# ---- block 1 ----
### Cell classes on the final placement, block 1

Scale bar: 20 µm.
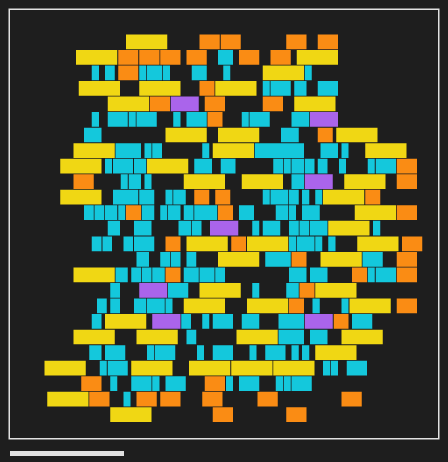
<file path="src/rtl/pxs_timing_gen_pkg.sv">
// Shared pixel-stream definitions: stream word field positions and default 640x480 timing.
package pxs_timing_gen_pkg;

  localparam int unsigned PXS_W      = 26;
  localparam int unsigned XC_MSB     = 25;
  localparam int unsigned XC_LSB     = 16;
  localparam int unsigned YC_MSB     = 15;
  localparam int unsigned YC_LSB     = 6;
  localparam int unsigned HS_BIT     = 5;
  localparam int unsigned VS_BIT     = 4;
  localparam int unsigned ACTIVE_BIT = 3;
  localparam int unsigned RGB_MSB    = 2;
  localparam int unsigned RGB_LSB    = 0;

  localparam int unsigned DEF_H_VISIBLE = 640;
  localparam int unsigned DEF_H_FRONT   = 16;
  localparam int unsigned DEF_H_SYNC    = 96;
  localparam int unsigned DEF_H_BACK    = 48;
  localparam int unsigned DEF_V_VISIBLE = 480;
  localparam int unsigned DEF_V_FRONT   = 10;
  localparam int unsigned DEF_V_SYNC    = 2;
  localparam int unsigned DEF_V_BACK    = 33;

  // Idle word: origin position, both syncs inactive (high), blanked.
  localparam logic [PXS_W-1:0] PXS_RESET_WORD = PXS_W'((1 << HS_BIT) | (1 << VS_BIT));

  // Eight vertical colour bars, 80 pixels wide.
  function automatic logic [2:0] pxs_bar_color(input logic [9:0] xc);
    return 3'(xc / 10'd80);
  endfunction

endpackage

</file>
<file path="src/rtl/pxs_axis_counter.sv">
// Wrapping position counter for one screen axis, with enable, wrap pulse and sync reset.
module pxs_axis_counter #(
  parameter int unsigned TOTAL = 800
) (
  input  logic       i_clk,
  input  logic       i_rst,
  input  logic       i_en,
  output logic [9:0] o_count,
  output logic       o_wrap
);

  localparam logic [9:0] LAST = 10'(TOTAL - 1);

  logic [9:0] r_count;

  assign o_count = r_count;
  assign o_wrap  = i_en && (r_count == LAST);

  always_ff @(posedge i_clk) begin
    if (i_rst)       r_count <= '0;
    else if (o_wrap) r_count <= '0;
    else if (i_en)   r_count <= r_count + 10'd1;
  end

endmodule

</file>
<file path="src/rtl/pxs_timing_gen.sv">
// Video timing generator producing a registered 26-bit pixel-stream word.
// Optional build macro: PXS_TEST_PATTERN_EN (colour bars instead of bg_color).
module pxs_timing_gen
  import pxs_timing_gen_pkg::*;
#(
  parameter int unsigned H_VISIBLE = DEF_H_VISIBLE,
  parameter int unsigned H_FRONT   = DEF_H_FRONT,
  parameter int unsigned H_SYNC    = DEF_H_SYNC,
  parameter int unsigned H_BACK    = DEF_H_BACK,
  parameter int unsigned V_VISIBLE = DEF_V_VISIBLE,
  parameter int unsigned V_FRONT   = DEF_V_FRONT,
  parameter int unsigned V_SYNC    = DEF_V_SYNC,
  parameter int unsigned V_BACK    = DEF_V_BACK
) (
  input  logic        px_clk,
  input  logic        reset,
  input  logic        px_en,
  input  logic [2:0]  bg_color,
  output logic [25:0] RGBStr_o,
  output logic        frame_start
);

  localparam int unsigned H_TOTAL = H_VISIBLE + H_FRONT + H_SYNC + H_BACK;
  localparam int unsigned V_TOTAL = V_VISIBLE + V_FRONT + V_SYNC + V_BACK;

  localparam logic [9:0] H_VIS   = 10'(H_VISIBLE);
  localparam logic [9:0] HS_BEG  = 10'(H_VISIBLE + H_FRONT);
  localparam logic [9:0] HS_END  = 10'(H_VISIBLE + H_FRONT + H_SYNC);
  localparam logic [9:0] V_VIS   = 10'(V_VISIBLE);
  localparam logic [9:0] VS_BEG  = 10'(V_VISIBLE + V_FRONT);
  localparam logic [9:0] VS_END  = 10'(V_VISIBLE + V_FRONT + V_SYNC);

  logic [9:0]       w_xc, w_yc;
  logic             w_h_wrap, w_v_wrap, w_active;
  logic [PXS_W-1:0] w_next;
  logic [PXS_W-1:0] r_word;
  logic             r_frame_start;
  logic             r_at_origin;

  pxs_axis_counter #(.TOTAL(H_TOTAL)) u_h_cnt (
    .i_clk   (px_clk),
    .i_rst   (reset),
    .i_en    (px_en),
    .o_count (w_xc),
    .o_wrap  (w_h_wrap)
  );

  pxs_axis_counter #(.TOTAL(V_TOTAL)) u_v_cnt (
    .i_clk   (px_clk),
    .i_rst   (reset),
    .i_en    (w_h_wrap),
    .o_count (w_yc),
    .o_wrap  (w_v_wrap)
  );

  // Counters hold the position to be emitted next; the word is decoded from them.
  assign w_active = (w_xc < H_VIS) && (w_yc < V_VIS);

  always_comb begin
    w_next                   = '0;
    w_next[XC_MSB:XC_LSB]    = w_xc;
    w_next[YC_MSB:YC_LSB]    = w_yc;
    w_next[HS_BIT]           = !((w_xc >= HS_BEG) && (w_xc < HS_END));
    w_next[VS_BIT]           = !((w_yc >= VS_BEG) && (w_yc < VS_END));
    w_next[ACTIVE_BIT]       = w_active;
    if (w_active) begin
`ifdef PXS_TEST_PATTERN_EN
      w_next[RGB_MSB:RGB_LSB] = pxs_bar_color(w_xc);
`else
      w_next[RGB_MSB:RGB_LSB] = bg_color;
`endif
    end
  end

  // r_at_origin tracks "counters sit at (0,0)", so the pulse fires on the word that emits the origin.
  always_ff @(posedge px_clk) begin
    if (reset) begin
      r_word        <= PXS_RESET_WORD;
      r_frame_start <= 1'b0;
      r_at_origin   <= 1'b1;
    end else begin
      r_frame_start <= px_en && r_at_origin;
      if (px_en) r_word <= w_next;
      if (w_v_wrap)   r_at_origin <= 1'b1;
      else if (px_en) r_at_origin <= 1'b0;
    end
  end

  assign RGBStr_o    = r_word;
  assign frame_start = r_frame_start;

endmodule

</file>
<file path="config.mk">
export PLATFORM = sky130hd
export DESIGN_NAME = pxs_timing_gen
export DESIGN_NICKNAME = d
export VERILOG_FILES = /design/src/rtl/pxs_timing_gen_pkg.sv /design/src/rtl/pxs_axis_counter.sv /design/src/rtl/pxs_timing_gen.sv
export SDC_FILE = /design/constraint.sdc
export NUM_CORES = 1
export LEC_CHECK = 0
export ABC_CLOCK_PERIOD_IN_PS = 2000
export CORE_MARGIN = 2
export CORE_UTILIZATION = 40
export CTS_BUF_LIST = sky130_fd_sc_hd__clkbuf_4 sky130_fd_sc_hd__clkbuf_8
export DETAILED_ROUTE_END_ITERATION = 10
export PLACE_DENSITY = 0.68
export SLEW_MARGIN = 25
export SYNTH_ARGS = -nofsm -noshare
export SYNTH_HDL_FRONTEND = slang
export SYNTH_SLANG_ARGS = --single-unit
</file>
<file path="constraint.sdc">
create_clock -name px_clk -period 2 [get_ports px_clk]
set_input_delay 0.4 -clock px_clk [delete_from_list [all_inputs] [get_ports px_clk]]
set_output_delay 0.4 -clock px_clk [all_outputs]
set_load 0.02 [all_outputs]
</file>
==> results.toml <==
# yosys + openroad results
[routing]
wl_um = 3870
vias = 1581
drtIter0Drc = 79

[floorplan]
rows = 25
core-area_um2 = 4790

[clock_network]
ctsHoldBuffers = 0
cts_buffers = 5
clockBufferDepth = 2

[worst_hold_path]
min_to = "frame_start$_SDFF_PP0_"

[flow_run]
cap_violations = 0

[placed_design]
place_congestion = 0.776

[pwr]
p_sw_mw = 0.374

[logic_synthesis]
synth.distinct_cells = 39
synth_flops = 48

[layout]
nFillCells = 442
antenna_cells = 0
comb_area_share_pct = 37.3

[worst_setup_path]
cp_slowest_cell = "dfxtp_1"

[run_status]
status = "completed"

[sta]
fin_ws_ps = 201
Notes on 'Cell classes on the final placement' of block 1 above:
- sequential cells: yellow (cells 48; share of their area 39%)
- remaining logic cells: cyan (cells 151; share of their area 39%)
- remaining buffers and delay cells: orange (cells 48; share of their area 18%)
- clock drivers and dummy loads: purple (cells 7; share of their area 3.9%)

-- layer usage --
layer | routed length [µm] | global-route usage, %
met5 | 0 | 0
met3 | 116 | 3.88
met4 | 68 | 7.14
met1 | 1830 | 18.2
met2 | 1860 | 25.7
-- critical path, delay by kind of cell, from the launching register on --
family	cells	cell delay (ps)
AND-OR/OR-AND	1	160
buffers and inverters	1	210
adder cells (fa/ha/maj)	1	200
flip-flops	1	410
AND/OR/NAND/NOR	3	750
-- cells by family after synthesis --
family | count (synthesis) | synth area share (%)
and+or+nand+nor | 84 | 22.2
DFF | 48 | 47.8
AOI/OAI and AO/OA | 26 | 7.90
muxes | 22 | 10.9
buffers and inverters | 20 | 4.79
xor gates and xnor gates | 9 | 3.92
adders and majority gates | 4 | 2.49
-- metrics by stage --
stage	setup TNS, ps	hold slack [ps]	cell area, µm²	instances
4_1_cts	0	462	2560	321
2_1_floorplan	0	419	2010	213
5_1_grt	0	486	2560	321
3_5_place_dp	-261	450	2460	314
6_report	0	459	2560	321
3_3_place_gp	-170	438	2460	314

# ---- block 2 ----
--- src/rtl/mul_pipe_tracker.sv ---
// Pipelined M-extension multiplier with in-flight rd tracking.
// Exposes per-stage valid/rd and a RAW/WAW stall request for ID.
module mul_pipe_tracker #(
    parameter int XLEN   = 32,
    parameter int STAGES = 3,
    parameter int ADDR_W = 5
) (
    input  logic                       clk,
    input  logic                       rst,
    input  logic                       use_i,
    input  logic [1:0]                 mult_type_i,
    input  logic [XLEN-1:0]            a_i,
    input  logic [XLEN-1:0]            b_i,
    input  logic [ADDR_W-1:0]          rd_addr_i,
    input  logic                       flush_i,
    input  logic                       rs1_re_id_i,
    input  logic [ADDR_W-1:0]          rs1_addr_id_i,
    input  logic                       rs2_re_id_i,
    input  logic [ADDR_W-1:0]          rs2_addr_id_i,
    input  logic                       rd_we_id_i,
    input  logic [ADDR_W-1:0]          rd_addr_id_i,
    output logic [STAGES-1:0]          valid_o,
    output logic [STAGES*ADDR_W-1:0]   rd_addrs_o,
    output logic                       done_o,
    output logic [ADDR_W-1:0]          rd_addr_o,
    output logic [XLEN-1:0]            rd_data_o,
    output logic                       busy_o,
    output logic                       stall_req_o
);

    logic [STAGES-1:0]        valid_q, valid_d;
    logic [STAGES*ADDR_W-1:0] rd_q, rd_d;
    logic [STAGES*XLEN-1:0]   data_q, data_d;

    logic                     issue;
    logic                     a_sgn, b_sgn;
    logic [2*XLEN-1:0]        a_w, b_w, prod;
    logic [XLEN-1:0]          res;

    assign issue = use_i & ~flush_i;

    // Operand extension: the low 2*XLEN product bits are exact for
    // every signedness mix, so a plain 2*XLEN multiply is sufficient.
    always_comb begin
        a_sgn = (mult_type_i != 2'b11);
        b_sgn = ~mult_type_i[1];
        a_w   = {{XLEN{a_sgn & a_i[XLEN-1]}}, a_i};
        b_w   = {{XLEN{b_sgn & b_i[XLEN-1]}}, b_i};
        prod  = a_w * b_w;
        res   = (mult_type_i == 2'b00) ? prod[XLEN-1:0]
                                       : prod[2*XLEN-1:XLEN];
    end

    // Shift every stage forward; bubbles carry zero addr/data.
    always_comb begin
        valid_d = '0;
        rd_d    = '0;
        data_d  = '0;
        valid_d[0] = issue;
        rd_d[0 +: ADDR_W] = issue ? rd_addr_i : '0;
        data_d[0 +: XLEN] = issue ? res : '0;
        for (int i = 1; i < STAGES; i++) begin
            valid_d[i] = valid_q[i-1];
            rd_d[i*ADDR_W +: ADDR_W] = rd_q[(i-1)*ADDR_W +: ADDR_W];
            data_d[i*XLEN +: XLEN] = data_q[(i-1)*XLEN +: XLEN];
        end
    end

    // Pipeline registers with synchronous active-low clear.
    always_ff @(posedge clk) begin
        if (!rst) begin
            valid_q <= '0;
            rd_q    <= '0;
            data_q  <= '0;
        end else begin
            valid_q <= valid_d;
            rd_q    <= rd_d;
            data_q  <= data_d;
        end
    end

    // Hazard check against every in-flight rd, completing stage included.
    always_comb begin
        logic [ADDR_W-1:0] r;
        stall_req_o = 1'b0;
        r = '0;
        for (int i = 0; i < STAGES; i++) begin
            r = rd_q[i*ADDR_W +: ADDR_W];
            if (valid_q[i] && (r != '0)) begin
                if ((rs1_re_id_i && (rs1_addr_id_i == r)) ||
                    (rs2_re_id_i && (rs2_addr_id_i == r)) ||
                    (rd_we_id_i  && (rd_addr_id_i  == r)))
                    stall_req_o = 1'b1;
            end
        end
    end

    assign valid_o    = valid_q;
    assign rd_addrs_o = rd_q;
    assign done_o     = valid_q[STAGES-1];
    assign rd_addr_o  = rd_q[(STAGES-1)*ADDR_W +: ADDR_W];
    assign rd_data_o  = data_q[(STAGES-1)*XLEN +: XLEN];
    assign busy_o     = |valid_q;

endmodule

--- config.mk ---
export PLATFORM = sky130hd
export DESIGN_NAME = mul_pipe_tracker
export DESIGN_NICKNAME = d
export VERILOG_FILES = /design/src/rtl/mul_pipe_tracker.sv
export SDC_FILE = /design/constraint.sdc
export NUM_CORES = 2
export LEC_CHECK = 0
export ABC_CLOCK_PERIOD_IN_PS = 12200
export CORE_ASPECT_RATIO = 1.2
export CORE_MARGIN = 3
export CORE_UTILIZATION = 64
export DETAILED_ROUTE_END_ITERATION = 12
export PLACE_DENSITY = 0.83
export SETUP_SLACK_MARGIN = 0.5
export SYNTH_ARGS = -nofsm -noshare
export SYNTH_HDL_FRONTEND = slang
export SYNTH_SLANG_ARGS = --single-unit
--- constraint.sdc ---
create_clock -name clk -period 12.2 [get_ports clk]
set_input_delay 2.44 -clock clk [delete_from_list [all_inputs] [get_ports clk]]
set_output_delay 2.44 -clock clk [all_outputs]
set_load 0.005 [all_outputs]
### Wiring by layer, block 2

Scale bar: 50 µm. Only two layers are drawn.
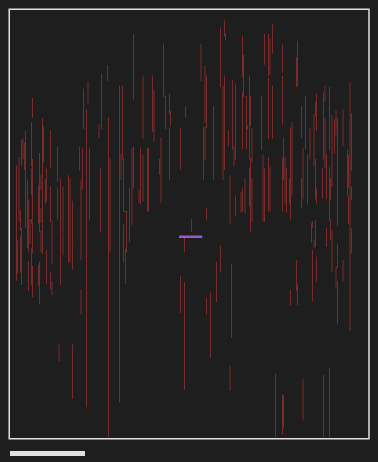
- M5: purple (wire length 13.8 µm)
- M4: red (wire length 6560 µm)

### Selected gate families, block 2

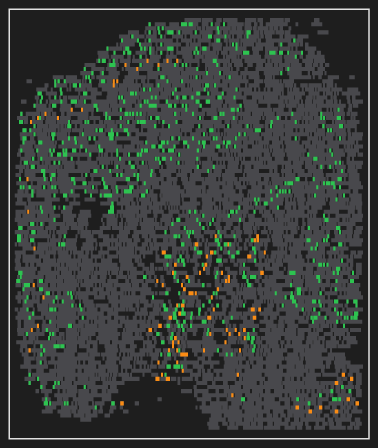
- nor cells: orange (cells 105)
- nand cells: green (cells 803)

### Routing congestion, block 2

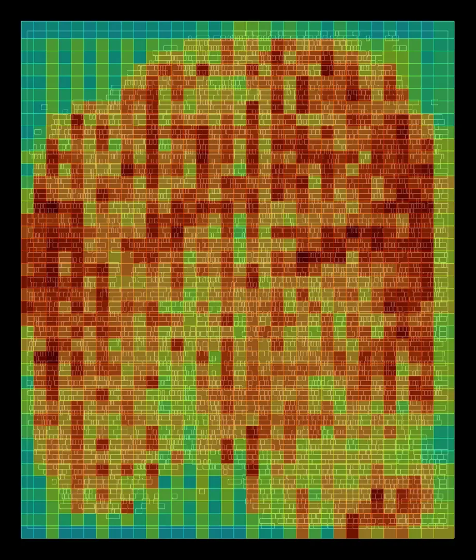
met2 Use GR: 58.7%
total global-route track usage: 33.4%

routing by layer:
layer	vias to the layer above	global-route usage, %	share of wire [%]
met5	-	0	0.012
met4	2	17.3	6.0
met1	15781	40.8	35
met3	455	3.95	6.5
met2	1382	58.7	52
li1	12992	-	-
layout make-up:
class	count	area, µm²
antenna	3	7.51
clock buffer	19	453
tap	824	1030
fill	4802	19300
timing repair buffer	231	2080
clock inverter	13	150
multi-input combinational	3076	34400
inverter	1097	4120
sequential	114	2280
critical path: cells and delay by family:
family | cells | cell delay [ps]
simple gates | 2 | 590
compound gates | 7 | 1360
mux | 1 | 200
buf+inv | 4 | 1480
fa+ha+maj | 9 | 5140
registers in the layout, summed over array words and instances (netlist names):
| register | cells |
|---|---|
| rd_addrs_o | 15 |
| valid_o | 3 |
| data_q | 96 |
==> results.toml <==
# yosys + openroad results
[run_status]
status = "completed"

[flow_run]
warning_count = 26
cap_violations = 0

[logic_synthesis]
top_cells_by_count = "fa_1, inv_1, nand2_1"
yosys_area_um2 = 41700
synth-xor-area-share_pct = 2.44

[sta]
finalSetupViolations = 0
hold_viol_final = 0
fin_crit_ps = 11000
relSlewSlack_pct = 17.1

[clock_network]
ctsResizeCount = 0
cts-htree-levels = 4
clockBufferDepth = 2
cts_tree = "yes"

[worst_setup_path]
path_cells = "clkdlybuf4s50_1, nand2_1, fa_1, fa_1, fa_1, inv_1, fa_1, fa_1, fa_1, inv_1, fa_1, fa_1, inv_1, ha_1, nand4_1, o41ai_1, o31a_1, o41ai_2, a31oi_1, o21bai_1, o21ai_1, mux2i_1, a21oi_1"
cp-end-kind = "flop"

[placed_design]
dp_hpwl_um = 92500

[global_route]
globalRouteOverflowTotal = 0

[floorplan]
rows = 101
chipArea_um2 = 68200

[routing]
drtIter0Drc = 2064
dr.pass1.iters = 5

[worst_hold_path]
hold_class = "reg -> reg"

# ---- block 3 ----
### Sequential cells colored by netlist name, block 3

Scale bar: 100 µm. Other sequential cells in the stronger gray, the rest of the logic in the fainter gray.
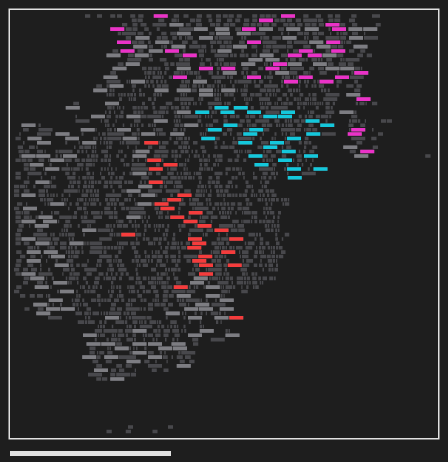
### Routing congestion, block 3

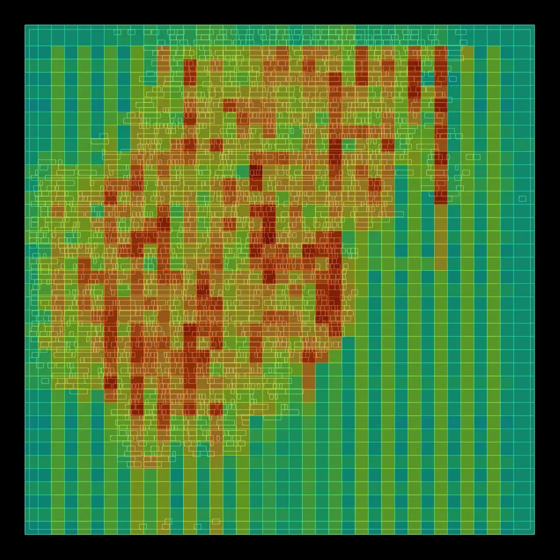
### Wiring by layer, block 3

Scale bar: 100 µm. Only two layers are drawn.
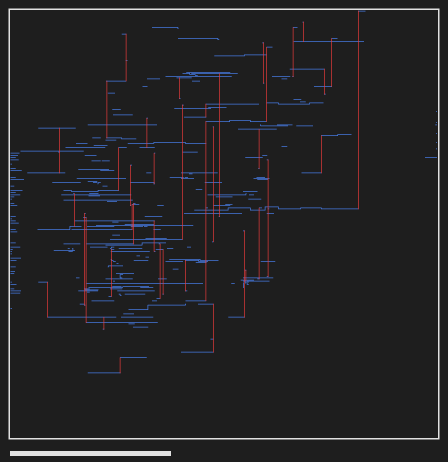
===== src/rtl/fpu_addsub.sv =====
// rtl/fpu_addsub.sv - Multi-cycle IEEE-754 single-precision add/subtract stage.
// Aligns, adds, normalises one bit per cycle and rounds; non-finite classes bypass the datapath.
module fpu_addsub #(
  parameter int EXPONENT_WIDTH    = 8,
  parameter int FRACTION_WIDTH    = 23,
  parameter int SIGNIFICAND_WIDTH = 24,
  parameter int OPERAND_WIDTH     = 32
) (
  input  logic                         fpu_clk,
  input  logic                         fpu_rst_n,
  input  logic                         fpu_addsub_en_i,
  input  logic                         fpu_dec_ready_i,
  input  logic [6:0]                   fpu_op_i,
  input  logic [4:0]                   fpu_res_type_i,
  input  logic [2:0]                   fpu_round_mode_i,
  input  logic                         fpu_dec_sign1_i,
  input  logic                         fpu_dec_sign2_i,
  input  logic [EXPONENT_WIDTH-1:0]    fpu_dec_exp1_i,
  input  logic [EXPONENT_WIDTH-1:0]    fpu_dec_exp2_i,
  input  logic [SIGNIFICAND_WIDTH-1:0] fpu_dec_sfgnd1_i,
  input  logic [SIGNIFICAND_WIDTH-1:0] fpu_dec_sfgnd2_i,
  input  logic [OPERAND_WIDTH-1:0]     fpu_res_nan_i,
  output logic [OPERAND_WIDTH-1:0]     fpu_addsub_res_o,
  output logic                         fpu_addsub_valid_o,
  output logic                         fpu_addsub_busy_o,
  output logic [3:0]                   fpu_addsub_flags_o
);

  localparam int EW    = EXPONENT_WIDTH;
  localparam int FW    = FRACTION_WIDTH;
  localparam int SW    = SIGNIFICAND_WIDTH;
  localparam int EXT_W = SW + 3;
  localparam int SUM_W = EXT_W + 1;
  localparam int XW    = EW + 2;

  localparam logic [2:0] RM_RNE = 3'd0;
  localparam logic [2:0] RM_RTZ = 3'd1;
  localparam logic [2:0] RM_RDN = 3'd2;
  localparam logic [2:0] RM_RUP = 3'd3;
  localparam logic [2:0] RM_RMM = 3'd4;

  localparam logic [OPERAND_WIDTH-1:0] INF_POS   = {1'b0, {EW{1'b1}}, {FW{1'b0}}};
  localparam logic [OPERAND_WIDTH-1:0] MAX_FIN   = {1'b0, {(EW-1){1'b1}}, 1'b0, {FW{1'b1}}};
  localparam logic [OPERAND_WIDTH-1:0] NAN_INDET = {1'b0, {EW{1'b1}}, 1'b1, {(FW-1){1'b0}}};
  localparam logic [XW-1:0]            X_EXP_INF = XW'((1 << EW) - 1);
  localparam logic [EW-1:0]            D_MAX     = EW'(EXT_W - 1);

  typedef enum logic [2:0] {
    S_IDLE, S_SPECIAL, S_ALIGN, S_ADD, S_NORM, S_ROUND, S_DONE
  } state_t;

  state_t r_state, w_state_n;

  logic                     r_sign1, r_sign2, r_sign, r_sub;
  logic [EW-1:0]            r_exp1, r_exp2;
  logic [SW-1:0]            r_sf1, r_sf2;
  logic [2:0]               r_rm;
  logic [4:1]               r_rt;
  logic [OPERAND_WIDTH-1:0] r_nan;
  logic [XW-1:0]            r_exp;
  logic [EXT_W-1:0]         r_ma, r_mb;
  logic [SUM_W-1:0]         r_man;
  logic [OPERAND_WIDTH-1:0] r_res;
  logic [3:0]               r_flags;
  logic                     r_valid;

  logic w_unused_op;
  assign w_unused_op = ^{fpu_op_i[6:4], fpu_op_i[1:0]};

  // Alignment: subnormals use exponent 1; A is the operand with larger magnitude.
  logic [EW-1:0]    w_e1, w_e2, w_ea, w_eb, w_d;
  logic [SW-1:0]    w_sfa, w_sfb;
  logic             w_swap, w_sign_a, w_b_lost;
  logic [EXT_W-1:0] w_b_ext, w_b_sh, w_b_al;

  assign w_e1     = (r_exp1 == '0) ? EW'(1) : r_exp1;
  assign w_e2     = (r_exp2 == '0) ? EW'(1) : r_exp2;
  assign w_swap   = {w_e2, r_sf2} > {w_e1, r_sf1};
  assign w_ea     = w_swap ? w_e2 : w_e1;
  assign w_eb     = w_swap ? w_e1 : w_e2;
  assign w_sfa    = w_swap ? r_sf2 : r_sf1;
  assign w_sfb    = w_swap ? r_sf1 : r_sf2;
  assign w_sign_a = w_swap ? r_sign2 : r_sign1;
  assign w_d      = w_ea - w_eb;
  assign w_b_ext  = {w_sfb, 3'b000};
  assign w_b_sh   = w_b_ext >> w_d;
  assign w_b_lost = |(w_b_ext & ~({EXT_W{1'b1}} << w_d));
  assign w_b_al   = (w_d >= D_MAX) ? {{(EXT_W-1){1'b0}}, |w_b_ext}
                                   : {w_b_sh[EXT_W-1:1], w_b_sh[0] | w_b_lost};

  logic [SUM_W-1:0] w_sum;
  assign w_sum = r_sub ? ({1'b0, r_ma} - {1'b0, r_mb}) : ({1'b0, r_ma} + {1'b0, r_mb});

  logic w_zero_sign;
  assign w_zero_sign = r_sub ? (r_rm == RM_RDN) : r_sign;

  // Normalisation finishes on the same cycle the last left shift lands.
  logic [SUM_W-1:0] w_norm_man;
  logic [XW-1:0]    w_norm_exp;
  logic             w_norm_done;

  always_comb begin
    w_norm_man  = r_man;
    w_norm_exp  = r_exp;
    w_norm_done = 1'b1;
    if (r_man[SUM_W-1]) begin
      w_norm_man = {1'b0, r_man[SUM_W-1:2], r_man[1] | r_man[0]};
      w_norm_exp = r_exp + XW'(1);
    end else if (!r_man[SUM_W-2] && (r_exp > XW'(1))) begin
      w_norm_man  = {r_man[SUM_W-2:0], 1'b0};
      w_norm_exp  = r_exp - XW'(1);
      w_norm_done = r_man[SUM_W-3] || (r_exp <= XW'(2));
    end
  end

  logic [SW-1:0]    w_mant, w_mant_f;
  logic [SW:0]      w_mant_inc;
  logic             w_g, w_r, w_s, w_inexact, w_inc, w_ovf, w_use_inf;
  logic [XW-1:0]    w_exp_f;
  logic [EW-1:0]    w_exp_field;

  assign w_mant     = r_man[SUM_W-2:3];
  assign w_g        = r_man[2];
  assign w_r        = r_man[1];
  assign w_s        = r_man[0];
  assign w_inexact  = w_g | w_r | w_s;
  assign w_mant_inc = {1'b0, w_mant} + {{SW{1'b0}}, w_inc};
  assign w_mant_f   = w_mant_inc[SW] ? w_mant_inc[SW:1] : w_mant_inc[SW-1:0];
  assign w_exp_f    = r_exp + XW'(w_mant_inc[SW]);
  assign w_ovf      = w_exp_f >= X_EXP_INF;
  assign w_exp_field = w_mant_f[SW-1] ? w_exp_f[EW-1:0] : '0;

  always_comb begin
    w_inc     = 1'b0;
    w_use_inf = 1'b1;
    case (r_rm)
      RM_RTZ: begin w_inc = 1'b0;                 w_use_inf = 1'b0;    end
      RM_RDN: begin w_inc = r_sign & w_inexact;   w_use_inf = r_sign;  end
      RM_RUP: begin w_inc = ~r_sign & w_inexact;  w_use_inf = ~r_sign; end
      RM_RMM: begin w_inc = w_g;                  w_use_inf = 1'b1;    end
      default: begin w_inc = w_g & (w_r | w_s | w_mant[0]); w_use_inf = 1'b1; end
    endcase
  end

  logic [OPERAND_WIDTH-1:0] w_res_n;
  logic [3:0]               w_flags_n;

  always_comb begin
    w_res_n   = r_res;
    w_flags_n = r_flags;
    case (r_state)
      S_SPECIAL: begin
        w_flags_n = 4'b0000;
        if (r_rt[4])      w_res_n = r_nan;
        else if (r_rt[3]) w_res_n = INF_POS;
        else if (r_rt[2]) w_res_n = INF_POS | {1'b1, {(OPERAND_WIDTH-1){1'b0}}};
        else begin
          w_res_n   = NAN_INDET;
          w_flags_n = 4'b1000;
        end
      end
      S_ADD: begin
        w_res_n   = {w_zero_sign, {(OPERAND_WIDTH-1){1'b0}}};
        w_flags_n = 4'b0000;
      end
      S_ROUND: begin
        if (w_ovf) begin
          w_res_n   = {r_sign, w_use_inf ? INF_POS[OPERAND_WIDTH-2:0] : MAX_FIN[OPERAND_WIDTH-2:0]};
          w_flags_n = 4'b0101;
        end else begin
          w_res_n   = {r_sign, w_exp_field, w_mant_f[FW-1:0]};
          w_flags_n = {2'b00, ~w_mant_f[SW-1] & w_inexact, w_inexact};
        end
      end
      default: ;
    endcase
  end

  always_comb begin
    w_state_n = r_state;
    case (r_state)
      S_IDLE:
        if (fpu_addsub_en_i && fpu_dec_ready_i && (fpu_op_i[2] || fpu_op_i[3]))
          w_state_n = fpu_res_type_i[0] ? S_ALIGN : S_SPECIAL;
      S_SPECIAL: w_state_n = S_DONE;
      S_ALIGN:   w_state_n = S_ADD;
      S_ADD:     w_state_n = (w_sum == '0) ? S_DONE : S_NORM;
      S_NORM:    w_state_n = w_norm_done ? S_ROUND : S_NORM;
      S_ROUND:   w_state_n = S_DONE;
      S_DONE:    w_state_n = S_IDLE;
      default:   w_state_n = S_IDLE;
    endcase
    if ((r_state != S_IDLE) && !fpu_addsub_en_i)
      w_state_n = S_IDLE;
  end

  always_ff @(posedge fpu_clk or negedge fpu_rst_n) begin
    if (!fpu_rst_n) r_state <= S_IDLE;
    else            r_state <= w_state_n;
  end

  always_ff @(posedge fpu_clk or negedge fpu_rst_n) begin
    if (!fpu_rst_n) begin
      r_sign1 <= 1'b0;  r_sign2 <= 1'b0;  r_sign <= 1'b0;  r_sub <= 1'b0;
      r_exp1  <= '0;    r_exp2  <= '0;    r_sf1  <= '0;    r_sf2 <= '0;
      r_rm    <= RM_RNE; r_rt   <= '0;    r_nan  <= '0;
      r_exp   <= '0;    r_ma    <= '0;    r_mb   <= '0;    r_man <= '0;
      r_res   <= '0;    r_flags <= '0;    r_valid <= 1'b0;
    end else begin
      r_valid <= (w_state_n == S_DONE);
      if (w_state_n == S_DONE) begin
        r_res   <= w_res_n;
        r_flags <= w_flags_n;
      end
      case (r_state)
        S_IDLE: if (w_state_n != S_IDLE) begin
          r_sign1 <= fpu_dec_sign1_i;
          r_sign2 <= fpu_dec_sign2_i ^ fpu_op_i[3];
          r_exp1  <= fpu_dec_exp1_i;
          r_exp2  <= fpu_dec_exp2_i;
          r_sf1   <= fpu_dec_sfgnd1_i;
          r_sf2   <= fpu_dec_sfgnd2_i;
          r_rm    <= (fpu_round_mode_i > RM_RMM) ? RM_RNE : fpu_round_mode_i;
          r_rt    <= fpu_res_type_i[4:1];
          r_nan   <= fpu_res_nan_i;
        end
        S_ALIGN: begin
          r_sign <= w_sign_a;
          r_sub  <= r_sign1 ^ r_sign2;
          r_exp  <= {2'b00, w_ea};
          r_ma   <= {w_sfa, 3'b000};
          r_mb   <= w_b_al;
        end
        S_ADD:  r_man <= w_sum;
        S_NORM: begin
          r_man <= w_norm_man;
          r_exp <= w_norm_exp;
        end
        default: ;
      endcase
    end
  end

  assign fpu_addsub_res_o   = r_res;
  assign fpu_addsub_flags_o = r_flags;
  assign fpu_addsub_valid_o = r_valid;
  assign fpu_addsub_busy_o  = (r_state != S_IDLE);

endmodule


===== config.mk =====
export PLATFORM = sky130hd
export DESIGN_NAME = fpu_addsub
export DESIGN_NICKNAME = d
export VERILOG_FILES = /design/src/rtl/fpu_addsub.sv
export SDC_FILE = /design/constraint.sdc
export NUM_CORES = 1
export LEC_CHECK = 0
export ABC_AREA = 0
export CAP_MARGIN = 10
export CORE_MARGIN = 2
export CORE_UTILIZATION = 25
export CTS_CLUSTER_DIAMETER = 30
export CTS_CLUSTER_SIZE = 24
export DETAILED_ROUTE_END_ITERATION = 10
export HOLD_SLACK_MARGIN = 0.02
export SETUP_SLACK_MARGIN = 0.05
export SLEW_MARGIN = 5
export SYNTH_ARGS = -nofsm -noshare
export SYNTH_HDL_FRONTEND = slang
export SYNTH_SLANG_ARGS = --single-unit

===== constraint.sdc =====
create_clock -name fpu_clk -period 7.8 [get_ports fpu_clk]
set_clock_uncertainty 0.15 [all_clocks]
set_input_delay 1.56 -clock fpu_clk [delete_from_list [all_inputs] [get_ports fpu_clk]]
set_output_delay 1.56 -clock fpu_clk [all_outputs]
set_load 0.005 [all_outputs]

==> results.toml <==
# yosys + openroad results
[clock_network]
cts_setup_buffers = 0
ctsResizeCount = 0
ctsHoldBuffers = 0
clockBufferDepth = 3

[logic_synthesis]
ys_cells = 1967
mux_share_pct = 14.0
largest_area_cell = "dfrtp_1"
synth_top_area_share_pct = 34.2
topCellsByArea = "dfrtp_1, ha_1, mux2_2"

[layout]
clkbuf_count = 97
signal_buffers = 169
fin_cells = 3014
fin_util_pct = 31.9
logic_gates = 1488
nFillCells = 6994

[routing]
dr.pass1.iters = 6
vias_per_cell = 5.13
drtIter0Drc = 1212

[run_status]
status = "completed"

[floorplan]
die_w_um = 266

[worst_setup_path]
cp_slowest_cell = "nand3_1"

[sta]
rsz0062_at_grt = "no"
finalClockPeriodUsage_pct = 85.5

[worst_hold_path]
hp-start = "fpu_addsub_res_o[25]$_DFFE_PN0P_"

[global_route]
antenna_found_initial = 0
## Picture notes: 'Sequential cells colored by netlist name' of block 3
- r_mb: red (placed flops 27; where center)
- r_man: cyan (placed flops 28)
- fpu_addsub_res_o: magenta (placed flops 32)
- not colored: 148

## Picture notes: 'Routing congestion' of block 3
detailed-route wire length per cell: 17.6 µm
routing usage on met3: 2.97%

## Picture notes: 'Wiring by layer' of block 3
- M4: red (wire length 1450 µm)
- M3: blue (wire length 2750 µm)

## path summary, 6_finish.rpt
path | end | slack, ps | cells past startpoint
max | fpu_addsub_res_o[17]$_DFFE_PN0P_ | 1130 | 27
max in group asynchronous | r_sf2[18]$_DFFE_PN0P_ | 5220 | 2
max reg2reg | fpu_addsub_res_o[17]$_DFFE_PN0P_ | 1130 | 27
min in group asynchronous | fpu_addsub_res_o[17]$_DFFE_PN0P_ | 800 | 1
min | fpu_addsub_res_o[25]$_DFFE_PN0P_ | 330 | 1
min reg2reg | fpu_addsub_res_o[25]$_DFFE_PN0P_ | 330 | 1
## registers in the layout, summed over array words and instances, names as in the netlist, 3 cells and up
signal,cells
fpu_addsub_flags_o,4
fpu_addsub_res_o,32
r_exp,10
r_exp1,8
r_exp2,8
r_ma,24
r_man,28
r_mb,27
r_nan,32
r_rm,3
r_rt,3
r_sf1,24
r_sf2,24
r_state,3

# ---- block 4 ----
### Wiring by layer, block 4

Scale bar: 20 µm. Only two layers are drawn.
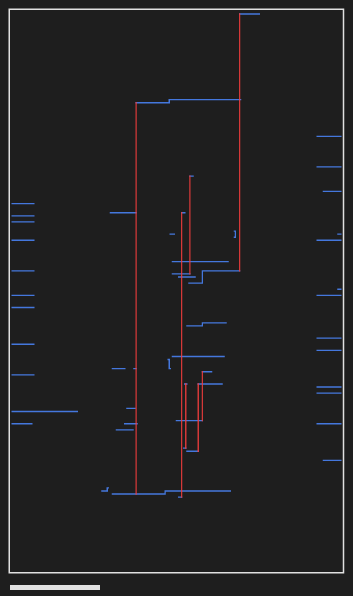
### Selected gate families, block 4

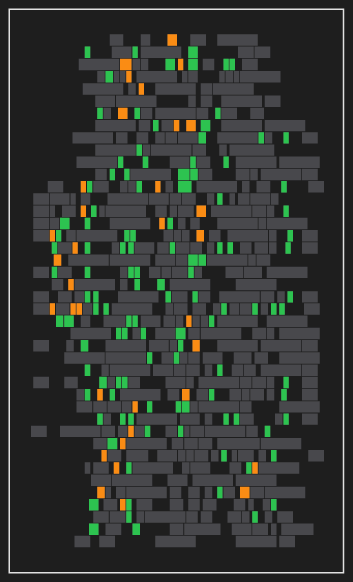
### Routing congestion, block 4

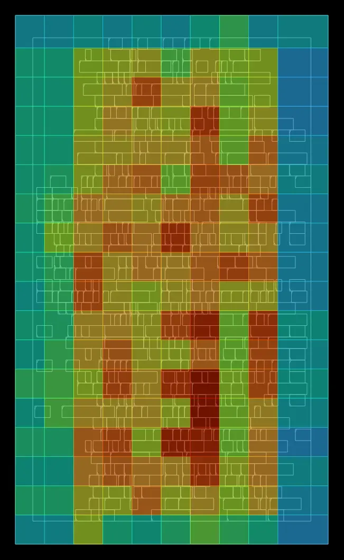
`config.mk`:
```
export PLATFORM = sky130hd
export DESIGN_NAME = seq_mult
export DESIGN_NICKNAME = d
export VERILOG_FILES = /design/src/rtl/seq_mult_pkg.sv /design/src/rtl/seq_mult_dp.sv /design/src/rtl/seq_mult.sv
export SDC_FILE = /design/constraint.sdc
export NUM_CORES = 1
export LEC_CHECK = 0
export CAP_MARGIN = 20
export CORE_AREA = 4 4 70 121
export CTS_CLUSTER_DIAMETER = 80
export CTS_CLUSTER_SIZE = 14
export DETAILED_ROUTE_END_ITERATION = 12
export DIE_AREA = 0 0 74 125
export PLACE_DENSITY = 0.79
export SYNTH_ARGS = -nofsm -noshare
export SYNTH_HDL_FRONTEND = slang
export SYNTH_SLANG_ARGS = --single-unit
```
`constraint.sdc`:
```
create_clock -name clk -period 2.34 [get_ports clk]
set_input_delay 0.468 -clock clk [delete_from_list [all_inputs] [get_ports clk]]
set_output_delay 0.468 -clock clk [all_outputs]
set_load 0.01 [all_outputs]
```
`src/rtl/seq_mult_pkg.sv`:
```
// seq_mult_pkg
// Shared definitions for the sequential signed multiplier: controller state
// type with its explicit encodings, and the default values for the operand
// width and the fault-injection period.
package seq_mult_pkg;

  localparam int DEFAULT_W            = 8;
  localparam int DEFAULT_FAULT_PERIOD = 10;

  localparam logic [1:0] IDLE_ENC = 2'd0;
  localparam logic [1:0] RUN_ENC  = 2'd1;
  localparam logic [1:0] FIX_ENC  = 2'd2;

  typedef enum logic [1:0] {
    IDLE = IDLE_ENC,
    RUN  = RUN_ENC,
    FIX  = FIX_ENC
  } state_t;

endpackage

```
`src/rtl/seq_mult_dp.sv`:
```
// seq_mult_dp
// Unsigned radix-2 shift-add datapath. It multiplies two W-bit magnitudes
// over W step cycles.
// Ports:
//   clk, rst   clock, asynchronous active-high reset
//   load       capture a_mag/b_mag, clear accumulator, counter = W
//   step       perform one shift-add step and decrement the counter
//   a_mag      multiplicand magnitude (W bits, unsigned)
//   b_mag      multiplier magnitude (W bits, unsigned)
//   mag        accumulated unsigned product (2W bits)
//   last_step  high while the counter shows the final step is pending
module seq_mult_dp
  import seq_mult_pkg::*;
#(
  parameter int W = DEFAULT_W
) (
  input  logic           clk,
  input  logic           rst,
  input  logic           load,
  input  logic           step,
  input  logic [W-1:0]   a_mag,
  input  logic [W-1:0]   b_mag,
  output logic [2*W-1:0] mag,
  output logic           last_step
);

  localparam int CW = $clog2(W + 1);

  logic [2*W-1:0] mcand;
  logic [W-1:0]   mplier;
  logic [CW-1:0]  count;

  // The multiplicand moves left while the multiplier moves right. The
  // multiplier LSB therefore always selects the correctly weighted partial
  // product.
  always_ff @(posedge clk or posedge rst) begin
    if (rst) begin
      mcand  <= '0;
      mplier <= '0;
      mag    <= '0;
      count  <= '0;
    end else if (load) begin
      mcand  <= {{W{1'b0}}, a_mag};
      mplier <= b_mag;
      mag    <= '0;
      count  <= CW'(W);
    end else if (step) begin
      if (mplier[0]) begin
        mag <= mag + mcand;
      end
      mcand  <= mcand << 1;
      mplier <= mplier >> 1;
      count  <= count - CW'(1);
    end
  end

  assign last_step = (count == CW'(1));

endmodule

```
`src/rtl/seq_mult.sv`:
```
// seq_mult
// Sequential 2's-complement multiplier. It takes the magnitudes of both
// operands, multiplies them with the shift-add datapath, and applies the
// sign in a final FIX cycle. The latency from the start-sampling edge to
// done is W+1 edges.
// Optional feature: define MULT_FAULT_INJECT_EN to arithmetically halve
// every FAULT_PERIOD-th result.
// Ports:
//   clk, rst  clock, asynchronous active-high reset
//   start     operation request (accepted only in IDLE)
//   a, b      W-bit signed operands
//   r         2W-bit signed product, registered, held until the next result
//   done      one-cycle completion pulse
//   busy      operation in progress
//   valid     r holds the result of the most recent operation
module seq_mult
  import seq_mult_pkg::*;
#(
  parameter int W            = DEFAULT_W,
  parameter int FAULT_PERIOD = DEFAULT_FAULT_PERIOD
) (
  input  logic           clk,
  input  logic           rst,
  input  logic           start,
  input  logic [W-1:0]   a,
  input  logic [W-1:0]   b,
  output logic [2*W-1:0] r,
  output logic           done,
  output logic           busy,
  output logic           valid
);

  if (W < 2 || FAULT_PERIOD < 1) begin : g_bad_params
    $error("seq_mult: W must be >= 2 and FAULT_PERIOD must be >= 1");
  end

  state_t         state, state_nxt;
  logic           dp_load, dp_step, fix_en;
  logic           last_step;
  logic           sign;
  logic [W-1:0]   a_mag, b_mag;
  logic [2*W-1:0] mag, exact, result;

  // The most negative value maps onto 2^(W-1). That still fits as a W-bit
  // unsigned value, so no widening is needed.
  assign a_mag = a[W-1] ? (~a + W'(1)) : a;
  assign b_mag = b[W-1] ? (~b + W'(1)) : b;

  seq_mult_dp #(.W(W)) u_dp (
    .clk       (clk),
    .rst       (rst),
    .load      (dp_load),
    .step      (dp_step),
    .a_mag     (a_mag),
    .b_mag     (b_mag),
    .mag       (mag),
    .last_step (last_step)
  );

  // Negating a zero magnitude wraps back to zero. Therefore no negative zero
  // can appear.
  assign exact = sign ? (~mag + (2*W)'(1)) : mag;

`ifdef MULT_FAULT_INJECT_EN
  localparam int FW = $clog2(FAULT_PERIOD + 1);

  logic [FW-1:0] fault_cnt;
  logic          fault_now;

  assign fault_now = (fault_cnt == FW'(FAULT_PERIOD - 1));
  assign result    = fault_now ? {exact[2*W-1], exact[2*W-1:1]} : exact;

  // Counts completed operations. It wraps on the faulty one, so every
  // FAULT_PERIOD-th completion is corrupted.
  always_ff @(posedge clk or posedge rst) begin
    if (rst) begin
      fault_cnt <= '0;
    end else if (fix_en) begin
      fault_cnt <= fault_now ? '0 : fault_cnt + FW'(1);
    end
  end
`else
  assign result = exact;
`endif

  always_ff @(posedge clk or posedge rst) begin
    if (rst) begin
      state <= IDLE;
    end else begin
      state <= state_nxt;
    end
  end

  always_comb begin
    state_nxt = state;
    unique case (state)
      IDLE:    if (start) state_nxt = RUN;
      RUN:     if (last_step) state_nxt = FIX;
      FIX:     state_nxt = IDLE;
      default: state_nxt = IDLE;
    endcase
  end

  always_comb begin
    dp_load = (state == IDLE) && start;
    dp_step = (state == RUN);
    fix_en  = (state == FIX);
  end

  // The outputs are registered. done defaults low, so it stays high only for
  // the single cycle that follows the FIX edge.
  always_ff @(posedge clk or posedge rst) begin
    if (rst) begin
      sign  <= 1'b0;
      r     <= '0;
      done  <= 1'b0;
      busy  <= 1'b0;
      valid <= 1'b0;
    end else begin
      done <= 1'b0;
      if (dp_load) begin
        sign  <= a[W-1] ^ b[W-1];
        busy  <= 1'b1;
        valid <= 1'b0;
      end
      if (fix_en) begin
        r     <= result;
        done  <= 1'b1;
        valid <= 1'b1;
        busy  <= 1'b0;
      end
    end
  end

endmodule

```
==> results.toml <==
# yosys + openroad results
[run_status]
status = "completed"

[logic_synthesis]
largest_area_cell = "dfrtp_1"
mux_share_pct = 1.04
syn_area_um2 = 3840
top_cells_by_count = "nand2_1, dfrtp_1, o21ai_0"
yosysMostFrequentCell = "nand2_1"
logic_family = "simple AND/OR/NAND/NOR gates"

[sta]
worstMarginPinSlew_ps = 613
relSlewSlack_pct = 59.1
hold_viol_final = 0

[placed_design]
dp_hpwl_um = 6220

[routing]
detail-route-antenna-nets = 0
highest_layer = "met4"
vias = 3207

[pwr]
intPower_mw = 3.91

[worst_setup_path]
r2r_start = "u_dp.mag[4]$_DFFE_PP0P_"

[floorplan]
rows = 42
die_w_um = 74
core-area_um2 = 7510

[layout]
nFillCells = 657

[global_route]
grt_pass1_wl_um = 14100
Notes on 'Wiring by layer' of block 4 above:
- M4: red (wire length 269 µm)
- M3: blue (wire length 272 µm)

Notes on 'Selected gate families' of block 4 above:
- nand cells: green (cells 115)
- nor cells: orange (cells 34)

Notes on 'Routing congestion' of block 4 above:
detailed-route wire length per cell: 14.1 µm
routing usage on met3: 4.02%
met1 Use GR: 18.6%
GR peak layer: met2
met2 Use GR: 35.9%

==> final cells by class <==
class                      instances  area (µm²)  area share (%)
timing repair buffer              56         526            11.2
sequential                        66        1650            35.3
inverter                          13        48.8            1.04
clock buffer                      13         260            5.56
multi-input combinational        337        2080            44.5
tap                               88         110            2.35
==> registers in the layout, indices dropped and copies added, names as in the netlist <==
signal and count:
u_dp.mcand 16, u_dp.mag 16, busy 1, state 2, valid 1, r 16
sign 1, u_dp.count 4, u_dp.mplier 8, done 1
==> worst max-delay path by stage <==
stage                            start                        to  cells past startpoint
2_1_floorplan  u_dp.mag[4]$_DFFE_PP0P_         r[14]$_DFFE_PP0P_                      6
3_3_place_gp   u_dp.mag[0]$_DFFE_PP0P_  u_dp.mag[14]$_DFFE_PP0P_                      8
3_5_place_dp   u_dp.mag[0]$_DFFE_PP0P_  u_dp.mag[14]$_DFFE_PP0P_                      8
4_1_cts        u_dp.mag[0]$_DFFE_PP0P_  u_dp.mag[14]$_DFFE_PP0P_                      8
5_1_grt        u_dp.mag[0]$_DFFE_PP0P_         r[15]$_DFFE_PP0P_                      6
6_report       u_dp.mag[4]$_DFFE_PP0P_         r[14]$_DFFE_PP0P_                      6

# ---- block 5 ----
### Selected gate families, block 5

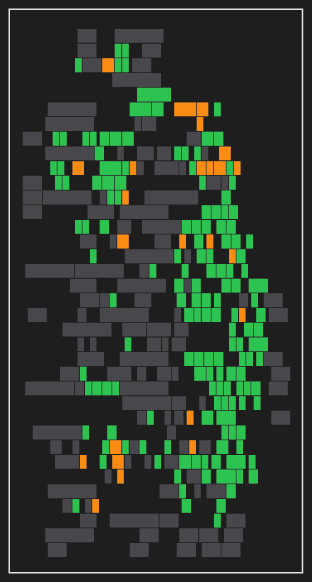
### Routing congestion, block 5

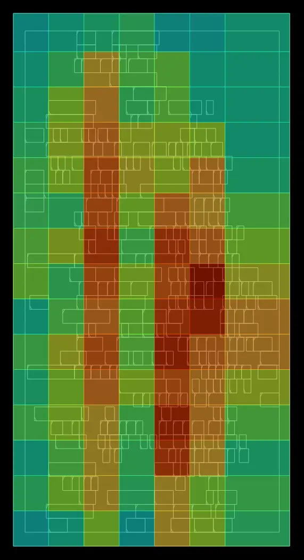
### Cell classes on the final placement, block 5

Scale bar: 20 µm.
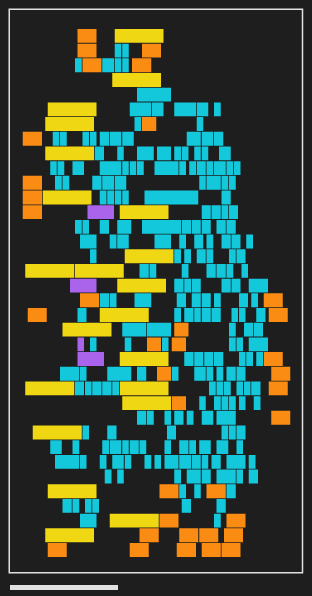
$ cat src/rtl/rr_arbiter8_pkg.sv
// Shared definitions for the 8-way round-robin arbiter: requester count,
// index width, FSM state encoding and a one-hot helper.
package rr_arbiter8_pkg;

    localparam int N_REQ = 8;
    localparam int IDX_W = 3;

    typedef enum logic {
        ST_IDLE  = 1'b0,
        ST_GRANT = 1'b1
    } state_e;

    function automatic logic [N_REQ-1:0] onehot(input logic [IDX_W-1:0] idx);
        return N_REQ'(1) << idx;
    endfunction

endpackage

$ cat src/rtl/rr_arbiter8_pick.sv
// Combinational round-robin picker: first set bit of eff_req_i scanning
// upward from ptr_i with wrap-around.
module rr_arbiter8_pick
    import rr_arbiter8_pkg::*;
(
    input  logic [N_REQ-1:0] eff_req_i,
    input  logic [IDX_W-1:0] ptr_i,
    output logic             any_o,
    output logic [IDX_W-1:0] idx_o
);

    logic [IDX_W-1:0] lsh;
    logic [N_REQ-1:0] rot;
    logic [IDX_W-1:0] off;

    // Rotate right by ptr so the highest-priority requester lands on bit 0;
    // the left-shift amount (8 - ptr) mod 8 falls out of 3-bit wrap-around.
    assign lsh = IDX_W'(0) - ptr_i;
    assign rot = (eff_req_i >> ptr_i) | (eff_req_i << lsh);

    always_comb begin
        off = '0;
        for (int i = N_REQ - 1; i >= 0; i--) begin
            if (rot[i]) begin
                off = IDX_W'(i);
            end
        end
    end

    assign any_o = |eff_req_i;
    assign idx_o = off + ptr_i;

endmodule

$ cat src/rtl/rr_arbiter8.sv
// 8-requester round-robin arbiter with registered one-hot grant, rotating
// priority pointer and an optional per-tenure hold limit.
module rr_arbiter8
    import rr_arbiter8_pkg::*;
#(
    parameter int HOLD_MAX = 16,
    parameter int CNT_W    = 5
) (
    input  logic             clk,
    input  logic             rst_n,
    input  logic [N_REQ-1:0] req_i,
    input  logic [N_REQ-1:0] mask_i,
    output logic [N_REQ-1:0] grant_o,
    output logic [IDX_W-1:0] grant_idx_o,
    output logic             busy_o,
    output logic             timeout_o
);

    localparam logic [CNT_W-1:0] HOLD_LAST = CNT_W'((HOLD_MAX == 0) ? 0 : HOLD_MAX - 1);

    state_e           state_q, state_d;
    logic [N_REQ-1:0] grant_q, grant_d;
    logic [IDX_W-1:0] idx_q, idx_d;
    logic [IDX_W-1:0] ptr_q, ptr_d;
    logic [CNT_W-1:0] cnt_q, cnt_d;
    logic             timeout_q, timeout_d;

    logic [N_REQ-1:0] eff_req;
    logic             any_req;
    logic [IDX_W-1:0] pick_idx;

    assign eff_req = req_i & mask_i;

    rr_arbiter8_pick u_pick (
        .eff_req_i (eff_req),
        .ptr_i     (ptr_q),
        .any_o     (any_req),
        .idx_o     (pick_idx)
    );

    // Release has priority over the hold limit, so a requester dropping on
    // the limit edge never sees a timeout pulse.
    always_comb begin
        state_d   = state_q;
        grant_d   = grant_q;
        idx_d     = idx_q;
        ptr_d     = ptr_q;
        cnt_d     = cnt_q;
        timeout_d = 1'b0;
        case (state_q)
            ST_IDLE: begin
                if (any_req) begin
                    grant_d = onehot(pick_idx);
                    idx_d   = pick_idx;
                    cnt_d   = '0;
                    state_d = ST_GRANT;
                end
            end
            ST_GRANT: begin
                if (!eff_req[idx_q]) begin
                    grant_d = '0;
                    ptr_d   = idx_q + IDX_W'(1);
                    state_d = ST_IDLE;
                end else if ((HOLD_MAX != 0) && (cnt_q == HOLD_LAST)) begin
                    grant_d   = '0;
                    timeout_d = 1'b1;
                    ptr_d     = idx_q + IDX_W'(1);
                    state_d   = ST_IDLE;
                end else begin
                    cnt_d = cnt_q + CNT_W'(1);
                end
            end
            default: begin
                grant_d = '0;
                state_d = ST_IDLE;
            end
        endcase
    end

    always_ff @(posedge clk or negedge rst_n) begin
        if (!rst_n) begin
            state_q   <= ST_IDLE;
            grant_q   <= '0;
            idx_q     <= '0;
            ptr_q     <= '0;
            cnt_q     <= '0;
            timeout_q <= 1'b0;
        end else begin
            state_q   <= state_d;
            grant_q   <= grant_d;
            idx_q     <= idx_d;
            ptr_q     <= ptr_d;
            cnt_q     <= cnt_d;
            timeout_q <= timeout_d;
        end
    end

    assign grant_o     = grant_q;
    assign grant_idx_o = idx_q;
    assign busy_o      = |grant_q;
    assign timeout_o   = timeout_q;

endmodule

$ cat config.mk
export PLATFORM = sky130hd
export DESIGN_NAME = rr_arbiter8
export DESIGN_NICKNAME = d
export VERILOG_FILES = /design/src/rtl/rr_arbiter8_pkg.sv /design/src/rtl/rr_arbiter8_pick.sv /design/src/rtl/rr_arbiter8.sv
export SDC_FILE = /design/constraint.sdc
export NUM_CORES = 1
export LEC_CHECK = 0
export ABC_AREA = 1
export CAP_MARGIN = 15
export CORE_ASPECT_RATIO = 2
export CORE_MARGIN = 2
export CORE_UTILIZATION = 35
export DETAILED_ROUTE_END_ITERATION = 8
export MAX_ROUTING_LAYER = met4
export PLACE_DENSITY_LB_ADDON = 0.3
export SYNTH_ARGS = -nofsm -noshare
export SYNTH_HDL_FRONTEND = slang
export SYNTH_SLANG_ARGS = --single-unit
$ cat constraint.sdc
create_clock -name clk -period 3.6 [get_ports clk]
set_clock_uncertainty 0.15 [all_clocks]
set_input_delay 0.36 -clock clk [delete_from_list [all_inputs] [get_ports clk]]
set_output_delay 0.36 -clock clk [all_outputs]
set_load 0.03 [all_outputs]
==> results.toml <==
# yosys + openroad results
[run_status]
status = "completed"

[worst_setup_path]
cp_slowest_cell = "fa_1"

[logic_synthesis]
fp_nets = 278
top_cells_by_count = "nand2_1, nand3_1, dfrtp_1"

[layout]
nFillCells = 503
final-clk-cell-share_pct = 2.06
dominant_cells = "multi-input combinational cells"
signal_buffers = 36

[clock_network]
cts_buffers = 3
clkLatencyLatePin_ps = 260

[global_route]
grt_use_met3_pct = 0.862

[flow_run]
cap_violations = 0

[routing]
detail-route-antenna-nets = 0
## Picture notes: 'Selected gate families' of block 5
- nor cells: orange (cells 24)
- nand cells: green (cells 150)

## Picture notes: 'Routing congestion' of block 5
total global-route track usage: 19.7%
met1 Use GR: 19.6%

## Picture notes: 'Cell classes on the final placement' of block 5
- clock drivers and dummy loads: purple (cells 4; share of their area 2.1%)
- remaining logic cells: cyan (cells 229; share of their area 57%)
- remaining buffers and delay cells: orange (cells 36; share of their area 16%)
- sequential cells: yellow (cells 21; share of their area 25%)

## stage by stage
| stage | std cells | hold slack, ps | worst slack, ps |
|---|---|---|---|
| after floorplan | 254 | -85.6 | 330 |
| after global placement | 343 | 341 | 191 |
| after detailed placement | 343 | 344 | 166 |
| after CTS | 347 | 363 | 410 |
| after global routing | 347 | 406 | 105 |
| final | 347 | 360 | 437 |
## worst min-delay path by stage
stage                        endpoint  slack, ps  depth (start not counted)
2_1_floorplan    cnt_q[0]$_DFFE_PN0P_        -90                          0
3_3_place_gp   grant_o[5]$_DFFE_PN0P_        340                          2
3_5_place_dp   grant_o[5]$_DFFE_PN0P_        340                          2
4_1_cts        grant_o[5]$_DFFE_PN0P_        360                          2
5_1_grt        grant_o[0]$_DFFE_PN0P_        410                          2
6_report       grant_o[5]$_DFFE_PN0P_        360                          2
## cells by family after synthesis
family | synth area share, %
and+or+nand+nor | 47.8
buffers and inverters | 6.49
DFF | 30.0
AOI/OAI and AO/OA | 6.85
adders and majority gates | 4.71
xor gates and xnor gates | 3.57
muxes | 0.571
## flip-flops by register name, indices dropped and copies added, names as in the netlist
signal and count:
state_q 1, ptr_q 3, cnt_q 5, grant_idx_o 3, timeout_o 1, grant_o 8

# ---- block 6 ----
===== config.mk =====
export PLATFORM = sky130hd
export DESIGN_NAME = chamber_tree_dispenser
export DESIGN_NICKNAME = d
export VERILOG_FILES = /design/src/rtl/chamber_tree_dispenser.sv
export SDC_FILE = /design/constraint.sdc
export NUM_CORES = 1
export LEC_CHECK = 0
export ABC_AREA = 1
export CAP_MARGIN = 10
export CORE_MARGIN = 2
export CORE_UTILIZATION = 35
export DETAILED_ROUTE_END_ITERATION = 10
export SYNTH_ARGS = -nofsm -noshare
export SYNTH_HDL_FRONTEND = slang
export SYNTH_SLANG_ARGS = --single-unit

===== constraint.sdc =====
create_clock -name i_clk -period 1.9 [get_ports i_clk]
set_clock_uncertainty 0.15 [all_clocks]
set_input_delay 0.38 -clock i_clk [delete_from_list [all_inputs] [get_ports i_clk]]
set_output_delay 0.38 -clock i_clk [all_outputs]
set_load 0.03 [all_outputs]

===== src/rtl/chamber_tree_dispenser.sv =====
// rtl/chamber_tree_dispenser.sv - root-to-leaf valve path opener and metered pump pulser
// Opens one tree path, issues N pump pulses, closes the path and reports completion.
module chamber_tree_dispenser #(
   parameter int LEAVES     = 8,
   parameter int VOL_W      = 8,
   parameter int PULSE_CYC  = 4,
   parameter int GAP_CYC    = 4,
   parameter int SETTLE_CYC = 2
) (
   input  logic                       i_clk,
   input  logic                       i_rst_n,
   input  logic                       i_req_valid,
   output logic                       o_req_ready,
   input  logic [$clog2(LEAVES)-1:0]  i_req_leaf,
   input  logic [VOL_W-1:0]           i_req_vol,
   input  logic                       i_abort,
   output logic [2*LEAVES-3:0]        o_valve_en,
   output logic                       o_pump_out,
   output logic [VOL_W-1:0]           o_pulse_cnt,
   output logic                       o_done,
   output logic                       o_done_aborted
);

   localparam int L    = $clog2(LEAVES);
   localparam int EW   = 2*LEAVES - 2;
   localparam int MAXC = (PULSE_CYC > GAP_CYC) ?
                         ((PULSE_CYC > SETTLE_CYC) ? PULSE_CYC : SETTLE_CYC) :
                         ((GAP_CYC > SETTLE_CYC) ? GAP_CYC : SETTLE_CYC);
   localparam int CW   = $clog2(MAXC + 1);

   localparam logic [CW-1:0] SETTLE_RL = CW'(SETTLE_CYC - 1);
   localparam logic [CW-1:0] PULSE_RL  = CW'(PULSE_CYC - 1);
   localparam logic [CW-1:0] GAP_RL    = CW'(GAP_CYC - 1);

   typedef enum logic [2:0] {
      S_IDLE, S_OPEN, S_PUMP_H, S_PUMP_L, S_CLOSE, S_DONE
   } state_t;

   state_t             r_state;
   logic [CW-1:0]      r_cnt;
   logic [VOL_W-1:0]   r_vol;
   logic [EW-1:0]      r_valve_en;
   logic               r_pump;
   logic [VOL_W-1:0]   r_pulse_cnt;
   logic               r_done;
   logic               r_done_aborted;
   logic               r_aborted;

   logic [EW-1:0]      w_path;
   logic [VOL_W-1:0]   w_cnt_next;
   logic               w_abortable;

   // Level l owns edges [2^(l+1)-2, 2^(l+2)-3]; the node hit is the leaf's top l+1 bits.
   for (genvar l = 0; l < L; l++) begin : g_lvl
      for (genvar j = 0; j < (2**(l+1)); j++) begin : g_node
         assign w_path[(2**(l+1)) - 2 + j] = ((i_req_leaf >> (L-1-l)) == L'(j));
      end
   end

   assign w_cnt_next  = r_pulse_cnt + VOL_W'(1);
   assign w_abortable = (r_state == S_OPEN) || (r_state == S_PUMP_H) || (r_state == S_PUMP_L);

   always_ff @(posedge i_clk) begin
      if (!i_rst_n) begin
         r_state        <= S_IDLE;
         r_cnt          <= '0;
         r_vol          <= '0;
         r_valve_en     <= '0;
         r_pump         <= 1'b0;
         r_pulse_cnt    <= '0;
         r_done         <= 1'b0;
         r_done_aborted <= 1'b0;
         r_aborted      <= 1'b0;
      end else if (i_abort && w_abortable) begin
         r_state    <= S_CLOSE;
         r_cnt      <= SETTLE_RL;
         r_valve_en <= '0;
         r_pump     <= 1'b0;
         r_aborted  <= 1'b1;
      end else begin
         case (r_state)
            S_IDLE: begin
               if (i_req_valid) begin
                  r_vol       <= i_req_vol;
                  r_pulse_cnt <= '0;
                  r_aborted   <= 1'b0;
                  if (i_req_vol == '0) begin
                     r_state        <= S_DONE;
                     r_done         <= 1'b1;
                     r_done_aborted <= 1'b0;
                  end else begin
                     r_state    <= S_OPEN;
                     r_cnt      <= SETTLE_RL;
                     r_valve_en <= w_path;
                  end
               end
            end
            S_OPEN: begin
               if (r_cnt == '0) begin
                  r_state <= S_PUMP_H;
                  r_cnt   <= PULSE_RL;
                  r_pump  <= 1'b1;
               end else begin
                  r_cnt <= r_cnt - CW'(1);
               end
            end
            S_PUMP_H: begin
               if (r_cnt == '0) begin
                  r_state <= S_PUMP_L;
                  r_cnt   <= GAP_RL;
                  r_pump  <= 1'b0;
               end else begin
                  r_cnt <= r_cnt - CW'(1);
               end
            end
            S_PUMP_L: begin
               if (r_cnt == '0) begin
                  r_pulse_cnt <= w_cnt_next;
                  if (w_cnt_next == r_vol) begin
                     r_state    <= S_CLOSE;
                     r_cnt      <= SETTLE_RL;
                     r_valve_en <= '0;
                  end else begin
                     r_state <= S_PUMP_H;
                     r_cnt   <= PULSE_RL;
                     r_pump  <= 1'b1;
                  end
               end else begin
                  r_cnt <= r_cnt - CW'(1);
               end
            end
            S_CLOSE: begin
               if (r_cnt == '0) begin
                  r_state        <= S_DONE;
                  r_done         <= 1'b1;
                  r_done_aborted <= r_aborted;
               end else begin
                  r_cnt <= r_cnt - CW'(1);
               end
            end
            S_DONE: begin
               r_state        <= S_IDLE;
               r_done         <= 1'b0;
               r_done_aborted <= 1'b0;
            end
            default: r_state <= S_IDLE;
         endcase
      end
   end

   assign o_req_ready    = (r_state == S_IDLE);
   assign o_valve_en     = r_valve_en;
   assign o_pump_out     = r_pump;
   assign o_pulse_cnt    = r_pulse_cnt;
   assign o_done         = r_done;
   assign o_done_aborted = r_done_aborted;

endmodule


### Wiring by layer, block 6

Scale bar: 20 µm. Only two layers are drawn.
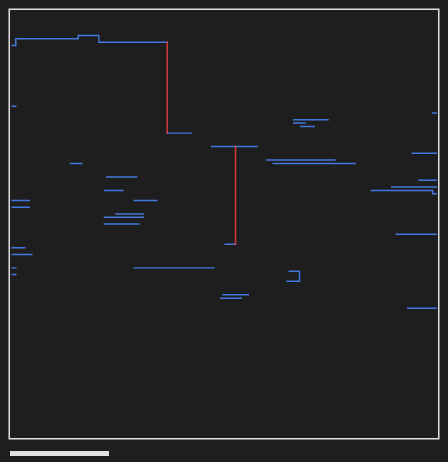
- M4: red (wire length 38.1 µm)
- M3: blue (wire length 223 µm)

### Selected gate families, block 6

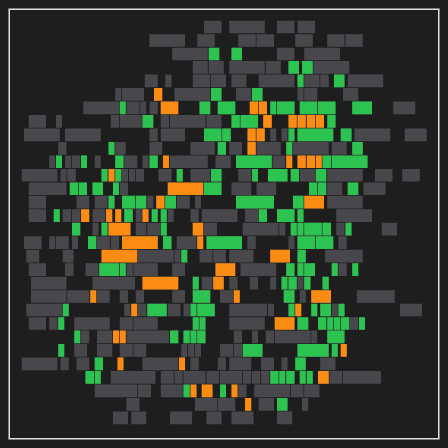
- nor cells: orange (cells 50)
- nand cells: green (cells 133)

### Routing congestion, block 6

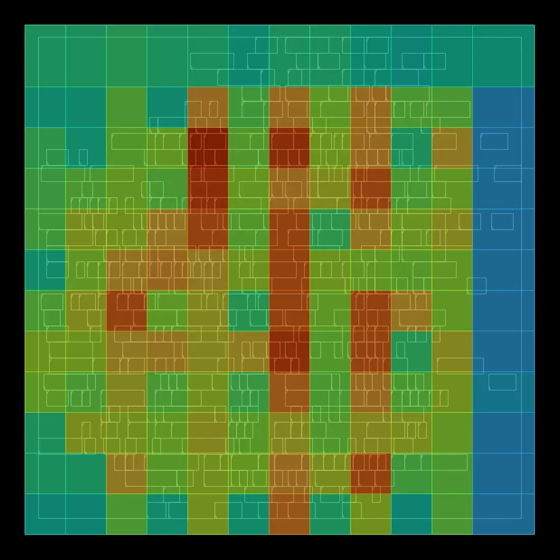
met2 Use GR: 27.8%
fin util: 52.2%

-- worst paths after layout --
check                                                   end  cells after the start
worst min register to register      o_pump_out$_SDFFE_PP0P_                      2
worst max register to register  o_valve_en[12]$_SDFFE_PP0P_                     11
worst max-delay path            o_valve_en[12]$_SDFFE_PP0P_                     11
worst min-delay path                  r_vol[4]$_SDFFE_PN0P_                      3
-- cell type report --
| type | instances | area (µm²) | share of cell area, % |
|---|---|---|---|
| multi-input combinational | 245 | 1580 | 45.4 |
| inverter | 41 | 164 | 4.70 |
| tap | 80 | 100 | 2.87 |
| sequential | 40 | 820 | 23.5 |
| clock buffer | 6 | 82.6 | 2.37 |
| clock inverter | 2 | 10.0 | 0.287 |
| timing repair buffer | 79 | 728 | 20.9 |
-- registers in the layout, indices dropped and copies added, names as in the netlist --
signal          cells
r_vol               8
r_state             3
o_done              1
o_pump_out          1
o_valve_en         14
r_cnt               3
o_pulse_cnt         8
o_done_aborted      1
r_aborted           1
-- worst register-to-register path, cell delays in order (launching register included) --
cell and delay [ps]:
dfxtp_4 350, ha_4 230, xor2_1 130, nor2_1 150, nand3_2 110, nor2_4 160
nand4_4 110, buf_6 150, nand2_8 100, nand2_8 90, nand2_2 70, a21oi_1 60
==> results.toml <==
# yosys + openroad results
[routing]
vias = 2445

[logic_synthesis]
logic_family = "simple AND/OR/NAND/NOR gates"
ys_cells = 335
synth_async_sr_flop_share_pct = 0

[sta]
worstMarginPinSlew_ps = 490
fin_ws_ps = -66.9
finalSetupViolations = 15

[worst_hold_path]
hold_class = "in -> reg"

[pwr]
ir_drop_mv = 0.898
comb_power_share_pct = 60.3
p_sw_mw = 1.98
p_per_area_nw_per_um2 = 1240

[placed_design]
dp_cells = 477

[worst_setup_path]
crit_required_ps = 1940
critPathKind = "reg -> reg"
critPathTopFamily = "simple AND/OR/NAND/NOR gates"

[run_status]
status = "finished with violations"
failed_checks = "negative setup slack"

[global_route]
grt.busiest_layer = "met2"
grt_pass1_vias = 2293

[clock_network]
numClockSinks = 40

# ---- block 7 ----
### Cell classes on the final placement, block 7

Scale bar: 20 µm.
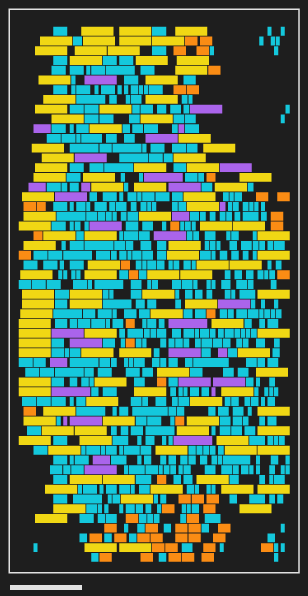
### Routing congestion, block 7

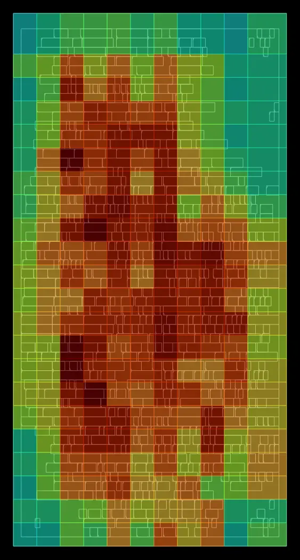
`src/rtl/simon_io_pkg.sv`:
```
// rtl/simon_io_pkg.sv - shared address map, colour codes, player states and CTRL bit indices
package simon_io_pkg;

    localparam logic [11:0] ADDR_LED    = 12'd6;
    localparam logic [11:0] ADDR_AUDIO  = 12'd8;
    localparam logic [11:0] ADDR_PUSH   = 12'd11;
    localparam logic [11:0] ADDR_CTRL   = 12'd12;
    localparam logic [11:0] ADDR_STATUS = 12'd13;

    localparam logic [1:0] COL_RED    = 2'd0;
    localparam logic [1:0] COL_BLUE   = 2'd1;
    localparam logic [1:0] COL_GREEN  = 2'd2;
    localparam logic [1:0] COL_YELLOW = 2'd3;

    localparam int CTRL_START = 0;
    localparam int CTRL_CLEAR = 1;

    typedef enum logic [1:0] {
        IDLE = 2'd0,
        ON   = 2'd1,
        GAP  = 2'd2
    } player_state_t;

endpackage

```
`src/rtl/pattern_mem.sv`:
```
// rtl/pattern_mem.sv - DEPTH x 2 colour pattern store, synchronous write, asynchronous read
// Ports:
//   clock, reset : system clock, asynchronous active-high reset (clears all entries)
//   we           : write enable
//   waddr, wdata : write address and colour
//   raddr, rdata : combinational read port
module pattern_mem #(
    parameter int DEPTH = 32
) (
    input  logic                     clock,
    input  logic                     reset,
    input  logic                     we,
    input  logic [$clog2(DEPTH)-1:0] waddr,
    input  logic [1:0]               wdata,
    input  logic [$clog2(DEPTH)-1:0] raddr,
    output logic [1:0]               rdata
);

    logic [1:0] mem [DEPTH];

    always_ff @(posedge clock or posedge reset) begin
        if (reset) begin
            for (int i = 0; i < DEPTH; i++) begin
                mem[i] <= 2'd0;
            end
        end else if (we) begin
            mem[waddr] <= wdata;
        end
    end

    assign rdata = mem[raddr];

endmodule

```
`src/rtl/simon_pattern_player.sv`:
```
// rtl/simon_pattern_player.sv - memory-mapped colour pattern sequencer owning the LED and audio peripherals
// Optional feature macro: PLAYER_SPEEDUP_EN (ON hold shrinks as the pattern grows).
// Ports:
//   clock, reset           : system clock, asynchronous active-high reset
//   wEn, addr, dataIn      : CPU store bus
//   dataOut                : status word when addr is ADDR_STATUS, else 0
//   led_strobe/color/on    : registered LED command
//   audio_strobe/color/on  : registered audio command
//   busy                   : player in ON or GAP
//   done_pulse             : one cycle at end of playback
module simon_pattern_player
    import simon_io_pkg::*;
#(
    parameter int DEPTH      = 32,
    parameter int ON_CYCLES  = 25000000,
    parameter int GAP_CYCLES = 12500000,
    parameter int CNT_W      = 26
) (
    input  logic        clock,
    input  logic        reset,
    input  logic        wEn,
    input  logic [11:0] addr,
    input  logic [31:0] dataIn,
    output logic [31:0] dataOut,
    output logic        led_strobe,
    output logic [1:0]  led_color,
    output logic        led_on,
    output logic        audio_strobe,
    output logic [2:0]  audio_color,
    output logic        audio_on,
    output logic        busy,
    output logic        done_pulse
);

    localparam int         AW      = $clog2(DEPTH);
    localparam logic [5:0] DEPTH_L = 6'(DEPTH);

    player_state_t    state_q, state_d;
    logic [5:0]       len_q, len_d;
    logic [5:0]       idx_q, idx_d;
    logic             ovf_q, ovf_d;
    logic [CNT_W-1:0] cnt_q, cnt_d;
    logic [CNT_W-1:0] on_hold_q, on_hold_d;

    logic             led_strobe_q, led_strobe_d;
    logic [1:0]       led_color_q, led_color_d;
    logic             led_on_q, led_on_d;
    logic             audio_strobe_q, audio_strobe_d;
    logic [2:0]       audio_color_q, audio_color_d;
    logic             audio_on_q, audio_on_d;
    logic             done_q, done_d;

    logic             mem_we;
    logic [AW-1:0]    rd_addr;
    logic [1:0]       rd_col;

    logic             push_wr, led_wr, audio_wr, ctrl_wr, do_clear, do_start;
    logic [CNT_W-1:0] hold_raw, start_hold;
    logic             unused_data;

    assign unused_data = ^dataIn[31:4];

    assign push_wr  = wEn && (addr == ADDR_PUSH);
    assign led_wr   = wEn && (addr == ADDR_LED);
    assign audio_wr = wEn && (addr == ADDR_AUDIO);
    assign ctrl_wr  = wEn && (addr == ADDR_CTRL);
    assign do_clear = ctrl_wr && dataIn[CTRL_CLEAR];
    assign do_start = ctrl_wr && dataIn[CTRL_START] && !dataIn[CTRL_CLEAR];

`ifdef PLAYER_SPEEDUP_EN
    logic [1:0] speed_sh;
    // len/8 saturated at 3; below 24 entries bit 5 is clear so bits [4:3] are len/8
    assign speed_sh = (len_q >= 6'd24) ? 2'd3 : len_q[4:3];
    assign hold_raw = CNT_W'(ON_CYCLES) >> speed_sh;
`else
    assign hold_raw = CNT_W'(ON_CYCLES);
`endif
    // a hold of zero would underflow the counter load, so it is floored at one clock
    assign start_hold = (hold_raw == '0) ? CNT_W'(1) : hold_raw;

    // In GAP the next ON entry's colour must be ready on the cycle the on-strobe is registered
    assign rd_addr = (state_q == GAP) ? (idx_q[AW-1:0] + AW'(1)) : idx_q[AW-1:0];

    pattern_mem #(
        .DEPTH(DEPTH)
    ) u_mem (
        .clock(clock),
        .reset(reset),
        .we   (mem_we),
        .waddr(len_q[AW-1:0]),
        .wdata(dataIn[1:0]),
        .raddr(rd_addr),
        .rdata(rd_col)
    );

    always_comb begin
        state_d        = state_q;
        len_d          = len_q;
        idx_d          = idx_q;
        ovf_d          = ovf_q;
        cnt_d          = cnt_q;
        on_hold_d      = on_hold_q;
        led_strobe_d   = 1'b0;
        led_color_d    = led_color_q;
        led_on_d       = led_on_q;
        audio_strobe_d = 1'b0;
        audio_color_d  = audio_color_q;
        audio_on_d     = audio_on_q;
        done_d         = 1'b0;
        mem_we         = 1'b0;

        if (state_q == IDLE) begin
            if (push_wr) begin
                if (len_q == DEPTH_L) begin
                    ovf_d = 1'b1;
                end else begin
                    mem_we = 1'b1;
                    len_d  = len_q + 6'd1;
                end
            end
            if (led_wr) begin
                led_strobe_d = 1'b1;
                led_color_d  = dataIn[2:1];
                led_on_d     = dataIn[0];
            end
            if (audio_wr) begin
                audio_strobe_d = 1'b1;
                audio_color_d  = dataIn[3:1];
                audio_on_d     = dataIn[0];
            end
            if (do_clear) begin
                len_d = 6'd0;
                ovf_d = 1'b0;
            end else if (do_start) begin
                if (len_q == 6'd0) begin
                    done_d = 1'b1;
                end else begin
                    state_d        = ON;
                    idx_d          = 6'd0;
                    on_hold_d      = start_hold;
                    cnt_d          = start_hold - CNT_W'(1);
                    led_strobe_d   = 1'b1;
                    led_color_d    = rd_col;
                    led_on_d       = 1'b1;
                    audio_strobe_d = 1'b1;
                    audio_color_d  = {1'b0, rd_col};
                    audio_on_d     = 1'b1;
                end
            end
        end else begin
            if (push_wr) begin
                ovf_d = 1'b1;
            end
            if (do_clear) begin
                // abort: silence both peripherals and forget the pattern length
                state_d        = IDLE;
                len_d          = 6'd0;
                idx_d          = 6'd0;
                ovf_d          = 1'b0;
                led_strobe_d   = 1'b1;
                led_on_d       = 1'b0;
                audio_strobe_d = 1'b1;
                audio_on_d     = 1'b0;
            end else if (state_q == ON) begin
                if (cnt_q == '0) begin
                    state_d        = GAP;
                    cnt_d          = CNT_W'(GAP_CYCLES - 1);
                    led_strobe_d   = 1'b1;
                    led_on_d       = 1'b0;
                    audio_strobe_d = 1'b1;
                    audio_on_d     = 1'b0;
                end else begin
                    cnt_d = cnt_q - CNT_W'(1);
                end
            end else begin
                if (cnt_q == '0) begin
                    if (idx_q == len_q - 6'd1) begin
                        state_d = IDLE;
                        idx_d   = 6'd0;
                        done_d  = 1'b1;
                    end else begin
                        state_d        = ON;
                        idx_d          = idx_q + 6'd1;
                        cnt_d          = on_hold_q - CNT_W'(1);
                        led_strobe_d   = 1'b1;
                        led_color_d    = rd_col;
                        led_on_d       = 1'b1;
                        audio_strobe_d = 1'b1;
                        audio_color_d  = {1'b0, rd_col};
                        audio_on_d     = 1'b1;
                    end
                end else begin
                    cnt_d = cnt_q - CNT_W'(1);
                end
            end
        end
    end

    always_ff @(posedge clock or posedge reset) begin
        if (reset) begin
            state_q        <= IDLE;
            len_q          <= 6'd0;
            idx_q          <= 6'd0;
            ovf_q          <= 1'b0;
            cnt_q          <= '0;
            on_hold_q      <= '0;
            led_strobe_q   <= 1'b0;
            led_color_q    <= 2'd0;
            led_on_q       <= 1'b0;
            audio_strobe_q <= 1'b0;
            audio_color_q  <= 3'd0;
            audio_on_q     <= 1'b0;
            done_q         <= 1'b0;
        end else begin
            state_q        <= state_d;
            len_q          <= len_d;
            idx_q          <= idx_d;
            ovf_q          <= ovf_d;
            cnt_q          <= cnt_d;
            on_hold_q      <= on_hold_d;
            led_strobe_q   <= led_strobe_d;
            led_color_q    <= led_color_d;
            led_on_q       <= led_on_d;
            audio_strobe_q <= audio_strobe_d;
            audio_color_q  <= audio_color_d;
            audio_on_q     <= audio_on_d;
            done_q         <= done_d;
        end
    end

    assign led_strobe   = led_strobe_q;
    assign led_color    = led_color_q;
    assign led_on       = led_on_q;
    assign audio_strobe = audio_strobe_q;
    assign audio_color  = audio_color_q;
    assign audio_on     = audio_on_q;
    assign done_pulse   = done_q;
    assign busy         = (state_q != IDLE);

    assign dataOut = (addr == ADDR_STATUS)
                   ? {18'd0, ovf_q, busy, idx_q, len_q}
                   : 32'd0;

endmodule
```
`config.mk`:
```
export PLATFORM = sky130hd
export DESIGN_NAME = simon_pattern_player
export DESIGN_NICKNAME = d
export VERILOG_FILES = /design/src/rtl/simon_io_pkg.sv /design/src/rtl/pattern_mem.sv /design/src/rtl/simon_pattern_player.sv
export SDC_FILE = /design/constraint.sdc
export NUM_CORES = 1
export LEC_CHECK = 0
export CORE_ASPECT_RATIO = 2
export CORE_MARGIN = 2
export CORE_UTILIZATION = 61
export CTS_CLUSTER_SIZE = 16
export DETAILED_ROUTE_END_ITERATION = 10
export GPL_TIMING_DRIVEN = 1
export PLACE_DENSITY = 0.86
export SLEW_MARGIN = 20
export SYNTH_ARGS = -nofsm -noshare
export SYNTH_HDL_FRONTEND = slang
export SYNTH_SLANG_ARGS = --single-unit
```
`constraint.sdc`:
```
create_clock -name clock -period 5.8 [get_ports clock]
set_clock_uncertainty 0.15 [all_clocks]
set_input_delay 0.58 -clock clock [delete_from_list [all_inputs] [get_ports clock]]
set_output_delay 0.58 -clock clock [all_outputs]
set_load 0.005 [all_outputs]
```
==> results.toml <==
# yosys + openroad results
[floorplan]
fp_util_pct = 62.8

[global_route]
antenna_found_initial = 0

[layout]
design_area_um2 = 8190
drive_gt1_share_pct = 19.5
area_growth_syn_to_layout_pct = 14.9

[sta]
worstMarginPinSlew_ps = 1140
rsz0062_at_grt = "no"
fin_setup_tns_ps = 0
finalClockPeriodUsage_pct = 64.8

[clock_network]
cts_setup_buffers = 0
cts_tree = "yes"
ctsHoldBuffers = 0

[run_status]
status = "completed"

[logic_synthesis]
yosys_warnings = 0
yosys_area_um2 = 7130
yosysMostFrequentCell = "dfrtp_1"

[worst_hold_path]
hold_class = "reg -> reg"

[routing]
wl_um = 20400
wire_per_inst_um = 23.1

[placed_design]
place_congestion = 0.921

[flow_run]
cap_violations = 0

[pwr]
p_sw_mw = 0.503
seq-power_mw = 0.866
ir_drop_mv = 0.320

[worst_setup_path]
critPathKind = "reg -> reg"
Notes on 'Cell classes on the final placement' of block 7 above:
- remaining buffers and delay cells: orange (cells 55; share of their area 6.5%)
- sequential cells: yellow (cells 116; share of their area 36%)
- clock drivers and dummy loads: purple (cells 32; share of their area 8.1%)
- remaining logic cells: cyan (cells 536; share of their area 49%)

Notes on 'Routing congestion' of block 7 above:
met1 Use GR: 34.1%
total global-route track usage: 34.1%
fin util: 72.1%
GR peak layer: met2

state kept, by name, indices dropped and copies added, names as in the netlist:
signal and count:
u_mem.mem 64, cnt_q 26, idx_q 6, len_q 6
audio_color 3, led_color 2, state_q 2, audio_on 1
audio_strobe 1, done_pulse 1, led_on 1, led_strobe 1
on_hold_q 1, ovf_q 1
final cells by class:
type,count,area (µm²)
Fill cell,773,3160
Inverter,22,85.1
Clock inverter,8,145
Sequential cell,116,2900
Clock buffer,24,502
Timing Repair Buffer,55,520
Multi-Input combinational cell,514,3860
Tap cell,142,178
worst paths after layout:
path	slack, ps	endpoint	cells after the start	startpoint
setup / recovery	2040	cnt_q[18]$_DFFE_PP0P_	6	len_q[3]$_DFFE_PP0P_
min in group asynchronous	560	cnt_q[1]$_DFFE_PP0P_	2	reset
hold reg to reg	350	audio_color[2]$_DFFE_PP0P_	1	audio_color[2]$_DFFE_PP0P_
setup reg to reg	2040	cnt_q[18]$_DFFE_PP0P_	6	len_q[3]$_DFFE_PP0P_
max in group asynchronous	3830	u_mem.mem[62]$_DFFE_PP0P_	3	reset
hold / removal	350	audio_color[2]$_DFFE_PP0P_	1	audio_color[2]$_DFFE_PP0P_

# ---- block 8 ----
### Wiring by layer, block 8

Scale bar: 20 µm. Only two layers are drawn.
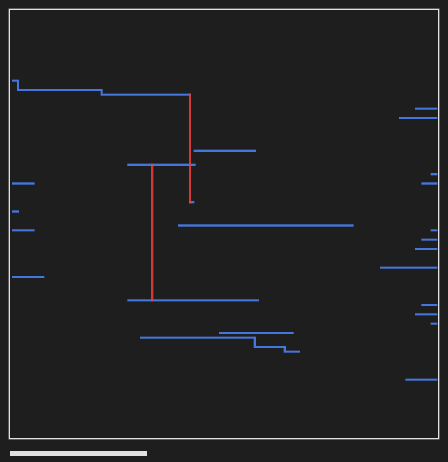
### Sequential cells colored by netlist name, block 8

Scale bar: 20 µm. Other sequential cells in the stronger gray, the rest of the logic in the fainter gray.
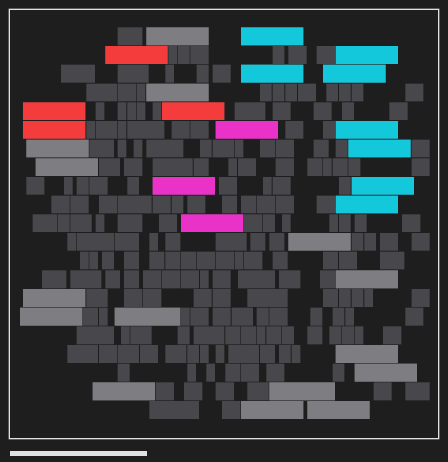
File: config.mk
export PLATFORM = sky130hd
export DESIGN_NAME = truth_table_sweeper
export DESIGN_NICKNAME = d
export VERILOG_FILES = /design/src/rtl/truth_table_sweeper_pkg.sv /design/src/rtl/truth_table_sweeper_settle_timer.sv /design/src/rtl/truth_table_sweeper.sv
export SDC_FILE = /design/constraint.sdc
export NUM_CORES = 1
export LEC_CHECK = 0
export CORE_UTILIZATION = 48
export CTS_CLUSTER_DIAMETER = 40
export DETAILED_ROUTE_END_ITERATION = 8
export PLACE_DENSITY = 0.73
export SLEW_MARGIN = 10
export SYNTH_ARGS = -nofsm -noshare
export SYNTH_HDL_FRONTEND = slang
export SYNTH_HIERARCHICAL = 1
export SYNTH_SLANG_ARGS = --single-unit
File: constraint.sdc
create_clock -name clk -period 1.8 [get_ports clk]
set_input_delay 0.18 -clock clk [delete_from_list [all_inputs] [get_ports clk]]
set_output_delay 0.18 -clock clk [all_outputs]
set_load 0.1 [all_outputs]
File: src/rtl/truth_table_sweeper_pkg.sv
// Shared types and constants for the truth-table sweeper: FSM states, sweep
// geometry for the default 3-input lab circuit, and its expected truth table.
package truth_table_sweeper_pkg;

  typedef enum logic [1:0] {
    IDLE   = 2'd0,
    SETTLE = 2'd1,
    SAMPLE = 2'd2,
    DONE   = 2'd3
  } sweep_state_e;

  localparam int N_IN_DEFAULT = 3;
  localparam int NVEC         = 2 ** N_IN_DEFAULT;
  localparam int CNT_W        = N_IN_DEFAULT + 1;

  // Truth table of out = ~(~A & B & C); bit i is the output for {A,B,C} == i.
  localparam logic [NVEC-1:0] EXPECTED_DEFAULT = 8'hF7;

  // Wide enough for the largest legal settle time (15).
  localparam int SETTLE_W = 4;

endpackage

File: src/rtl/truth_table_sweeper_settle_timer.sv
// Loadable down-counter: after a load, expire asserts on the SETTLE_CYCLES-th
// enabled cycle, which is the last cycle a vector is held before sampling.
module sweep_settle_timer
  import truth_table_sweeper_pkg::*;
#(
  parameter int SETTLE_CYCLES = 2
) (
  input  logic clk,
  input  logic rst_n,
  input  logic load,
  input  logic en,
  output logic expire
);

  localparam logic [SETTLE_W-1:0] LOAD_VAL = SETTLE_W'(SETTLE_CYCLES - 1);

  logic [SETTLE_W-1:0] count;

  // NOTE: state registers use non-blocking assignments so every flop samples
  // the pre-edge value of its inputs, independent of block ordering.
  always_ff @(posedge clk or negedge rst_n) begin
    if (!rst_n) begin
      count <= '0;
    end else if (load) begin
      count <= LOAD_VAL;
    end else if (en && (count != '0)) begin
      count <= count - 1'b1;
    end
  end

  assign expire = en && (count == '0);

endmodule

File: src/rtl/truth_table_sweeper.sv
// Sweeps every input vector of a small combinational circuit, holds each for a
// programmable settle time, captures the output and grades it against a table.
module truth_table_sweeper
  import truth_table_sweeper_pkg::*;
#(
  parameter int                    N_IN          = N_IN_DEFAULT,
  parameter int                    SETTLE_CYCLES = 2,
  parameter logic [2**N_IN-1:0]    EXPECTED      = EXPECTED_DEFAULT
) (
  input  logic                clk,
  input  logic                rst_n,
  input  logic                start,
  input  logic                abort,
  output logic [N_IN-1:0]     dut_in,
  input  logic                dut_out,
  output logic                busy,
  output logic                done,
  output logic                pass,
  output logic [2**N_IN-1:0]  table_out,
  output logic [N_IN:0]       mismatch_cnt,
  output logic [N_IN-1:0]     mismatch_idx
);

  localparam int              NUM_VEC  = 2 ** N_IN;
  localparam logic [N_IN-1:0] LAST_IDX = N_IN'(NUM_VEC - 1);

  sweep_state_e    state;
  logic [N_IN-1:0] idx;
  logic            tmr_load;
  logic            tmr_en;
  logic            tmr_expire;

  // The timer restarts on every entry into SETTLE: at sweep acceptance and
  // after each non-final sample.
  assign tmr_load = !abort &&
                    (((state == IDLE) && start) ||
                     ((state == SAMPLE) && (idx != LAST_IDX)));
  assign tmr_en   = (state == SETTLE);

  sweep_settle_timer #(
    .SETTLE_CYCLES (SETTLE_CYCLES)
  ) u_settle_timer (
    .clk    (clk),
    .rst_n  (rst_n),
    .load   (tmr_load),
    .en     (tmr_en),
    .expire (tmr_expire)
  );

  always_ff @(posedge clk or negedge rst_n) begin
    if (!rst_n) begin
      state        <= IDLE;
      idx          <= '0;
      dut_in       <= '0;
      busy         <= 1'b0;
      done         <= 1'b0;
      pass         <= 1'b0;
      table_out    <= '0;
      mismatch_cnt <= '0;
      mismatch_idx <= '0;
    end else begin
      done <= 1'b0;
      case (state)
        IDLE: begin
          dut_in <= '0;
          busy   <= 1'b0;
          if (start && !abort) begin
            state        <= SETTLE;
            idx          <= '0;
            busy         <= 1'b1;
            pass         <= 1'b0;
            table_out    <= '0;
            mismatch_cnt <= '0;
            mismatch_idx <= '0;
          end
        end

        SETTLE: begin
          if (abort) begin
            state  <= IDLE;
            busy   <= 1'b0;
            dut_in <= '0;
          end else if (tmr_expire) begin
            state <= SAMPLE;
          end
        end

        SAMPLE: begin
          if (abort) begin
            // An aborted sample is discarded; partial results stay visible.
            state  <= IDLE;
            busy   <= 1'b0;
            dut_in <= '0;
          end else begin
            table_out[idx] <= dut_out;
            if (dut_out != EXPECTED[idx]) begin
              mismatch_cnt <= mismatch_cnt + 1'b1;
              if (mismatch_cnt == '0) begin
                mismatch_idx <= idx;
              end
            end
            if (idx == LAST_IDX) begin
              state  <= DONE;
              busy   <= 1'b0;
              done   <= 1'b1;
              dut_in <= '0;
            end else begin
              state  <= SETTLE;
              idx    <= idx + 1'b1;
              dut_in <= idx + 1'b1;
            end
          end
        end

        DONE: begin
          state  <= IDLE;
          dut_in <= '0;
          // mismatch_cnt already holds the final vector's contribution here.
          if (!abort) begin
            pass <= (mismatch_cnt == '0);
          end
        end

        default: begin
          state  <= IDLE;
          busy   <= 1'b0;
          dut_in <= '0;
        end
      endcase
    end
  end

endmodule

==> results.toml <==
# yosys + openroad results
[layout]
signal_buffers = 46
area_growth_syn_to_layout_pct = 26.9
mostFrequentLayoutCells = "buf_4, dfrtp_1, o21ai_0, nor2_1, nand2_1"
drive_gt1_share_pct = 27.5
seq_share_pct = 34.0

[floorplan]
chipArea_um2 = 3880
ios = 26

[clock_network]
path_clk_slew_ps = 100
cts-htree-levels = 2
cts_buffers = 5
ctsHoldBuffers = 0

[logic_synthesis]
synth_top_area_share_pct = 43.0
synth-xor-area-share_pct = 1.43
ys_sh_aoi_pct = 18.3
syn_area_um2 = 1750
synth.cellmix.simpleShare_pct = 22.1

[run_status]
status = "completed"

[routing]
detail-route-antenna-nets = 0

[worst_hold_path]
hold_class = "in -> async"

[sta]
relSlewSlack_pct = 73.6
hold_viol_final = 0
hold_slack_ps = 236

[flow_run]
warning_count = 33

[global_route]
grt_pass1_wl_um = 6780
antenna_found_initial = 0

[worst_setup_path]
crit_required_ps = 2020

[pwr]
ir_drop_mv = 0.680
Notes on 'Wiring by layer' of block 8 above:
- M4: red (wire length 35.4 µm)
- M3: blue (wire length 172 µm)

Notes on 'Sequential cells colored by netlist name' of block 8 above:
- table_out: cyan (placed flops 8; where north-east)
- idx: magenta (placed flops 3)
- u_settle_timer/count: red (placed flops 4; where north-west)
- not colored: 15

## cells in the mapped netlist (2+ instances only)
cell type  count
a211o_1        2
a21oi_1        7
a22oi_1        2
a31oi_1        2
and2_1         2
buf_2          3
clkbuf_1       4
dfrtp_1       30
ha_1          11
inv_1          9
mux2i_1        3
nand2_1       14
nand2b_1       8
nand3_1        8
nand4_1        6
nor2_1        14
nor2b_1        3
nor3_1         6
nor3b_1        3
o21a_1         5
o21ai_0       18
o22ai_1        2
o31ai_1        3
## metrics by stage
step / cells / TNS, ps
floorplan: 188 / 0
global placement: 271 / 0
detailed placement: 271 / 0
CTS: 279 / 0
global route: 279 / -42.7
finish: 279 / 0
## flip-flops by register name, indices dropped and copies added, names as in the netlist
signal,count
mismatch_idx,3
pass,1
state,2
idx,3
busy,1
u_settle_timer/count,4
done,1
mismatch_cnt,4
dut_in,3
table_out,8
## worst max-delay path: stages, from the launching register on
cell and delay (ps):
dfrtp_1 400, ha_1 230, ha_2 210, xnor2_2 210
nand4_1 130, and3_1 210, a211o_1 250
## layer usage
layer  routed length, µm  share of wire (%)
met5                   0                  0
met4                  35               0.90
met3                 172                4.4
met2                1930                 50
met1                1740                 45

# ---- block 9 ----
File: src/rtl/mem_bus_ctrl_pkg.sv
// Shared constants for the memory bus controller: address regions, IO offsets,
// the timeout error word and the access FSM state encoding.
package mem_bus_ctrl_pkg;

    localparam logic [15:0] REGION_DMEM = 16'h1001;
    localparam logic [15:0] REGION_EXT  = 16'h1002;
    localparam logic [15:0] REGION_IO   = 16'h1003;

    localparam logic [1:0] IO_CNT    = 2'd0;
    localparam logic [1:0] IO_LED    = 2'd1;
    localparam logic [1:0] IO_PERIOD = 2'd2;
    localparam logic [1:0] IO_KEYB   = 2'd3;

    localparam logic [31:0] ERR_WORD = 32'hDEAD_BEEF;

    typedef logic [1:0] state_t;
    localparam state_t ST_IDLE = 2'd0;
    localparam state_t ST_WAIT = 2'd1;
    localparam state_t ST_DONE = 2'd2;

endpackage

File: src/rtl/mem_bus_ctrl_if.sv
// Handshake port towards the slow external slave; the controller is the master.
interface mem_bus_ctrl_if;

    logic        ext_req;
    logic        ext_we;
    logic [31:0] ext_addr;
    logic [31:0] ext_wdata;
    logic        ext_ack;
    logic [31:0] ext_rdata;

    modport master (
        output ext_req, ext_we, ext_addr, ext_wdata,
        input  ext_ack, ext_rdata
    );

    modport slave (
        input  ext_req, ext_we, ext_addr, ext_wdata,
        output ext_ack, ext_rdata
    );

endinterface

File: src/rtl/mem_bus_ctrl_io_regs.sv
// Memory-mapped IO block: free-running cycle counter, LED and sound-period
// registers, keyboard input, and the read mux selected by word offset.
module io_regs
    import mem_bus_ctrl_pkg::*;
#(
    parameter int LEDW = 16
) (
    input  logic            clock,
    input  logic            reset,
    input  logic            we,
    input  logic [1:0]      offset,
    input  logic [31:0]     wdata,
    input  logic [31:0]     keyb,
    output logic [31:0]     rdata,
    output logic [LEDW-1:0] led,
    output logic [31:0]     period
);

    logic [31:0] cnt;

    // The counter runs regardless of the processor; only explicit stores touch led/period.
    always_ff @(posedge clock or negedge reset) begin
        if (!reset) begin
            cnt    <= '0;
            led    <= '0;
            period <= '0;
        end else begin
            cnt <= cnt + 32'd1;
            if (we) begin
                case (offset)
                    IO_LED:    led    <= wdata[LEDW-1:0];
                    IO_PERIOD: period <= wdata;
                    default:   ;
                endcase
            end
        end
    end

    always_comb begin
        rdata = '0;
        case (offset)
            IO_CNT:    rdata = cnt;
            IO_LED:    rdata = 32'(led);
            IO_PERIOD: rdata = period;
            IO_KEYB:   rdata = keyb;
            default:   rdata = '0;
        endcase
    end

endmodule

File: src/rtl/mem_bus_ctrl.sv
// Data-bus decoder for the processor: routes accesses to DMEM, IO registers or a
// slow external slave, stalling the processor while the external handshake runs.
module mem_bus_ctrl
    import mem_bus_ctrl_pkg::*;
#(
    parameter int TIMEOUT = 64,
    parameter int LEDW    = 16
) (
    input  logic            clock,
    input  logic            reset,
    input  logic            run,
    output logic            enable,
    input  logic            mem_wr,
    input  logic            mem_rd,
    input  logic [31:0]     mem_addr,
    input  logic [31:0]     mem_writedata,
    output logic [31:0]     mem_readdata,
    output logic [31:0]     dmem_addr,
    output logic [31:0]     dmem_wdata,
    output logic            dmem_wr,
    input  logic [31:0]     dmem_rdata,
    mem_bus_ctrl_if.master  ext,
    input  logic [31:0]     keyb,
    output logic [LEDW-1:0] led,
    output logic [31:0]     period,
    output logic            bus_err
);

    localparam int CW = $clog2(TIMEOUT) + 1;

    state_t      state;
    logic [CW-1:0] wait_cnt;
    logic [31:0] rdata_q;
    logic [31:0] ext_addr_q;
    logic [31:0] ext_wdata_q;
    logic        ext_we_q;
    logic [31:0] io_rdata;
    logic        sel_dmem;
    logic        sel_ext;
    logic        sel_io;
    logic        access;
    logic        stall;

    assign sel_dmem = (mem_addr[31:16] == REGION_DMEM);
    assign sel_ext  = (mem_addr[31:16] == REGION_EXT);
    assign sel_io   = (mem_addr[31:16] == REGION_IO);
    assign access   = mem_rd | mem_wr;

    // Reset is folded in so the processor is held off while the block is in reset.
    assign stall  = ((state == ST_IDLE) & access & sel_ext) | (state == ST_WAIT);
    assign enable = reset & run & ~stall;

    assign dmem_addr  = mem_addr;
    assign dmem_wdata = mem_writedata;
    assign dmem_wr    = mem_wr & enable & sel_dmem;

    assign ext.ext_req   = (state == ST_WAIT);
    assign ext.ext_addr  = ext_addr_q;
    assign ext.ext_wdata = ext_wdata_q;
    assign ext.ext_we    = ext_we_q;

    // ext_ack beats the timeout on the same edge, so real data is never replaced by ERR_WORD.
    always_ff @(posedge clock or negedge reset) begin
        if (!reset) begin
            state       <= ST_IDLE;
            wait_cnt    <= '0;
            rdata_q     <= '0;
            bus_err     <= 1'b0;
            ext_addr_q  <= '0;
            ext_wdata_q <= '0;
            ext_we_q    <= 1'b0;
        end else begin
            case (state)
                ST_IDLE: begin
                    if (run && access && sel_ext) begin
                        state       <= ST_WAIT;
                        ext_addr_q  <= mem_addr;
                        ext_wdata_q <= mem_writedata;
                        ext_we_q    <= mem_wr;
                    end
                end
                ST_WAIT: begin
                    if (ext.ext_ack) begin
                        state    <= ST_DONE;
                        rdata_q  <= ext.ext_rdata;
                        wait_cnt <= '0;
                    end else if (wait_cnt == CW'(TIMEOUT - 1)) begin
                        state    <= ST_DONE;
                        rdata_q  <= ERR_WORD;
                        bus_err  <= 1'b1;
                        wait_cnt <= '0;
                    end else begin
                        wait_cnt <= wait_cnt + CW'(1);
                    end
                end
                ST_DONE: state <= ST_IDLE;
                default: state <= ST_IDLE;
            endcase
        end
    end

    always_comb begin
        mem_readdata = '0;
        if (state == ST_DONE) begin
            mem_readdata = rdata_q;
        end else if (sel_dmem) begin
            mem_readdata = dmem_rdata;
        end else if (sel_io) begin
            mem_readdata = io_rdata;
        end
    end

    io_regs #(
        .LEDW(LEDW)
    ) u_io (
        .clock (clock),
        .reset (reset),
        .we    (mem_wr & enable & sel_io),
        .offset(mem_addr[3:2]),
        .wdata (mem_writedata),
        .keyb  (keyb),
        .rdata (io_rdata),
        .led   (led),
        .period(period)
    );

endmodule

File: src/flat_wrapper.sv
// flat-port wrapper written by rule: the top's interface ports become plain ports
module mem_bus_ctrl_flat import mem_bus_ctrl_pkg::*;
#(
    parameter int TIMEOUT = 64,
    parameter int LEDW    = 16
)
  (clock, reset, run, enable, mem_wr, mem_rd, mem_addr, mem_writedata, mem_readdata, dmem_addr, dmem_wdata, dmem_wr, dmem_rdata, keyb, led, period, bus_err, ext_ext_req, ext_ext_we, ext_ext_addr, ext_ext_wdata, ext_ext_ack, ext_ext_rdata);
  mem_bus_ctrl_if ext_i ();
  input  logic clock;
  input  logic reset;
  input  logic run;
  output logic enable;
  input  logic mem_wr;
  input  logic mem_rd;
  input  logic [31:0] mem_addr;
  input  logic [31:0] mem_writedata;
  output logic [31:0] mem_readdata;
  output logic [31:0] dmem_addr;
  output logic [31:0] dmem_wdata;
  output logic dmem_wr;
  input  logic [31:0] dmem_rdata;
  input  logic [31:0] keyb;
  output logic [LEDW-1:0] led;
  output logic [31:0] period;
  output logic bus_err;
  output wire logic [$bits(ext_i.ext_req)-1:0] ext_ext_req;
  output wire logic [$bits(ext_i.ext_we)-1:0] ext_ext_we;
  output wire logic [$bits(ext_i.ext_addr)-1:0] ext_ext_addr;
  output wire logic [$bits(ext_i.ext_wdata)-1:0] ext_ext_wdata;
  input wire logic [$bits(ext_i.ext_ack)-1:0] ext_ext_ack;
  input wire logic [$bits(ext_i.ext_rdata)-1:0] ext_ext_rdata;
  assign ext_ext_req = ext_i.ext_req;
  assign ext_ext_we = ext_i.ext_we;
  assign ext_ext_addr = ext_i.ext_addr;
  assign ext_ext_wdata = ext_i.ext_wdata;
  assign ext_i.ext_ack = ext_ext_ack;
  assign ext_i.ext_rdata = ext_ext_rdata;
  mem_bus_ctrl #(.TIMEOUT(TIMEOUT), .LEDW(LEDW)) u_core (.clock(clock), .reset(reset), .run(run), .enable(enable), .mem_wr(mem_wr), .mem_rd(mem_rd), .mem_addr(mem_addr), .mem_writedata(mem_writedata), .mem_readdata(mem_readdata), .dmem_addr(dmem_addr), .dmem_wdata(dmem_wdata), .dmem_wr(dmem_wr), .dmem_rdata(dmem_rdata), .ext(ext_i), .keyb(keyb), .led(led), .period(period), .bus_err(bus_err));
endmodule
File: config.mk
export PLATFORM = sky130hd
export DESIGN_NAME = mem_bus_ctrl_flat
export DESIGN_NICKNAME = d
export VERILOG_FILES = /design/src/rtl/mem_bus_ctrl_pkg.sv /design/src/rtl/mem_bus_ctrl_if.sv /design/src/rtl/mem_bus_ctrl_io_regs.sv /design/src/rtl/mem_bus_ctrl.sv /design/src/flat_wrapper.sv
export SDC_FILE = /design/constraint.sdc
export NUM_CORES = 1
export LEC_CHECK = 0
export ABC_AREA = 0
export CAP_MARGIN = 15
export CORE_ASPECT_RATIO = 1.5
export CORE_MARGIN = 4
export CORE_UTILIZATION = 44
export DETAILED_ROUTE_END_ITERATION = 10
export PLACE_DENSITY = 0.82
export SYNTH_ARGS = -nofsm -noshare
export SYNTH_HDL_FRONTEND = slang
export SYNTH_HIERARCHICAL = 1
export SYNTH_SLANG_ARGS = --single-unit
File: constraint.sdc
create_clock -name clock -period 2.85 [get_ports clock]
set_input_delay 0.285 -clock clock [delete_from_list [all_inputs] [get_ports clock]]
set_output_delay 0.285 -clock clock [all_outputs]
set_load 0.01 [all_outputs]
### Sequential cells colored by netlist name, block 9

Scale bar: 50 µm. Other sequential cells in the stronger gray, the rest of the logic in the fainter gray.
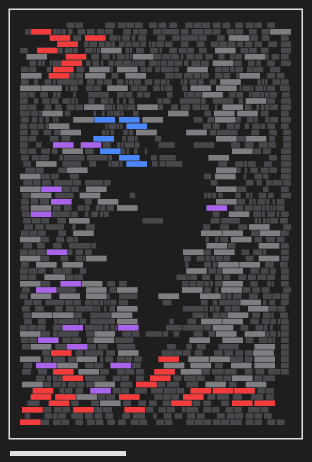
- u_core/ext.ext_addr: red (placed flops 32; where widely spread)
- u_core/u_io/led: purple (placed flops 16)
- u_core/wait_cnt: blue (placed flops 7)

### Selected gate families, block 9

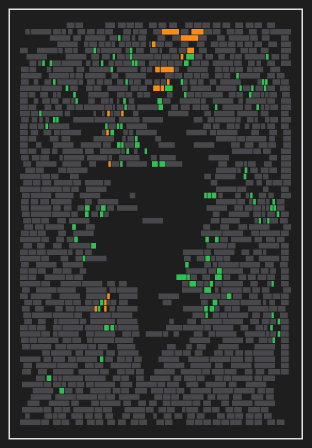
- nand cells: green (cells 102)
- nor cells: orange (cells 19)

### Routing congestion, block 9

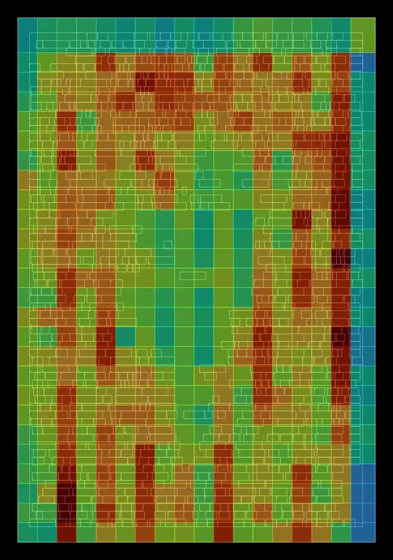
met2 Use GR: 43.6%
met1 Use GR: 28.9%
detailed-route wire length per cell: 22.2 µm
GR peak layer: met2

==> results.toml <==
# yosys + openroad results
[worst_setup_path]
path_cells = "clkdlybuf4s50_1, nor4b_2, nand4_1, buf_4, o21ai_0, a21o_1, clkdlybuf4s50_1"
worst_r2r_endpoint = "u_core/rdata_q[16]$_DFFE_PN0P_"
crit_fanout = 6
crit_buf_inv = 3

[floorplan]
die_y_um = 185
fp_util_pct = 44.9

[global_route]
grt_use_met3_pct = 5.94
grt_pass1_wl_um = 45000
globalRouteOverflowTotal = 0

[sta]
finalClockPeriodUsage_pct = 97.5
max_freq_mhz = 360
finalSetupViolations = 0

[placed_design]
pre_cts_ws_ps = 30.6

[layout]
antenna_cells = 0

[logic_synthesis]
edf_count = 0
fp_nets = 913

[run_status]
status = "completed"

[pwr]
ir_drop_mv = 0.471
==> registers in the layout, indices dropped and copies added (netlist names) <==
| name | count |
|---|---|
| u_core/wait_cnt | 7 |
| u_core/ext.ext_wdata | 32 |
| u_core/u_io/cnt | 32 |
| u_core/u_io/led | 16 |
| u_core/ext.ext_we | 1 |
| u_core/rdata_q | 32 |
| u_core/u_io/period | 32 |
| u_core/ext.ext_addr | 32 |
| u_core/state | 2 |
| u_core/bus_err | 1 |
==> cell type report <==
cell class,count,area [µm²]
multi-input cells,442,3780
well taps,264,330
clock buffers,17,425
fillers,1520,6870
flip-flops and latches,187,4680
repair buffers,413,4160
clock inverters,15,136
inverters,10,37.5
==> worst reg2reg max path, stage by stage, from the launching register on <==
cell and delay (ps):
dfrtp_1 380, nand2b_1 440, clkinv_1 310, nand2_1 400, clkinv_1 210, buf_4 260, o22a_1 220
==> per-stage QoR <==
stage	TNS, ps	cells
after global placement	0	1315
after global routing	-139	1348
after CTS	0	1347
after floorplan	0	745
final	0	1348
after detailed placement	0	1315
==> power by group <==
group	internal, mW	switching, mW	total [mW]
combinational	0.332	0.232	0.564
sequential	2.66	0.00375	2.66
clock	1.22	1.05	2.28
total	4.21	1.29	5.50

# ---- block 10 ----
### Sequential cells colored by netlist name, block 10

Scale bar: 50 µm. Other sequential cells in the stronger gray, the rest of the logic in the fainter gray.
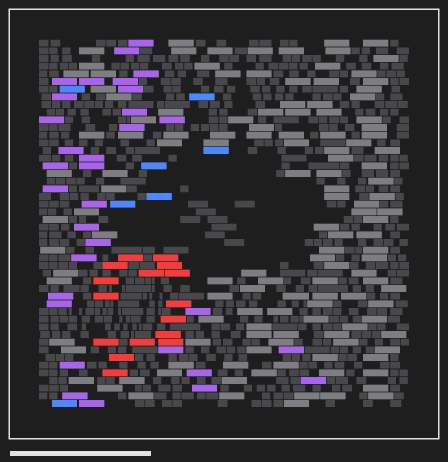
### Selected gate families, block 10

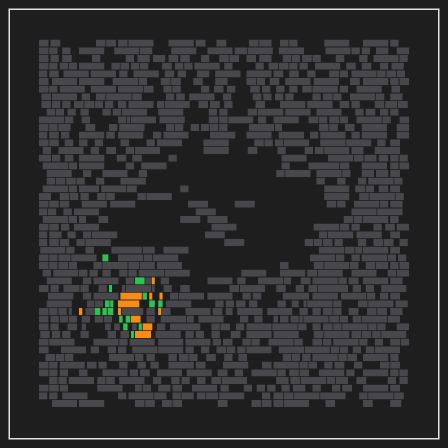
<file path="src/rtl/id_ex_latch.sv">
// ID/EX pipeline register. It supports stall, flush (bubble insertion) and a debug step enable.
// It also keeps a saturating count of the bubble slots it has inserted or held.
module id_ex_latch #(
  parameter int N_BITS  = 32,
  parameter int N_REG   = 5,
  parameter int N_FIELD = 6,
  parameter int N_ALUOP = 2,
  parameter int N_CNT   = 16
) (
  input  logic               i_clock,
  input  logic               i_reset,
  input  logic               i_enable,
  input  logic               i_stall,
  input  logic               i_flush,
  input  logic [N_BITS-1:0]  i_pc4,
  input  logic [N_BITS-1:0]  i_dataA,
  input  logic [N_BITS-1:0]  i_dataB,
  input  logic [N_BITS-1:0]  i_imm,
  input  logic [N_REG-1:0]   i_rs,
  input  logic [N_REG-1:0]   i_rt,
  input  logic [N_REG-1:0]   i_rd,
  input  logic [N_REG-1:0]   i_shamt,
  input  logic [N_FIELD-1:0] i_funct,
  input  logic [N_FIELD-1:0] i_op,
  input  logic [N_ALUOP-1:0] i_aluOp,
  input  logic [6:0]         i_ctrl,
  output logic [N_BITS-1:0]  o_pc4,
  output logic [N_BITS-1:0]  o_dataA,
  output logic [N_BITS-1:0]  o_dataB,
  output logic [N_BITS-1:0]  o_imm,
  output logic [N_REG-1:0]   o_rs,
  output logic [N_REG-1:0]   o_rt,
  output logic [N_REG-1:0]   o_rd,
  output logic [N_REG-1:0]   o_shamt,
  output logic [N_FIELD-1:0] o_funct,
  output logic [N_FIELD-1:0] o_op,
  output logic [N_ALUOP-1:0] o_aluOp,
  output logic [6:0]         o_ctrl,
  output logic               o_valid,
  output logic [N_CNT-1:0]   o_bubbles
);

  // A bubble decodes as R-type funct 0 (SLL $0,$0,0) with every control bit cleared.
  localparam logic [N_ALUOP-1:0] ALUOP_BUBBLE = N_ALUOP'(2'b10);

  logic [N_BITS-1:0]  r_pc4, r_dataA, r_dataB, r_imm;
  logic [N_REG-1:0]   r_rs, r_rt, r_rd, r_shamt;
  logic [N_FIELD-1:0] r_funct, r_op;
  logic [N_ALUOP-1:0] r_aluOp;
  logic [6:0]         r_ctrl;
  logic               r_valid;
  logic [N_CNT-1:0]   r_bubbles;
  logic [N_CNT-1:0]   w_bubbles_inc;

  assign w_bubbles_inc = (r_bubbles == '1) ? r_bubbles : r_bubbles + N_CNT'(1);

  always_ff @(posedge i_clock or negedge i_reset) begin
    if (!i_reset) begin
      r_pc4     <= '0;
      r_dataA   <= '0;
      r_dataB   <= '0;
      r_imm     <= '0;
      r_rs      <= '0;
      r_rt      <= '0;
      r_rd      <= '0;
      r_shamt   <= '0;
      r_funct   <= '0;
      r_op      <= '0;
      r_aluOp   <= ALUOP_BUBBLE;
      r_ctrl    <= '0;
      r_valid   <= 1'b0;
      r_bubbles <= '0;
    end else if (i_enable) begin
      if (i_flush) begin
        r_pc4     <= '0;
        r_dataA   <= '0;
        r_dataB   <= '0;
        r_imm     <= '0;
        r_rs      <= '0;
        r_rt      <= '0;
        r_rd      <= '0;
        r_shamt   <= '0;
        r_funct   <= '0;
        r_op      <= '0;
        r_aluOp   <= ALUOP_BUBBLE;
        r_ctrl    <= '0;
        r_valid   <= 1'b0;
        r_bubbles <= w_bubbles_inc;
      end else if (i_stall) begin
        // The held slot is counted as a bubble, because the hazard unit neutralises it downstream.
        r_bubbles <= w_bubbles_inc;
      end else begin
        r_pc4     <= i_pc4;
        r_dataA   <= i_dataA;
        r_dataB   <= i_dataB;
        r_imm     <= i_imm;
        r_rs      <= i_rs;
        r_rt      <= i_rt;
        r_rd      <= i_rd;
        r_shamt   <= i_shamt;
        r_funct   <= i_funct;
        r_op      <= i_op;
        r_aluOp   <= i_aluOp;
        r_ctrl    <= i_ctrl;
        r_valid   <= 1'b1;
      end
    end
  end

  assign o_pc4     = r_pc4;
  assign o_dataA   = r_dataA;
  assign o_dataB   = r_dataB;
  assign o_imm     = r_imm;
  assign o_rs      = r_rs;
  assign o_rt      = r_rt;
  assign o_rd      = r_rd;
  assign o_shamt   = r_shamt;
  assign o_funct   = r_funct;
  assign o_op      = r_op;
  assign o_aluOp   = r_aluOp;
  assign o_ctrl    = r_ctrl;
  assign o_valid   = r_valid;
  assign o_bubbles = r_bubbles;

endmodule

</file>
<file path="config.mk">
export PLATFORM = sky130hd
export DESIGN_NAME = id_ex_latch
export DESIGN_NICKNAME = d
export VERILOG_FILES = /design/src/rtl/id_ex_latch.sv
export SDC_FILE = /design/constraint.sdc
export NUM_CORES = 1
export LEC_CHECK = 0
export CAP_MARGIN = 10
export CORE_MARGIN = 10
export CORE_UTILIZATION = 39
export DETAILED_ROUTE_END_ITERATION = 8
export PLACE_DENSITY_LB_ADDON = 0.3
export SETUP_SLACK_MARGIN = 0.5
export SYNTH_ARGS = -nofsm -noshare
export SYNTH_HDL_FRONTEND = slang
export SYNTH_SLANG_ARGS = --single-unit
</file>
<file path="constraint.sdc">
create_clock -name i_clock -period 2.4 [get_ports i_clock]
set_input_delay 0.48 -clock i_clock [delete_from_list [all_inputs] [get_ports i_clock]]
set_output_delay 0.48 -clock i_clock [all_outputs]
set_load 0.02 [all_outputs]
</file>
==> results.toml <==
# yosys + openroad results
[clock_network]
cts-root-buf = "clkbuf_16"
clkLatencyLatePin_ps = 420

[logic_synthesis]
synth_cells = 456
synthFlopType = "dfrtp_1"
synth.avg_cell_area_um2 = 14.9
synth.distinct_cells = 30
yosys_warnings = 0

[routing]
detail-route-antenna-nets = 0
wl_met1_um = 9960
highest_layer = "met4"
dr.pass1.iters = 4

[worst_setup_path]
critPathTopFamily = "buffers and inverters"
max_stage_delay_ps = 620
r2r_start = "o_bubbles[0]$_DFFE_PN0P_"
crit_buf_inv = 1

[pwr]
p_leak_nw = 6.15
ir_drop_mv = 0.487
seqPwrFrac_pct = 44.1

[sta]
fin_ws_ps = 536

[global_route]
grt_use_met3_pct = 8.72
grt_max_degree = 61
grt.busiest_layer = "met2"

[run_status]
status = "completed"

[floorplan]
die_w_um = 152

[layout]
fin_cells = 1047
Notes on 'Sequential cells colored by netlist name' of block 10 above:
- o_pc4: purple (placed flops 32)
- o_bubbles: red (placed flops 16)
- o_ctrl: blue (placed flops 7)

Notes on 'Selected gate families' of block 10 above:
- nor cells: orange (cells 11)
- nand cells: green (cells 16)

## through the flow
step / power [mW] / instance area [µm²] / utilization [%]
final: 8.30 / 11300 / 65.5
after global routing: 8.65 / 11300 / 65.5
after CTS: 8.38 / 11100 / 64.9
after detailed placement: 5.57 / 10700 / 62.2
after global placement: 5.53 / 10700 / 62.2
after floorplan: 4.41 / 6780 / -
## power by group through the flow
stage                     registers (mW)  logic (mW)  clock network [mW]
after global routing                3.69        1.80                3.16
after floorplan                     4.02       0.393                   0
after detailed placement            3.71        1.86                   0
after global placement              3.70        1.83                   0
final                               3.66        1.68                2.96
after CTS                           3.65        1.71                3.01
## registers in the layout, summed over array words and instances, names as in the netlist, 6 cells and up
register	flops
o_dataA	32
o_dataB	32
o_imm	32
o_pc4	32
o_bubbles	16
o_ctrl	7
o_funct	6
o_op	6
## kinds of logic after synthesis
family / synth area share (%)
buffers and inverters: 2.92
DFF: 68.7
adders and majority gates: 0.185
muxes: 0.221
and+or+nand+nor: 3.65
AOI/OAI and AO/OA: 22.4
xor gates and xnor gates: 1.94
## what timing repair did
item | in CTS | in global routing
endpoints found under the setup margin | 142 | 43
gates resized | 138 | 42
cloned | 0 | 0
hold buffers | 0 | 0

# ---- block 11 ----
### Sequential cells colored by netlist name, block 11

Scale bar: 100 µm. Other sequential cells in the stronger gray, the rest of the logic in the fainter gray.
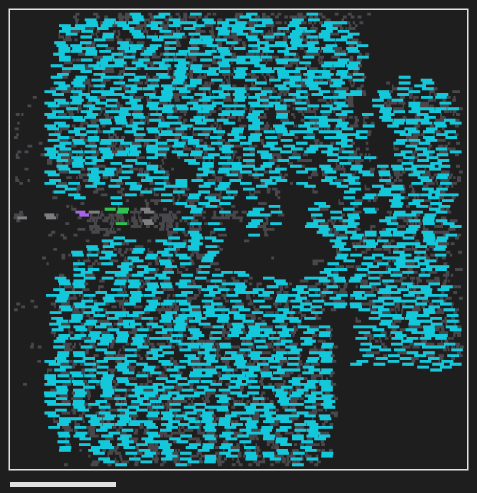
[src/rtl/aes256_rkey_reverse_buf_pkg.sv]
// Shared constants and state encoding for the AES-256 reverse round-key buffer.
package aes256_rkey_reverse_buf_pkg;

    localparam int unsigned AES_NR    = 14;
    localparam int unsigned AES_NRK   = AES_NR + 1;
    localparam int unsigned AES_BLK_W = 128;
    localparam int unsigned AES_RND_W = 4;

    typedef enum logic [1:0] {
        ST_LOAD = 2'd0,
        ST_IDLE = 2'd1,
        ST_READ = 2'd2
    } rkey_state_e;

endpackage

[src/rtl/aes256_rkey_mem.sv]
// Round-key register file: one synchronous write port, one asynchronous read port, no reset.
module aes256_rkey_mem #(
    parameter int unsigned DEPTH_P = 15,
    parameter int unsigned W_P     = 128,
    parameter int unsigned AW_P    = 4
) (
    input  logic            clk_i,
    input  logic            we_i,
    input  logic [AW_P-1:0] waddr_i,
    input  logic [W_P-1:0]  wdata_i,
    input  logic [AW_P-1:0] raddr_i,
    output logic [W_P-1:0]  rdata_o
);

    logic [W_P-1:0] mem_q [DEPTH_P];

    always_ff @(posedge clk_i) begin
        if (we_i) begin
            mem_q[waddr_i] <= wdata_i;
        end
    end

    // Out-of-range addresses read as zero rather than undefined storage.
    assign rdata_o = (raddr_i < AW_P'(DEPTH_P)) ? mem_q[raddr_i] : '0;

endmodule

[src/rtl/aes256_rkey_reverse_buf.sv]
// Stores the forward AES-256 key schedule and replays it rk14..rk0 per block for decryption.
module aes256_rkey_reverse_buf
    import aes256_rkey_reverse_buf_pkg::*;
#(
    parameter int unsigned NUM_ROUNDS_P = AES_NR,
    parameter int unsigned KEY_W_P      = AES_BLK_W
) (
    input  logic                 clk_i,
    input  logic                 rst_i,
    input  logic                 flush_i,
    input  logic                 wr_valid_i,
    input  logic [KEY_W_P-1:0]   wr_key_i,
    output logic                 wr_ready_o,
    output logic                 keys_valid_o,
    input  logic                 rd_start_i,
    output logic                 rd_valid_o,
    input  logic                 rd_ready_i,
    output logic [KEY_W_P-1:0]   rd_key_o,
    output logic [AES_RND_W-1:0] rd_round_o,
    output logic                 rd_done_o
);

    localparam int unsigned DEPTH = NUM_ROUNDS_P + 1;
    localparam int unsigned PTR_W = AES_RND_W;
    localparam logic [PTR_W-1:0] LAST_PTR = PTR_W'(NUM_ROUNDS_P);

    rkey_state_e      state_q, state_d;
    logic [PTR_W-1:0] wr_ptr_q, wr_ptr_d;
    logic [PTR_W-1:0] rd_ptr_q, rd_ptr_d;
    logic             rd_done_q, rd_done_d;
    logic             wr_ready_q, keys_valid_q, rd_valid_q;
    logic             mem_we;
    logic [KEY_W_P-1:0] mem_rdata;

    // Next-state logic; flush overrides any handshake in the same cycle.
    always_comb begin
        state_d   = state_q;
        wr_ptr_d  = wr_ptr_q;
        rd_ptr_d  = rd_ptr_q;
        rd_done_d = 1'b0;
        mem_we    = 1'b0;
        if (flush_i) begin
            state_d  = ST_LOAD;
            wr_ptr_d = '0;
            rd_ptr_d = '0;
        end else begin
            case (state_q)
                ST_LOAD: begin
                    if (wr_valid_i) begin
                        mem_we = 1'b1;
                        if (wr_ptr_q == LAST_PTR) begin
                            state_d = ST_IDLE;
                        end else begin
                            wr_ptr_d = wr_ptr_q + PTR_W'(1);
                        end
                    end
                end
                ST_IDLE: begin
                    if (rd_start_i) begin
                        state_d  = ST_READ;
                        rd_ptr_d = LAST_PTR;
                    end
                end
                ST_READ: begin
                    if (rd_ready_i) begin
                        if (rd_ptr_q == '0) begin
                            state_d   = ST_IDLE;
                            rd_done_d = 1'b1;
                        end else begin
                            rd_ptr_d = rd_ptr_q - PTR_W'(1);
                        end
                    end
                end
                default: begin
                    state_d  = ST_LOAD;
                    wr_ptr_d = '0;
                    rd_ptr_d = '0;
                end
            endcase
        end
    end

    // Status flags are registered from the next state so they track state_q exactly.
    always_ff @(posedge clk_i or posedge rst_i) begin
        if (rst_i) begin
            state_q      <= ST_LOAD;
            wr_ptr_q     <= '0;
            rd_ptr_q     <= '0;
            rd_done_q    <= 1'b0;
            wr_ready_q   <= 1'b1;
            keys_valid_q <= 1'b0;
            rd_valid_q   <= 1'b0;
        end else begin
            state_q      <= state_d;
            wr_ptr_q     <= wr_ptr_d;
            rd_ptr_q     <= rd_ptr_d;
            rd_done_q    <= rd_done_d;
            wr_ready_q   <= (state_d == ST_LOAD);
            keys_valid_q <= (state_d != ST_LOAD);
            rd_valid_q   <= (state_d == ST_READ);
        end
    end

    aes256_rkey_mem #(
        .DEPTH_P (DEPTH),
        .W_P     (KEY_W_P),
        .AW_P    (PTR_W)
    ) u_mem (
        .clk_i   (clk_i),
        .we_i    (mem_we),
        .waddr_i (wr_ptr_q),
        .wdata_i (wr_key_i),
        .raddr_i (rd_ptr_q),
        .rdata_o (mem_rdata)
    );

    assign wr_ready_o   = wr_ready_q;
    assign keys_valid_o = keys_valid_q;
    assign rd_valid_o   = rd_valid_q;
    assign rd_key_o     = rd_valid_q ? mem_rdata : '0;
    assign rd_round_o   = rd_ptr_q;
    assign rd_done_o    = rd_done_q;

endmodule
[config.mk]
export PLATFORM = sky130hd
export DESIGN_NAME = aes256_rkey_reverse_buf
export DESIGN_NICKNAME = d
export VERILOG_FILES = /design/src/rtl/aes256_rkey_reverse_buf_pkg.sv /design/src/rtl/aes256_rkey_mem.sv /design/src/rtl/aes256_rkey_reverse_buf.sv
export SDC_FILE = /design/constraint.sdc
export NUM_CORES = 2
export LEC_CHECK = 0
export CORE_AREA = 2 2 431 433
export CTS_BUF_LIST = sky130_fd_sc_hd__clkbuf_8
export DETAILED_ROUTE_END_ITERATION = 12
export DIE_AREA = 0 0 433 435
export PLACE_DENSITY = 0.62
export SLEW_MARGIN = 30
export SYNTH_ARGS = -nofsm -noshare
export SYNTH_HDL_FRONTEND = slang
export SYNTH_HIERARCHICAL = 1
export SYNTH_SLANG_ARGS = --single-unit
[constraint.sdc]
create_clock -name clk_i -period 17.1 [get_ports clk_i]
set_clock_uncertainty 0.1 [all_clocks]
set_input_delay 1.71 -clock clk_i [delete_from_list [all_inputs] [get_ports clk_i]]
set_output_delay 1.71 -clock clk_i [all_outputs]
set_load 0.03 [all_outputs]
==> results.toml <==
# yosys + openroad results
[run_status]
status = "completed"

[logic_synthesis]
fp_nets = 3950
synth_top_area_share_pct = 76.8
topCellsByArea = "edfxtp_1, mux4_2, mux2i_1"
synth_flops = 1934
largest_area_cell = "edfxtp_1"

[layout]
mostFrequentLayoutCells = "edfxtp_1, mux2i_1, clkbuf_8, clkdlybuf4s50_1, a21oi_1"

[worst_setup_path]
start_kind = "flop"
timing.reg2reg.setup_slack_ps = 12150
cp_slowest_cell = "buf_4"
cp-end-kind = "output port"
crit_buf_inv = 6

[sta]
finalClockPeriodUsage_pct = 51.1
slew_violations = 0

[placed_design]
place_congestion = 0.720

[routing]
wl_met2_um = 92000

[global_route]
globalRouteOverflowTotal = 0
Notes on 'Sequential cells colored by netlist name' of block 11 above:
- rd_round_o: green (placed flops 4; where west)
- state_q: purple (placed flops 2)
- u_mem/mem_q: cyan (placed flops 1920; where widely spread)

final cells by class:
class	instances	area, µm²	area share, %
timing repair buffer	359	3540	4.10
clock buffer	340	4680	5.43
tap	2480	3100	3.60
antenna	9	22.5	0.0261
clock inverter	222	1030	1.20
inverter	10	37.5	0.0435
multi-input combinational	1621	15800	18.3
sequential	1934	58000	67.3
through the flow:
stage	power [mW]	utilization, %	hold WS [ps]
floorplan	5.40	-	517
global placement	5.50	43.6	577
detailed placement	5.51	43.7	595
CTS	9.20	46.8	605
global route	9.41	46.8	662
finish	9.09	46.9	612
sequential cells by signal, indices dropped and copies added (netlist names):
signal	count
keys_valid_o	1
rd_done_o	1
rd_round_o	4
rd_valid_o	1
state_q	2
u_mem/mem_q	1920
wr_ptr_q	4
wr_ready_o	1
kinds of logic (layout without fill, tap and decap cells):
logic type | Yosys count | in the layout | synth area share, %
AOI/OAI and AO/OA | 652 | 652 | 5.66
xor gates and xnor gates | 3 | 3 | 0.0350
adders and majority gates | 8 | 8 | 0.133
buffers and inverters | 253 | 931 | 1.83
DFF | 1934 | 1934 | 77.3
muxes | 643 | 643 | 12.9
other | 0 | 9 | 0
and+or+nand+nor | 315 | 315 | 2.19


==> screenshots <==
Wiring by layer.
Plate I
Scale bar: 20 µm. Only two layers are drawn.
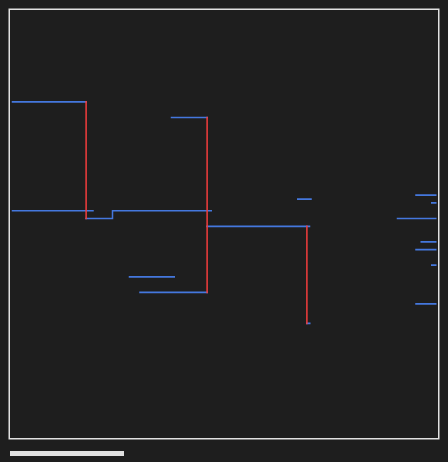
Plate II
Scale bar: 50 µm. Only two layers are drawn.
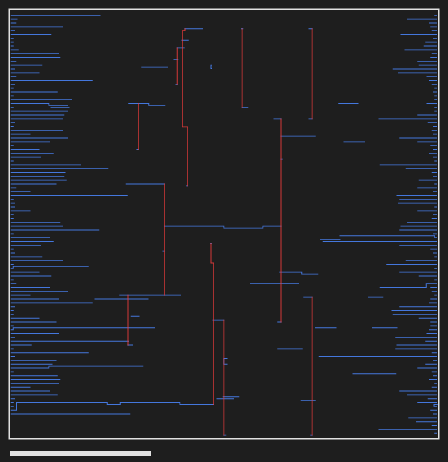
Plate III
Scale bar: 100 µm. Only two layers are drawn.
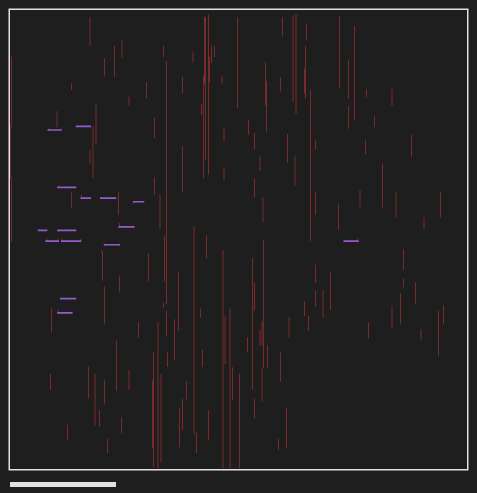
Plate IV
Scale bar: 20 µm. Only two layers are drawn.
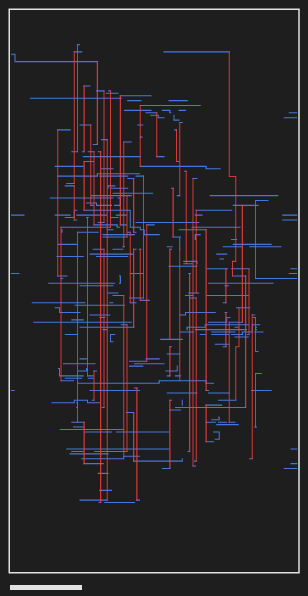
Plate V
Scale bar: 50 µm. Only two layers are drawn.
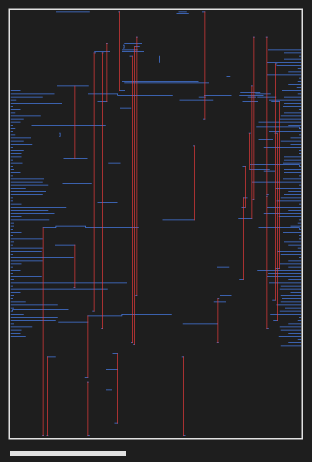
Plate VI
Scale bar: 20 µm. Only two layers are drawn.
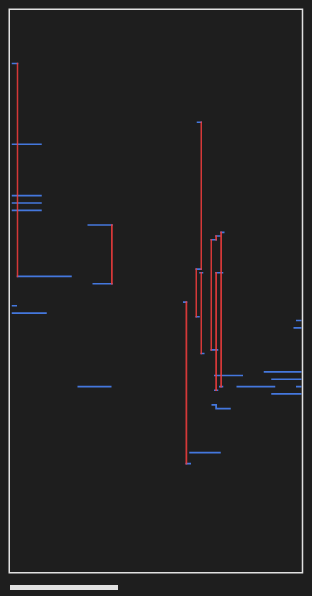
block 9 -> Plate V
block 11 -> Plate III
block 1 -> Plate I
block 10 -> Plate II
block 5 -> Plate VI
block 7 -> Plate IV

Key to Plate II:
- M3: blue (wire length 2330 µm)
- M4: red (wire length 425 µm)


==> gallery <==
Cell classes on the final placement.
panel A
Scale bar: 50 µm.
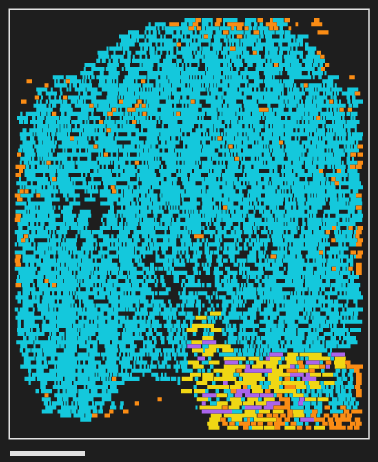
panel B
Scale bar: 100 µm.
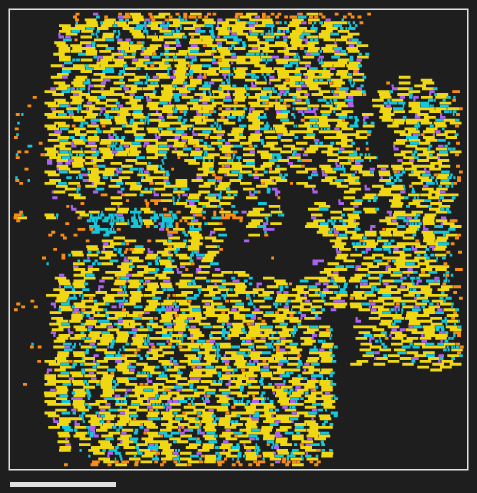
panel C
Scale bar: 100 µm.
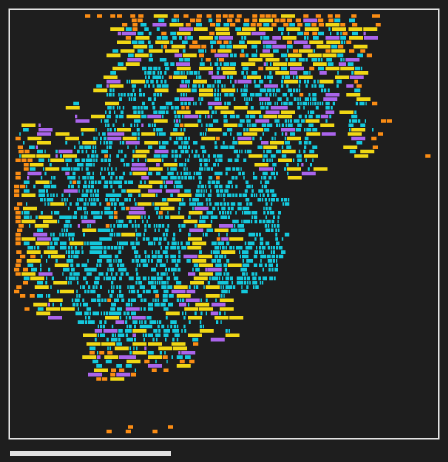
panel D
Scale bar: 50 µm.
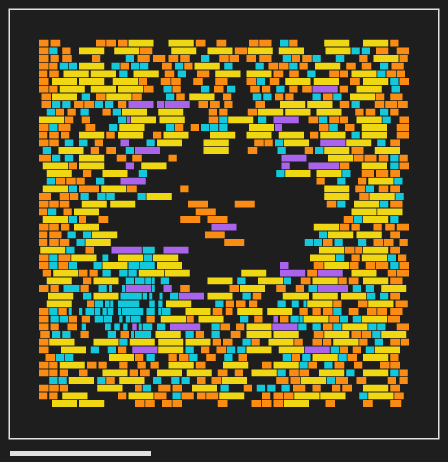
panel E
Scale bar: 20 µm.
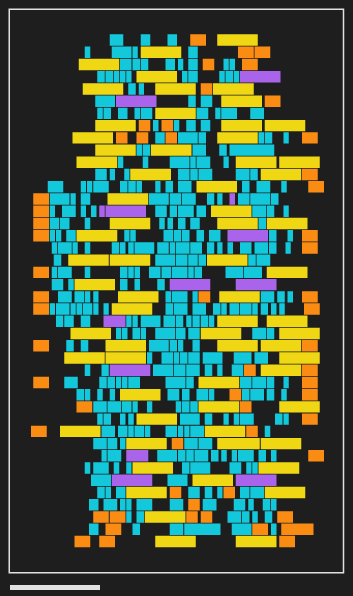
panel F
Scale bar: 20 µm.
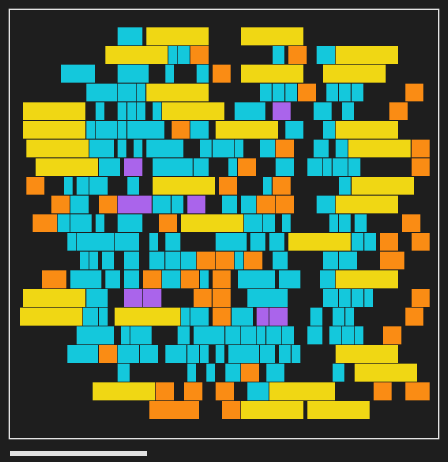
- panel B = block 11
- panel A = block 2
- panel D = block 10
- panel C = block 3
- panel E = block 4
- panel F = block 8

Key to panel F:
- clock drivers and dummy loads: purple (cells 8; share of their area 3.0%)
- sequential cells: yellow (cells 30; share of their area 35%)
- remaining logic cells: cyan (cells 149; share of their area 45%)
- remaining buffers and delay cells: orange (cells 46; share of their area 17%)

Power is estimated from default activity; no workload was simulated.
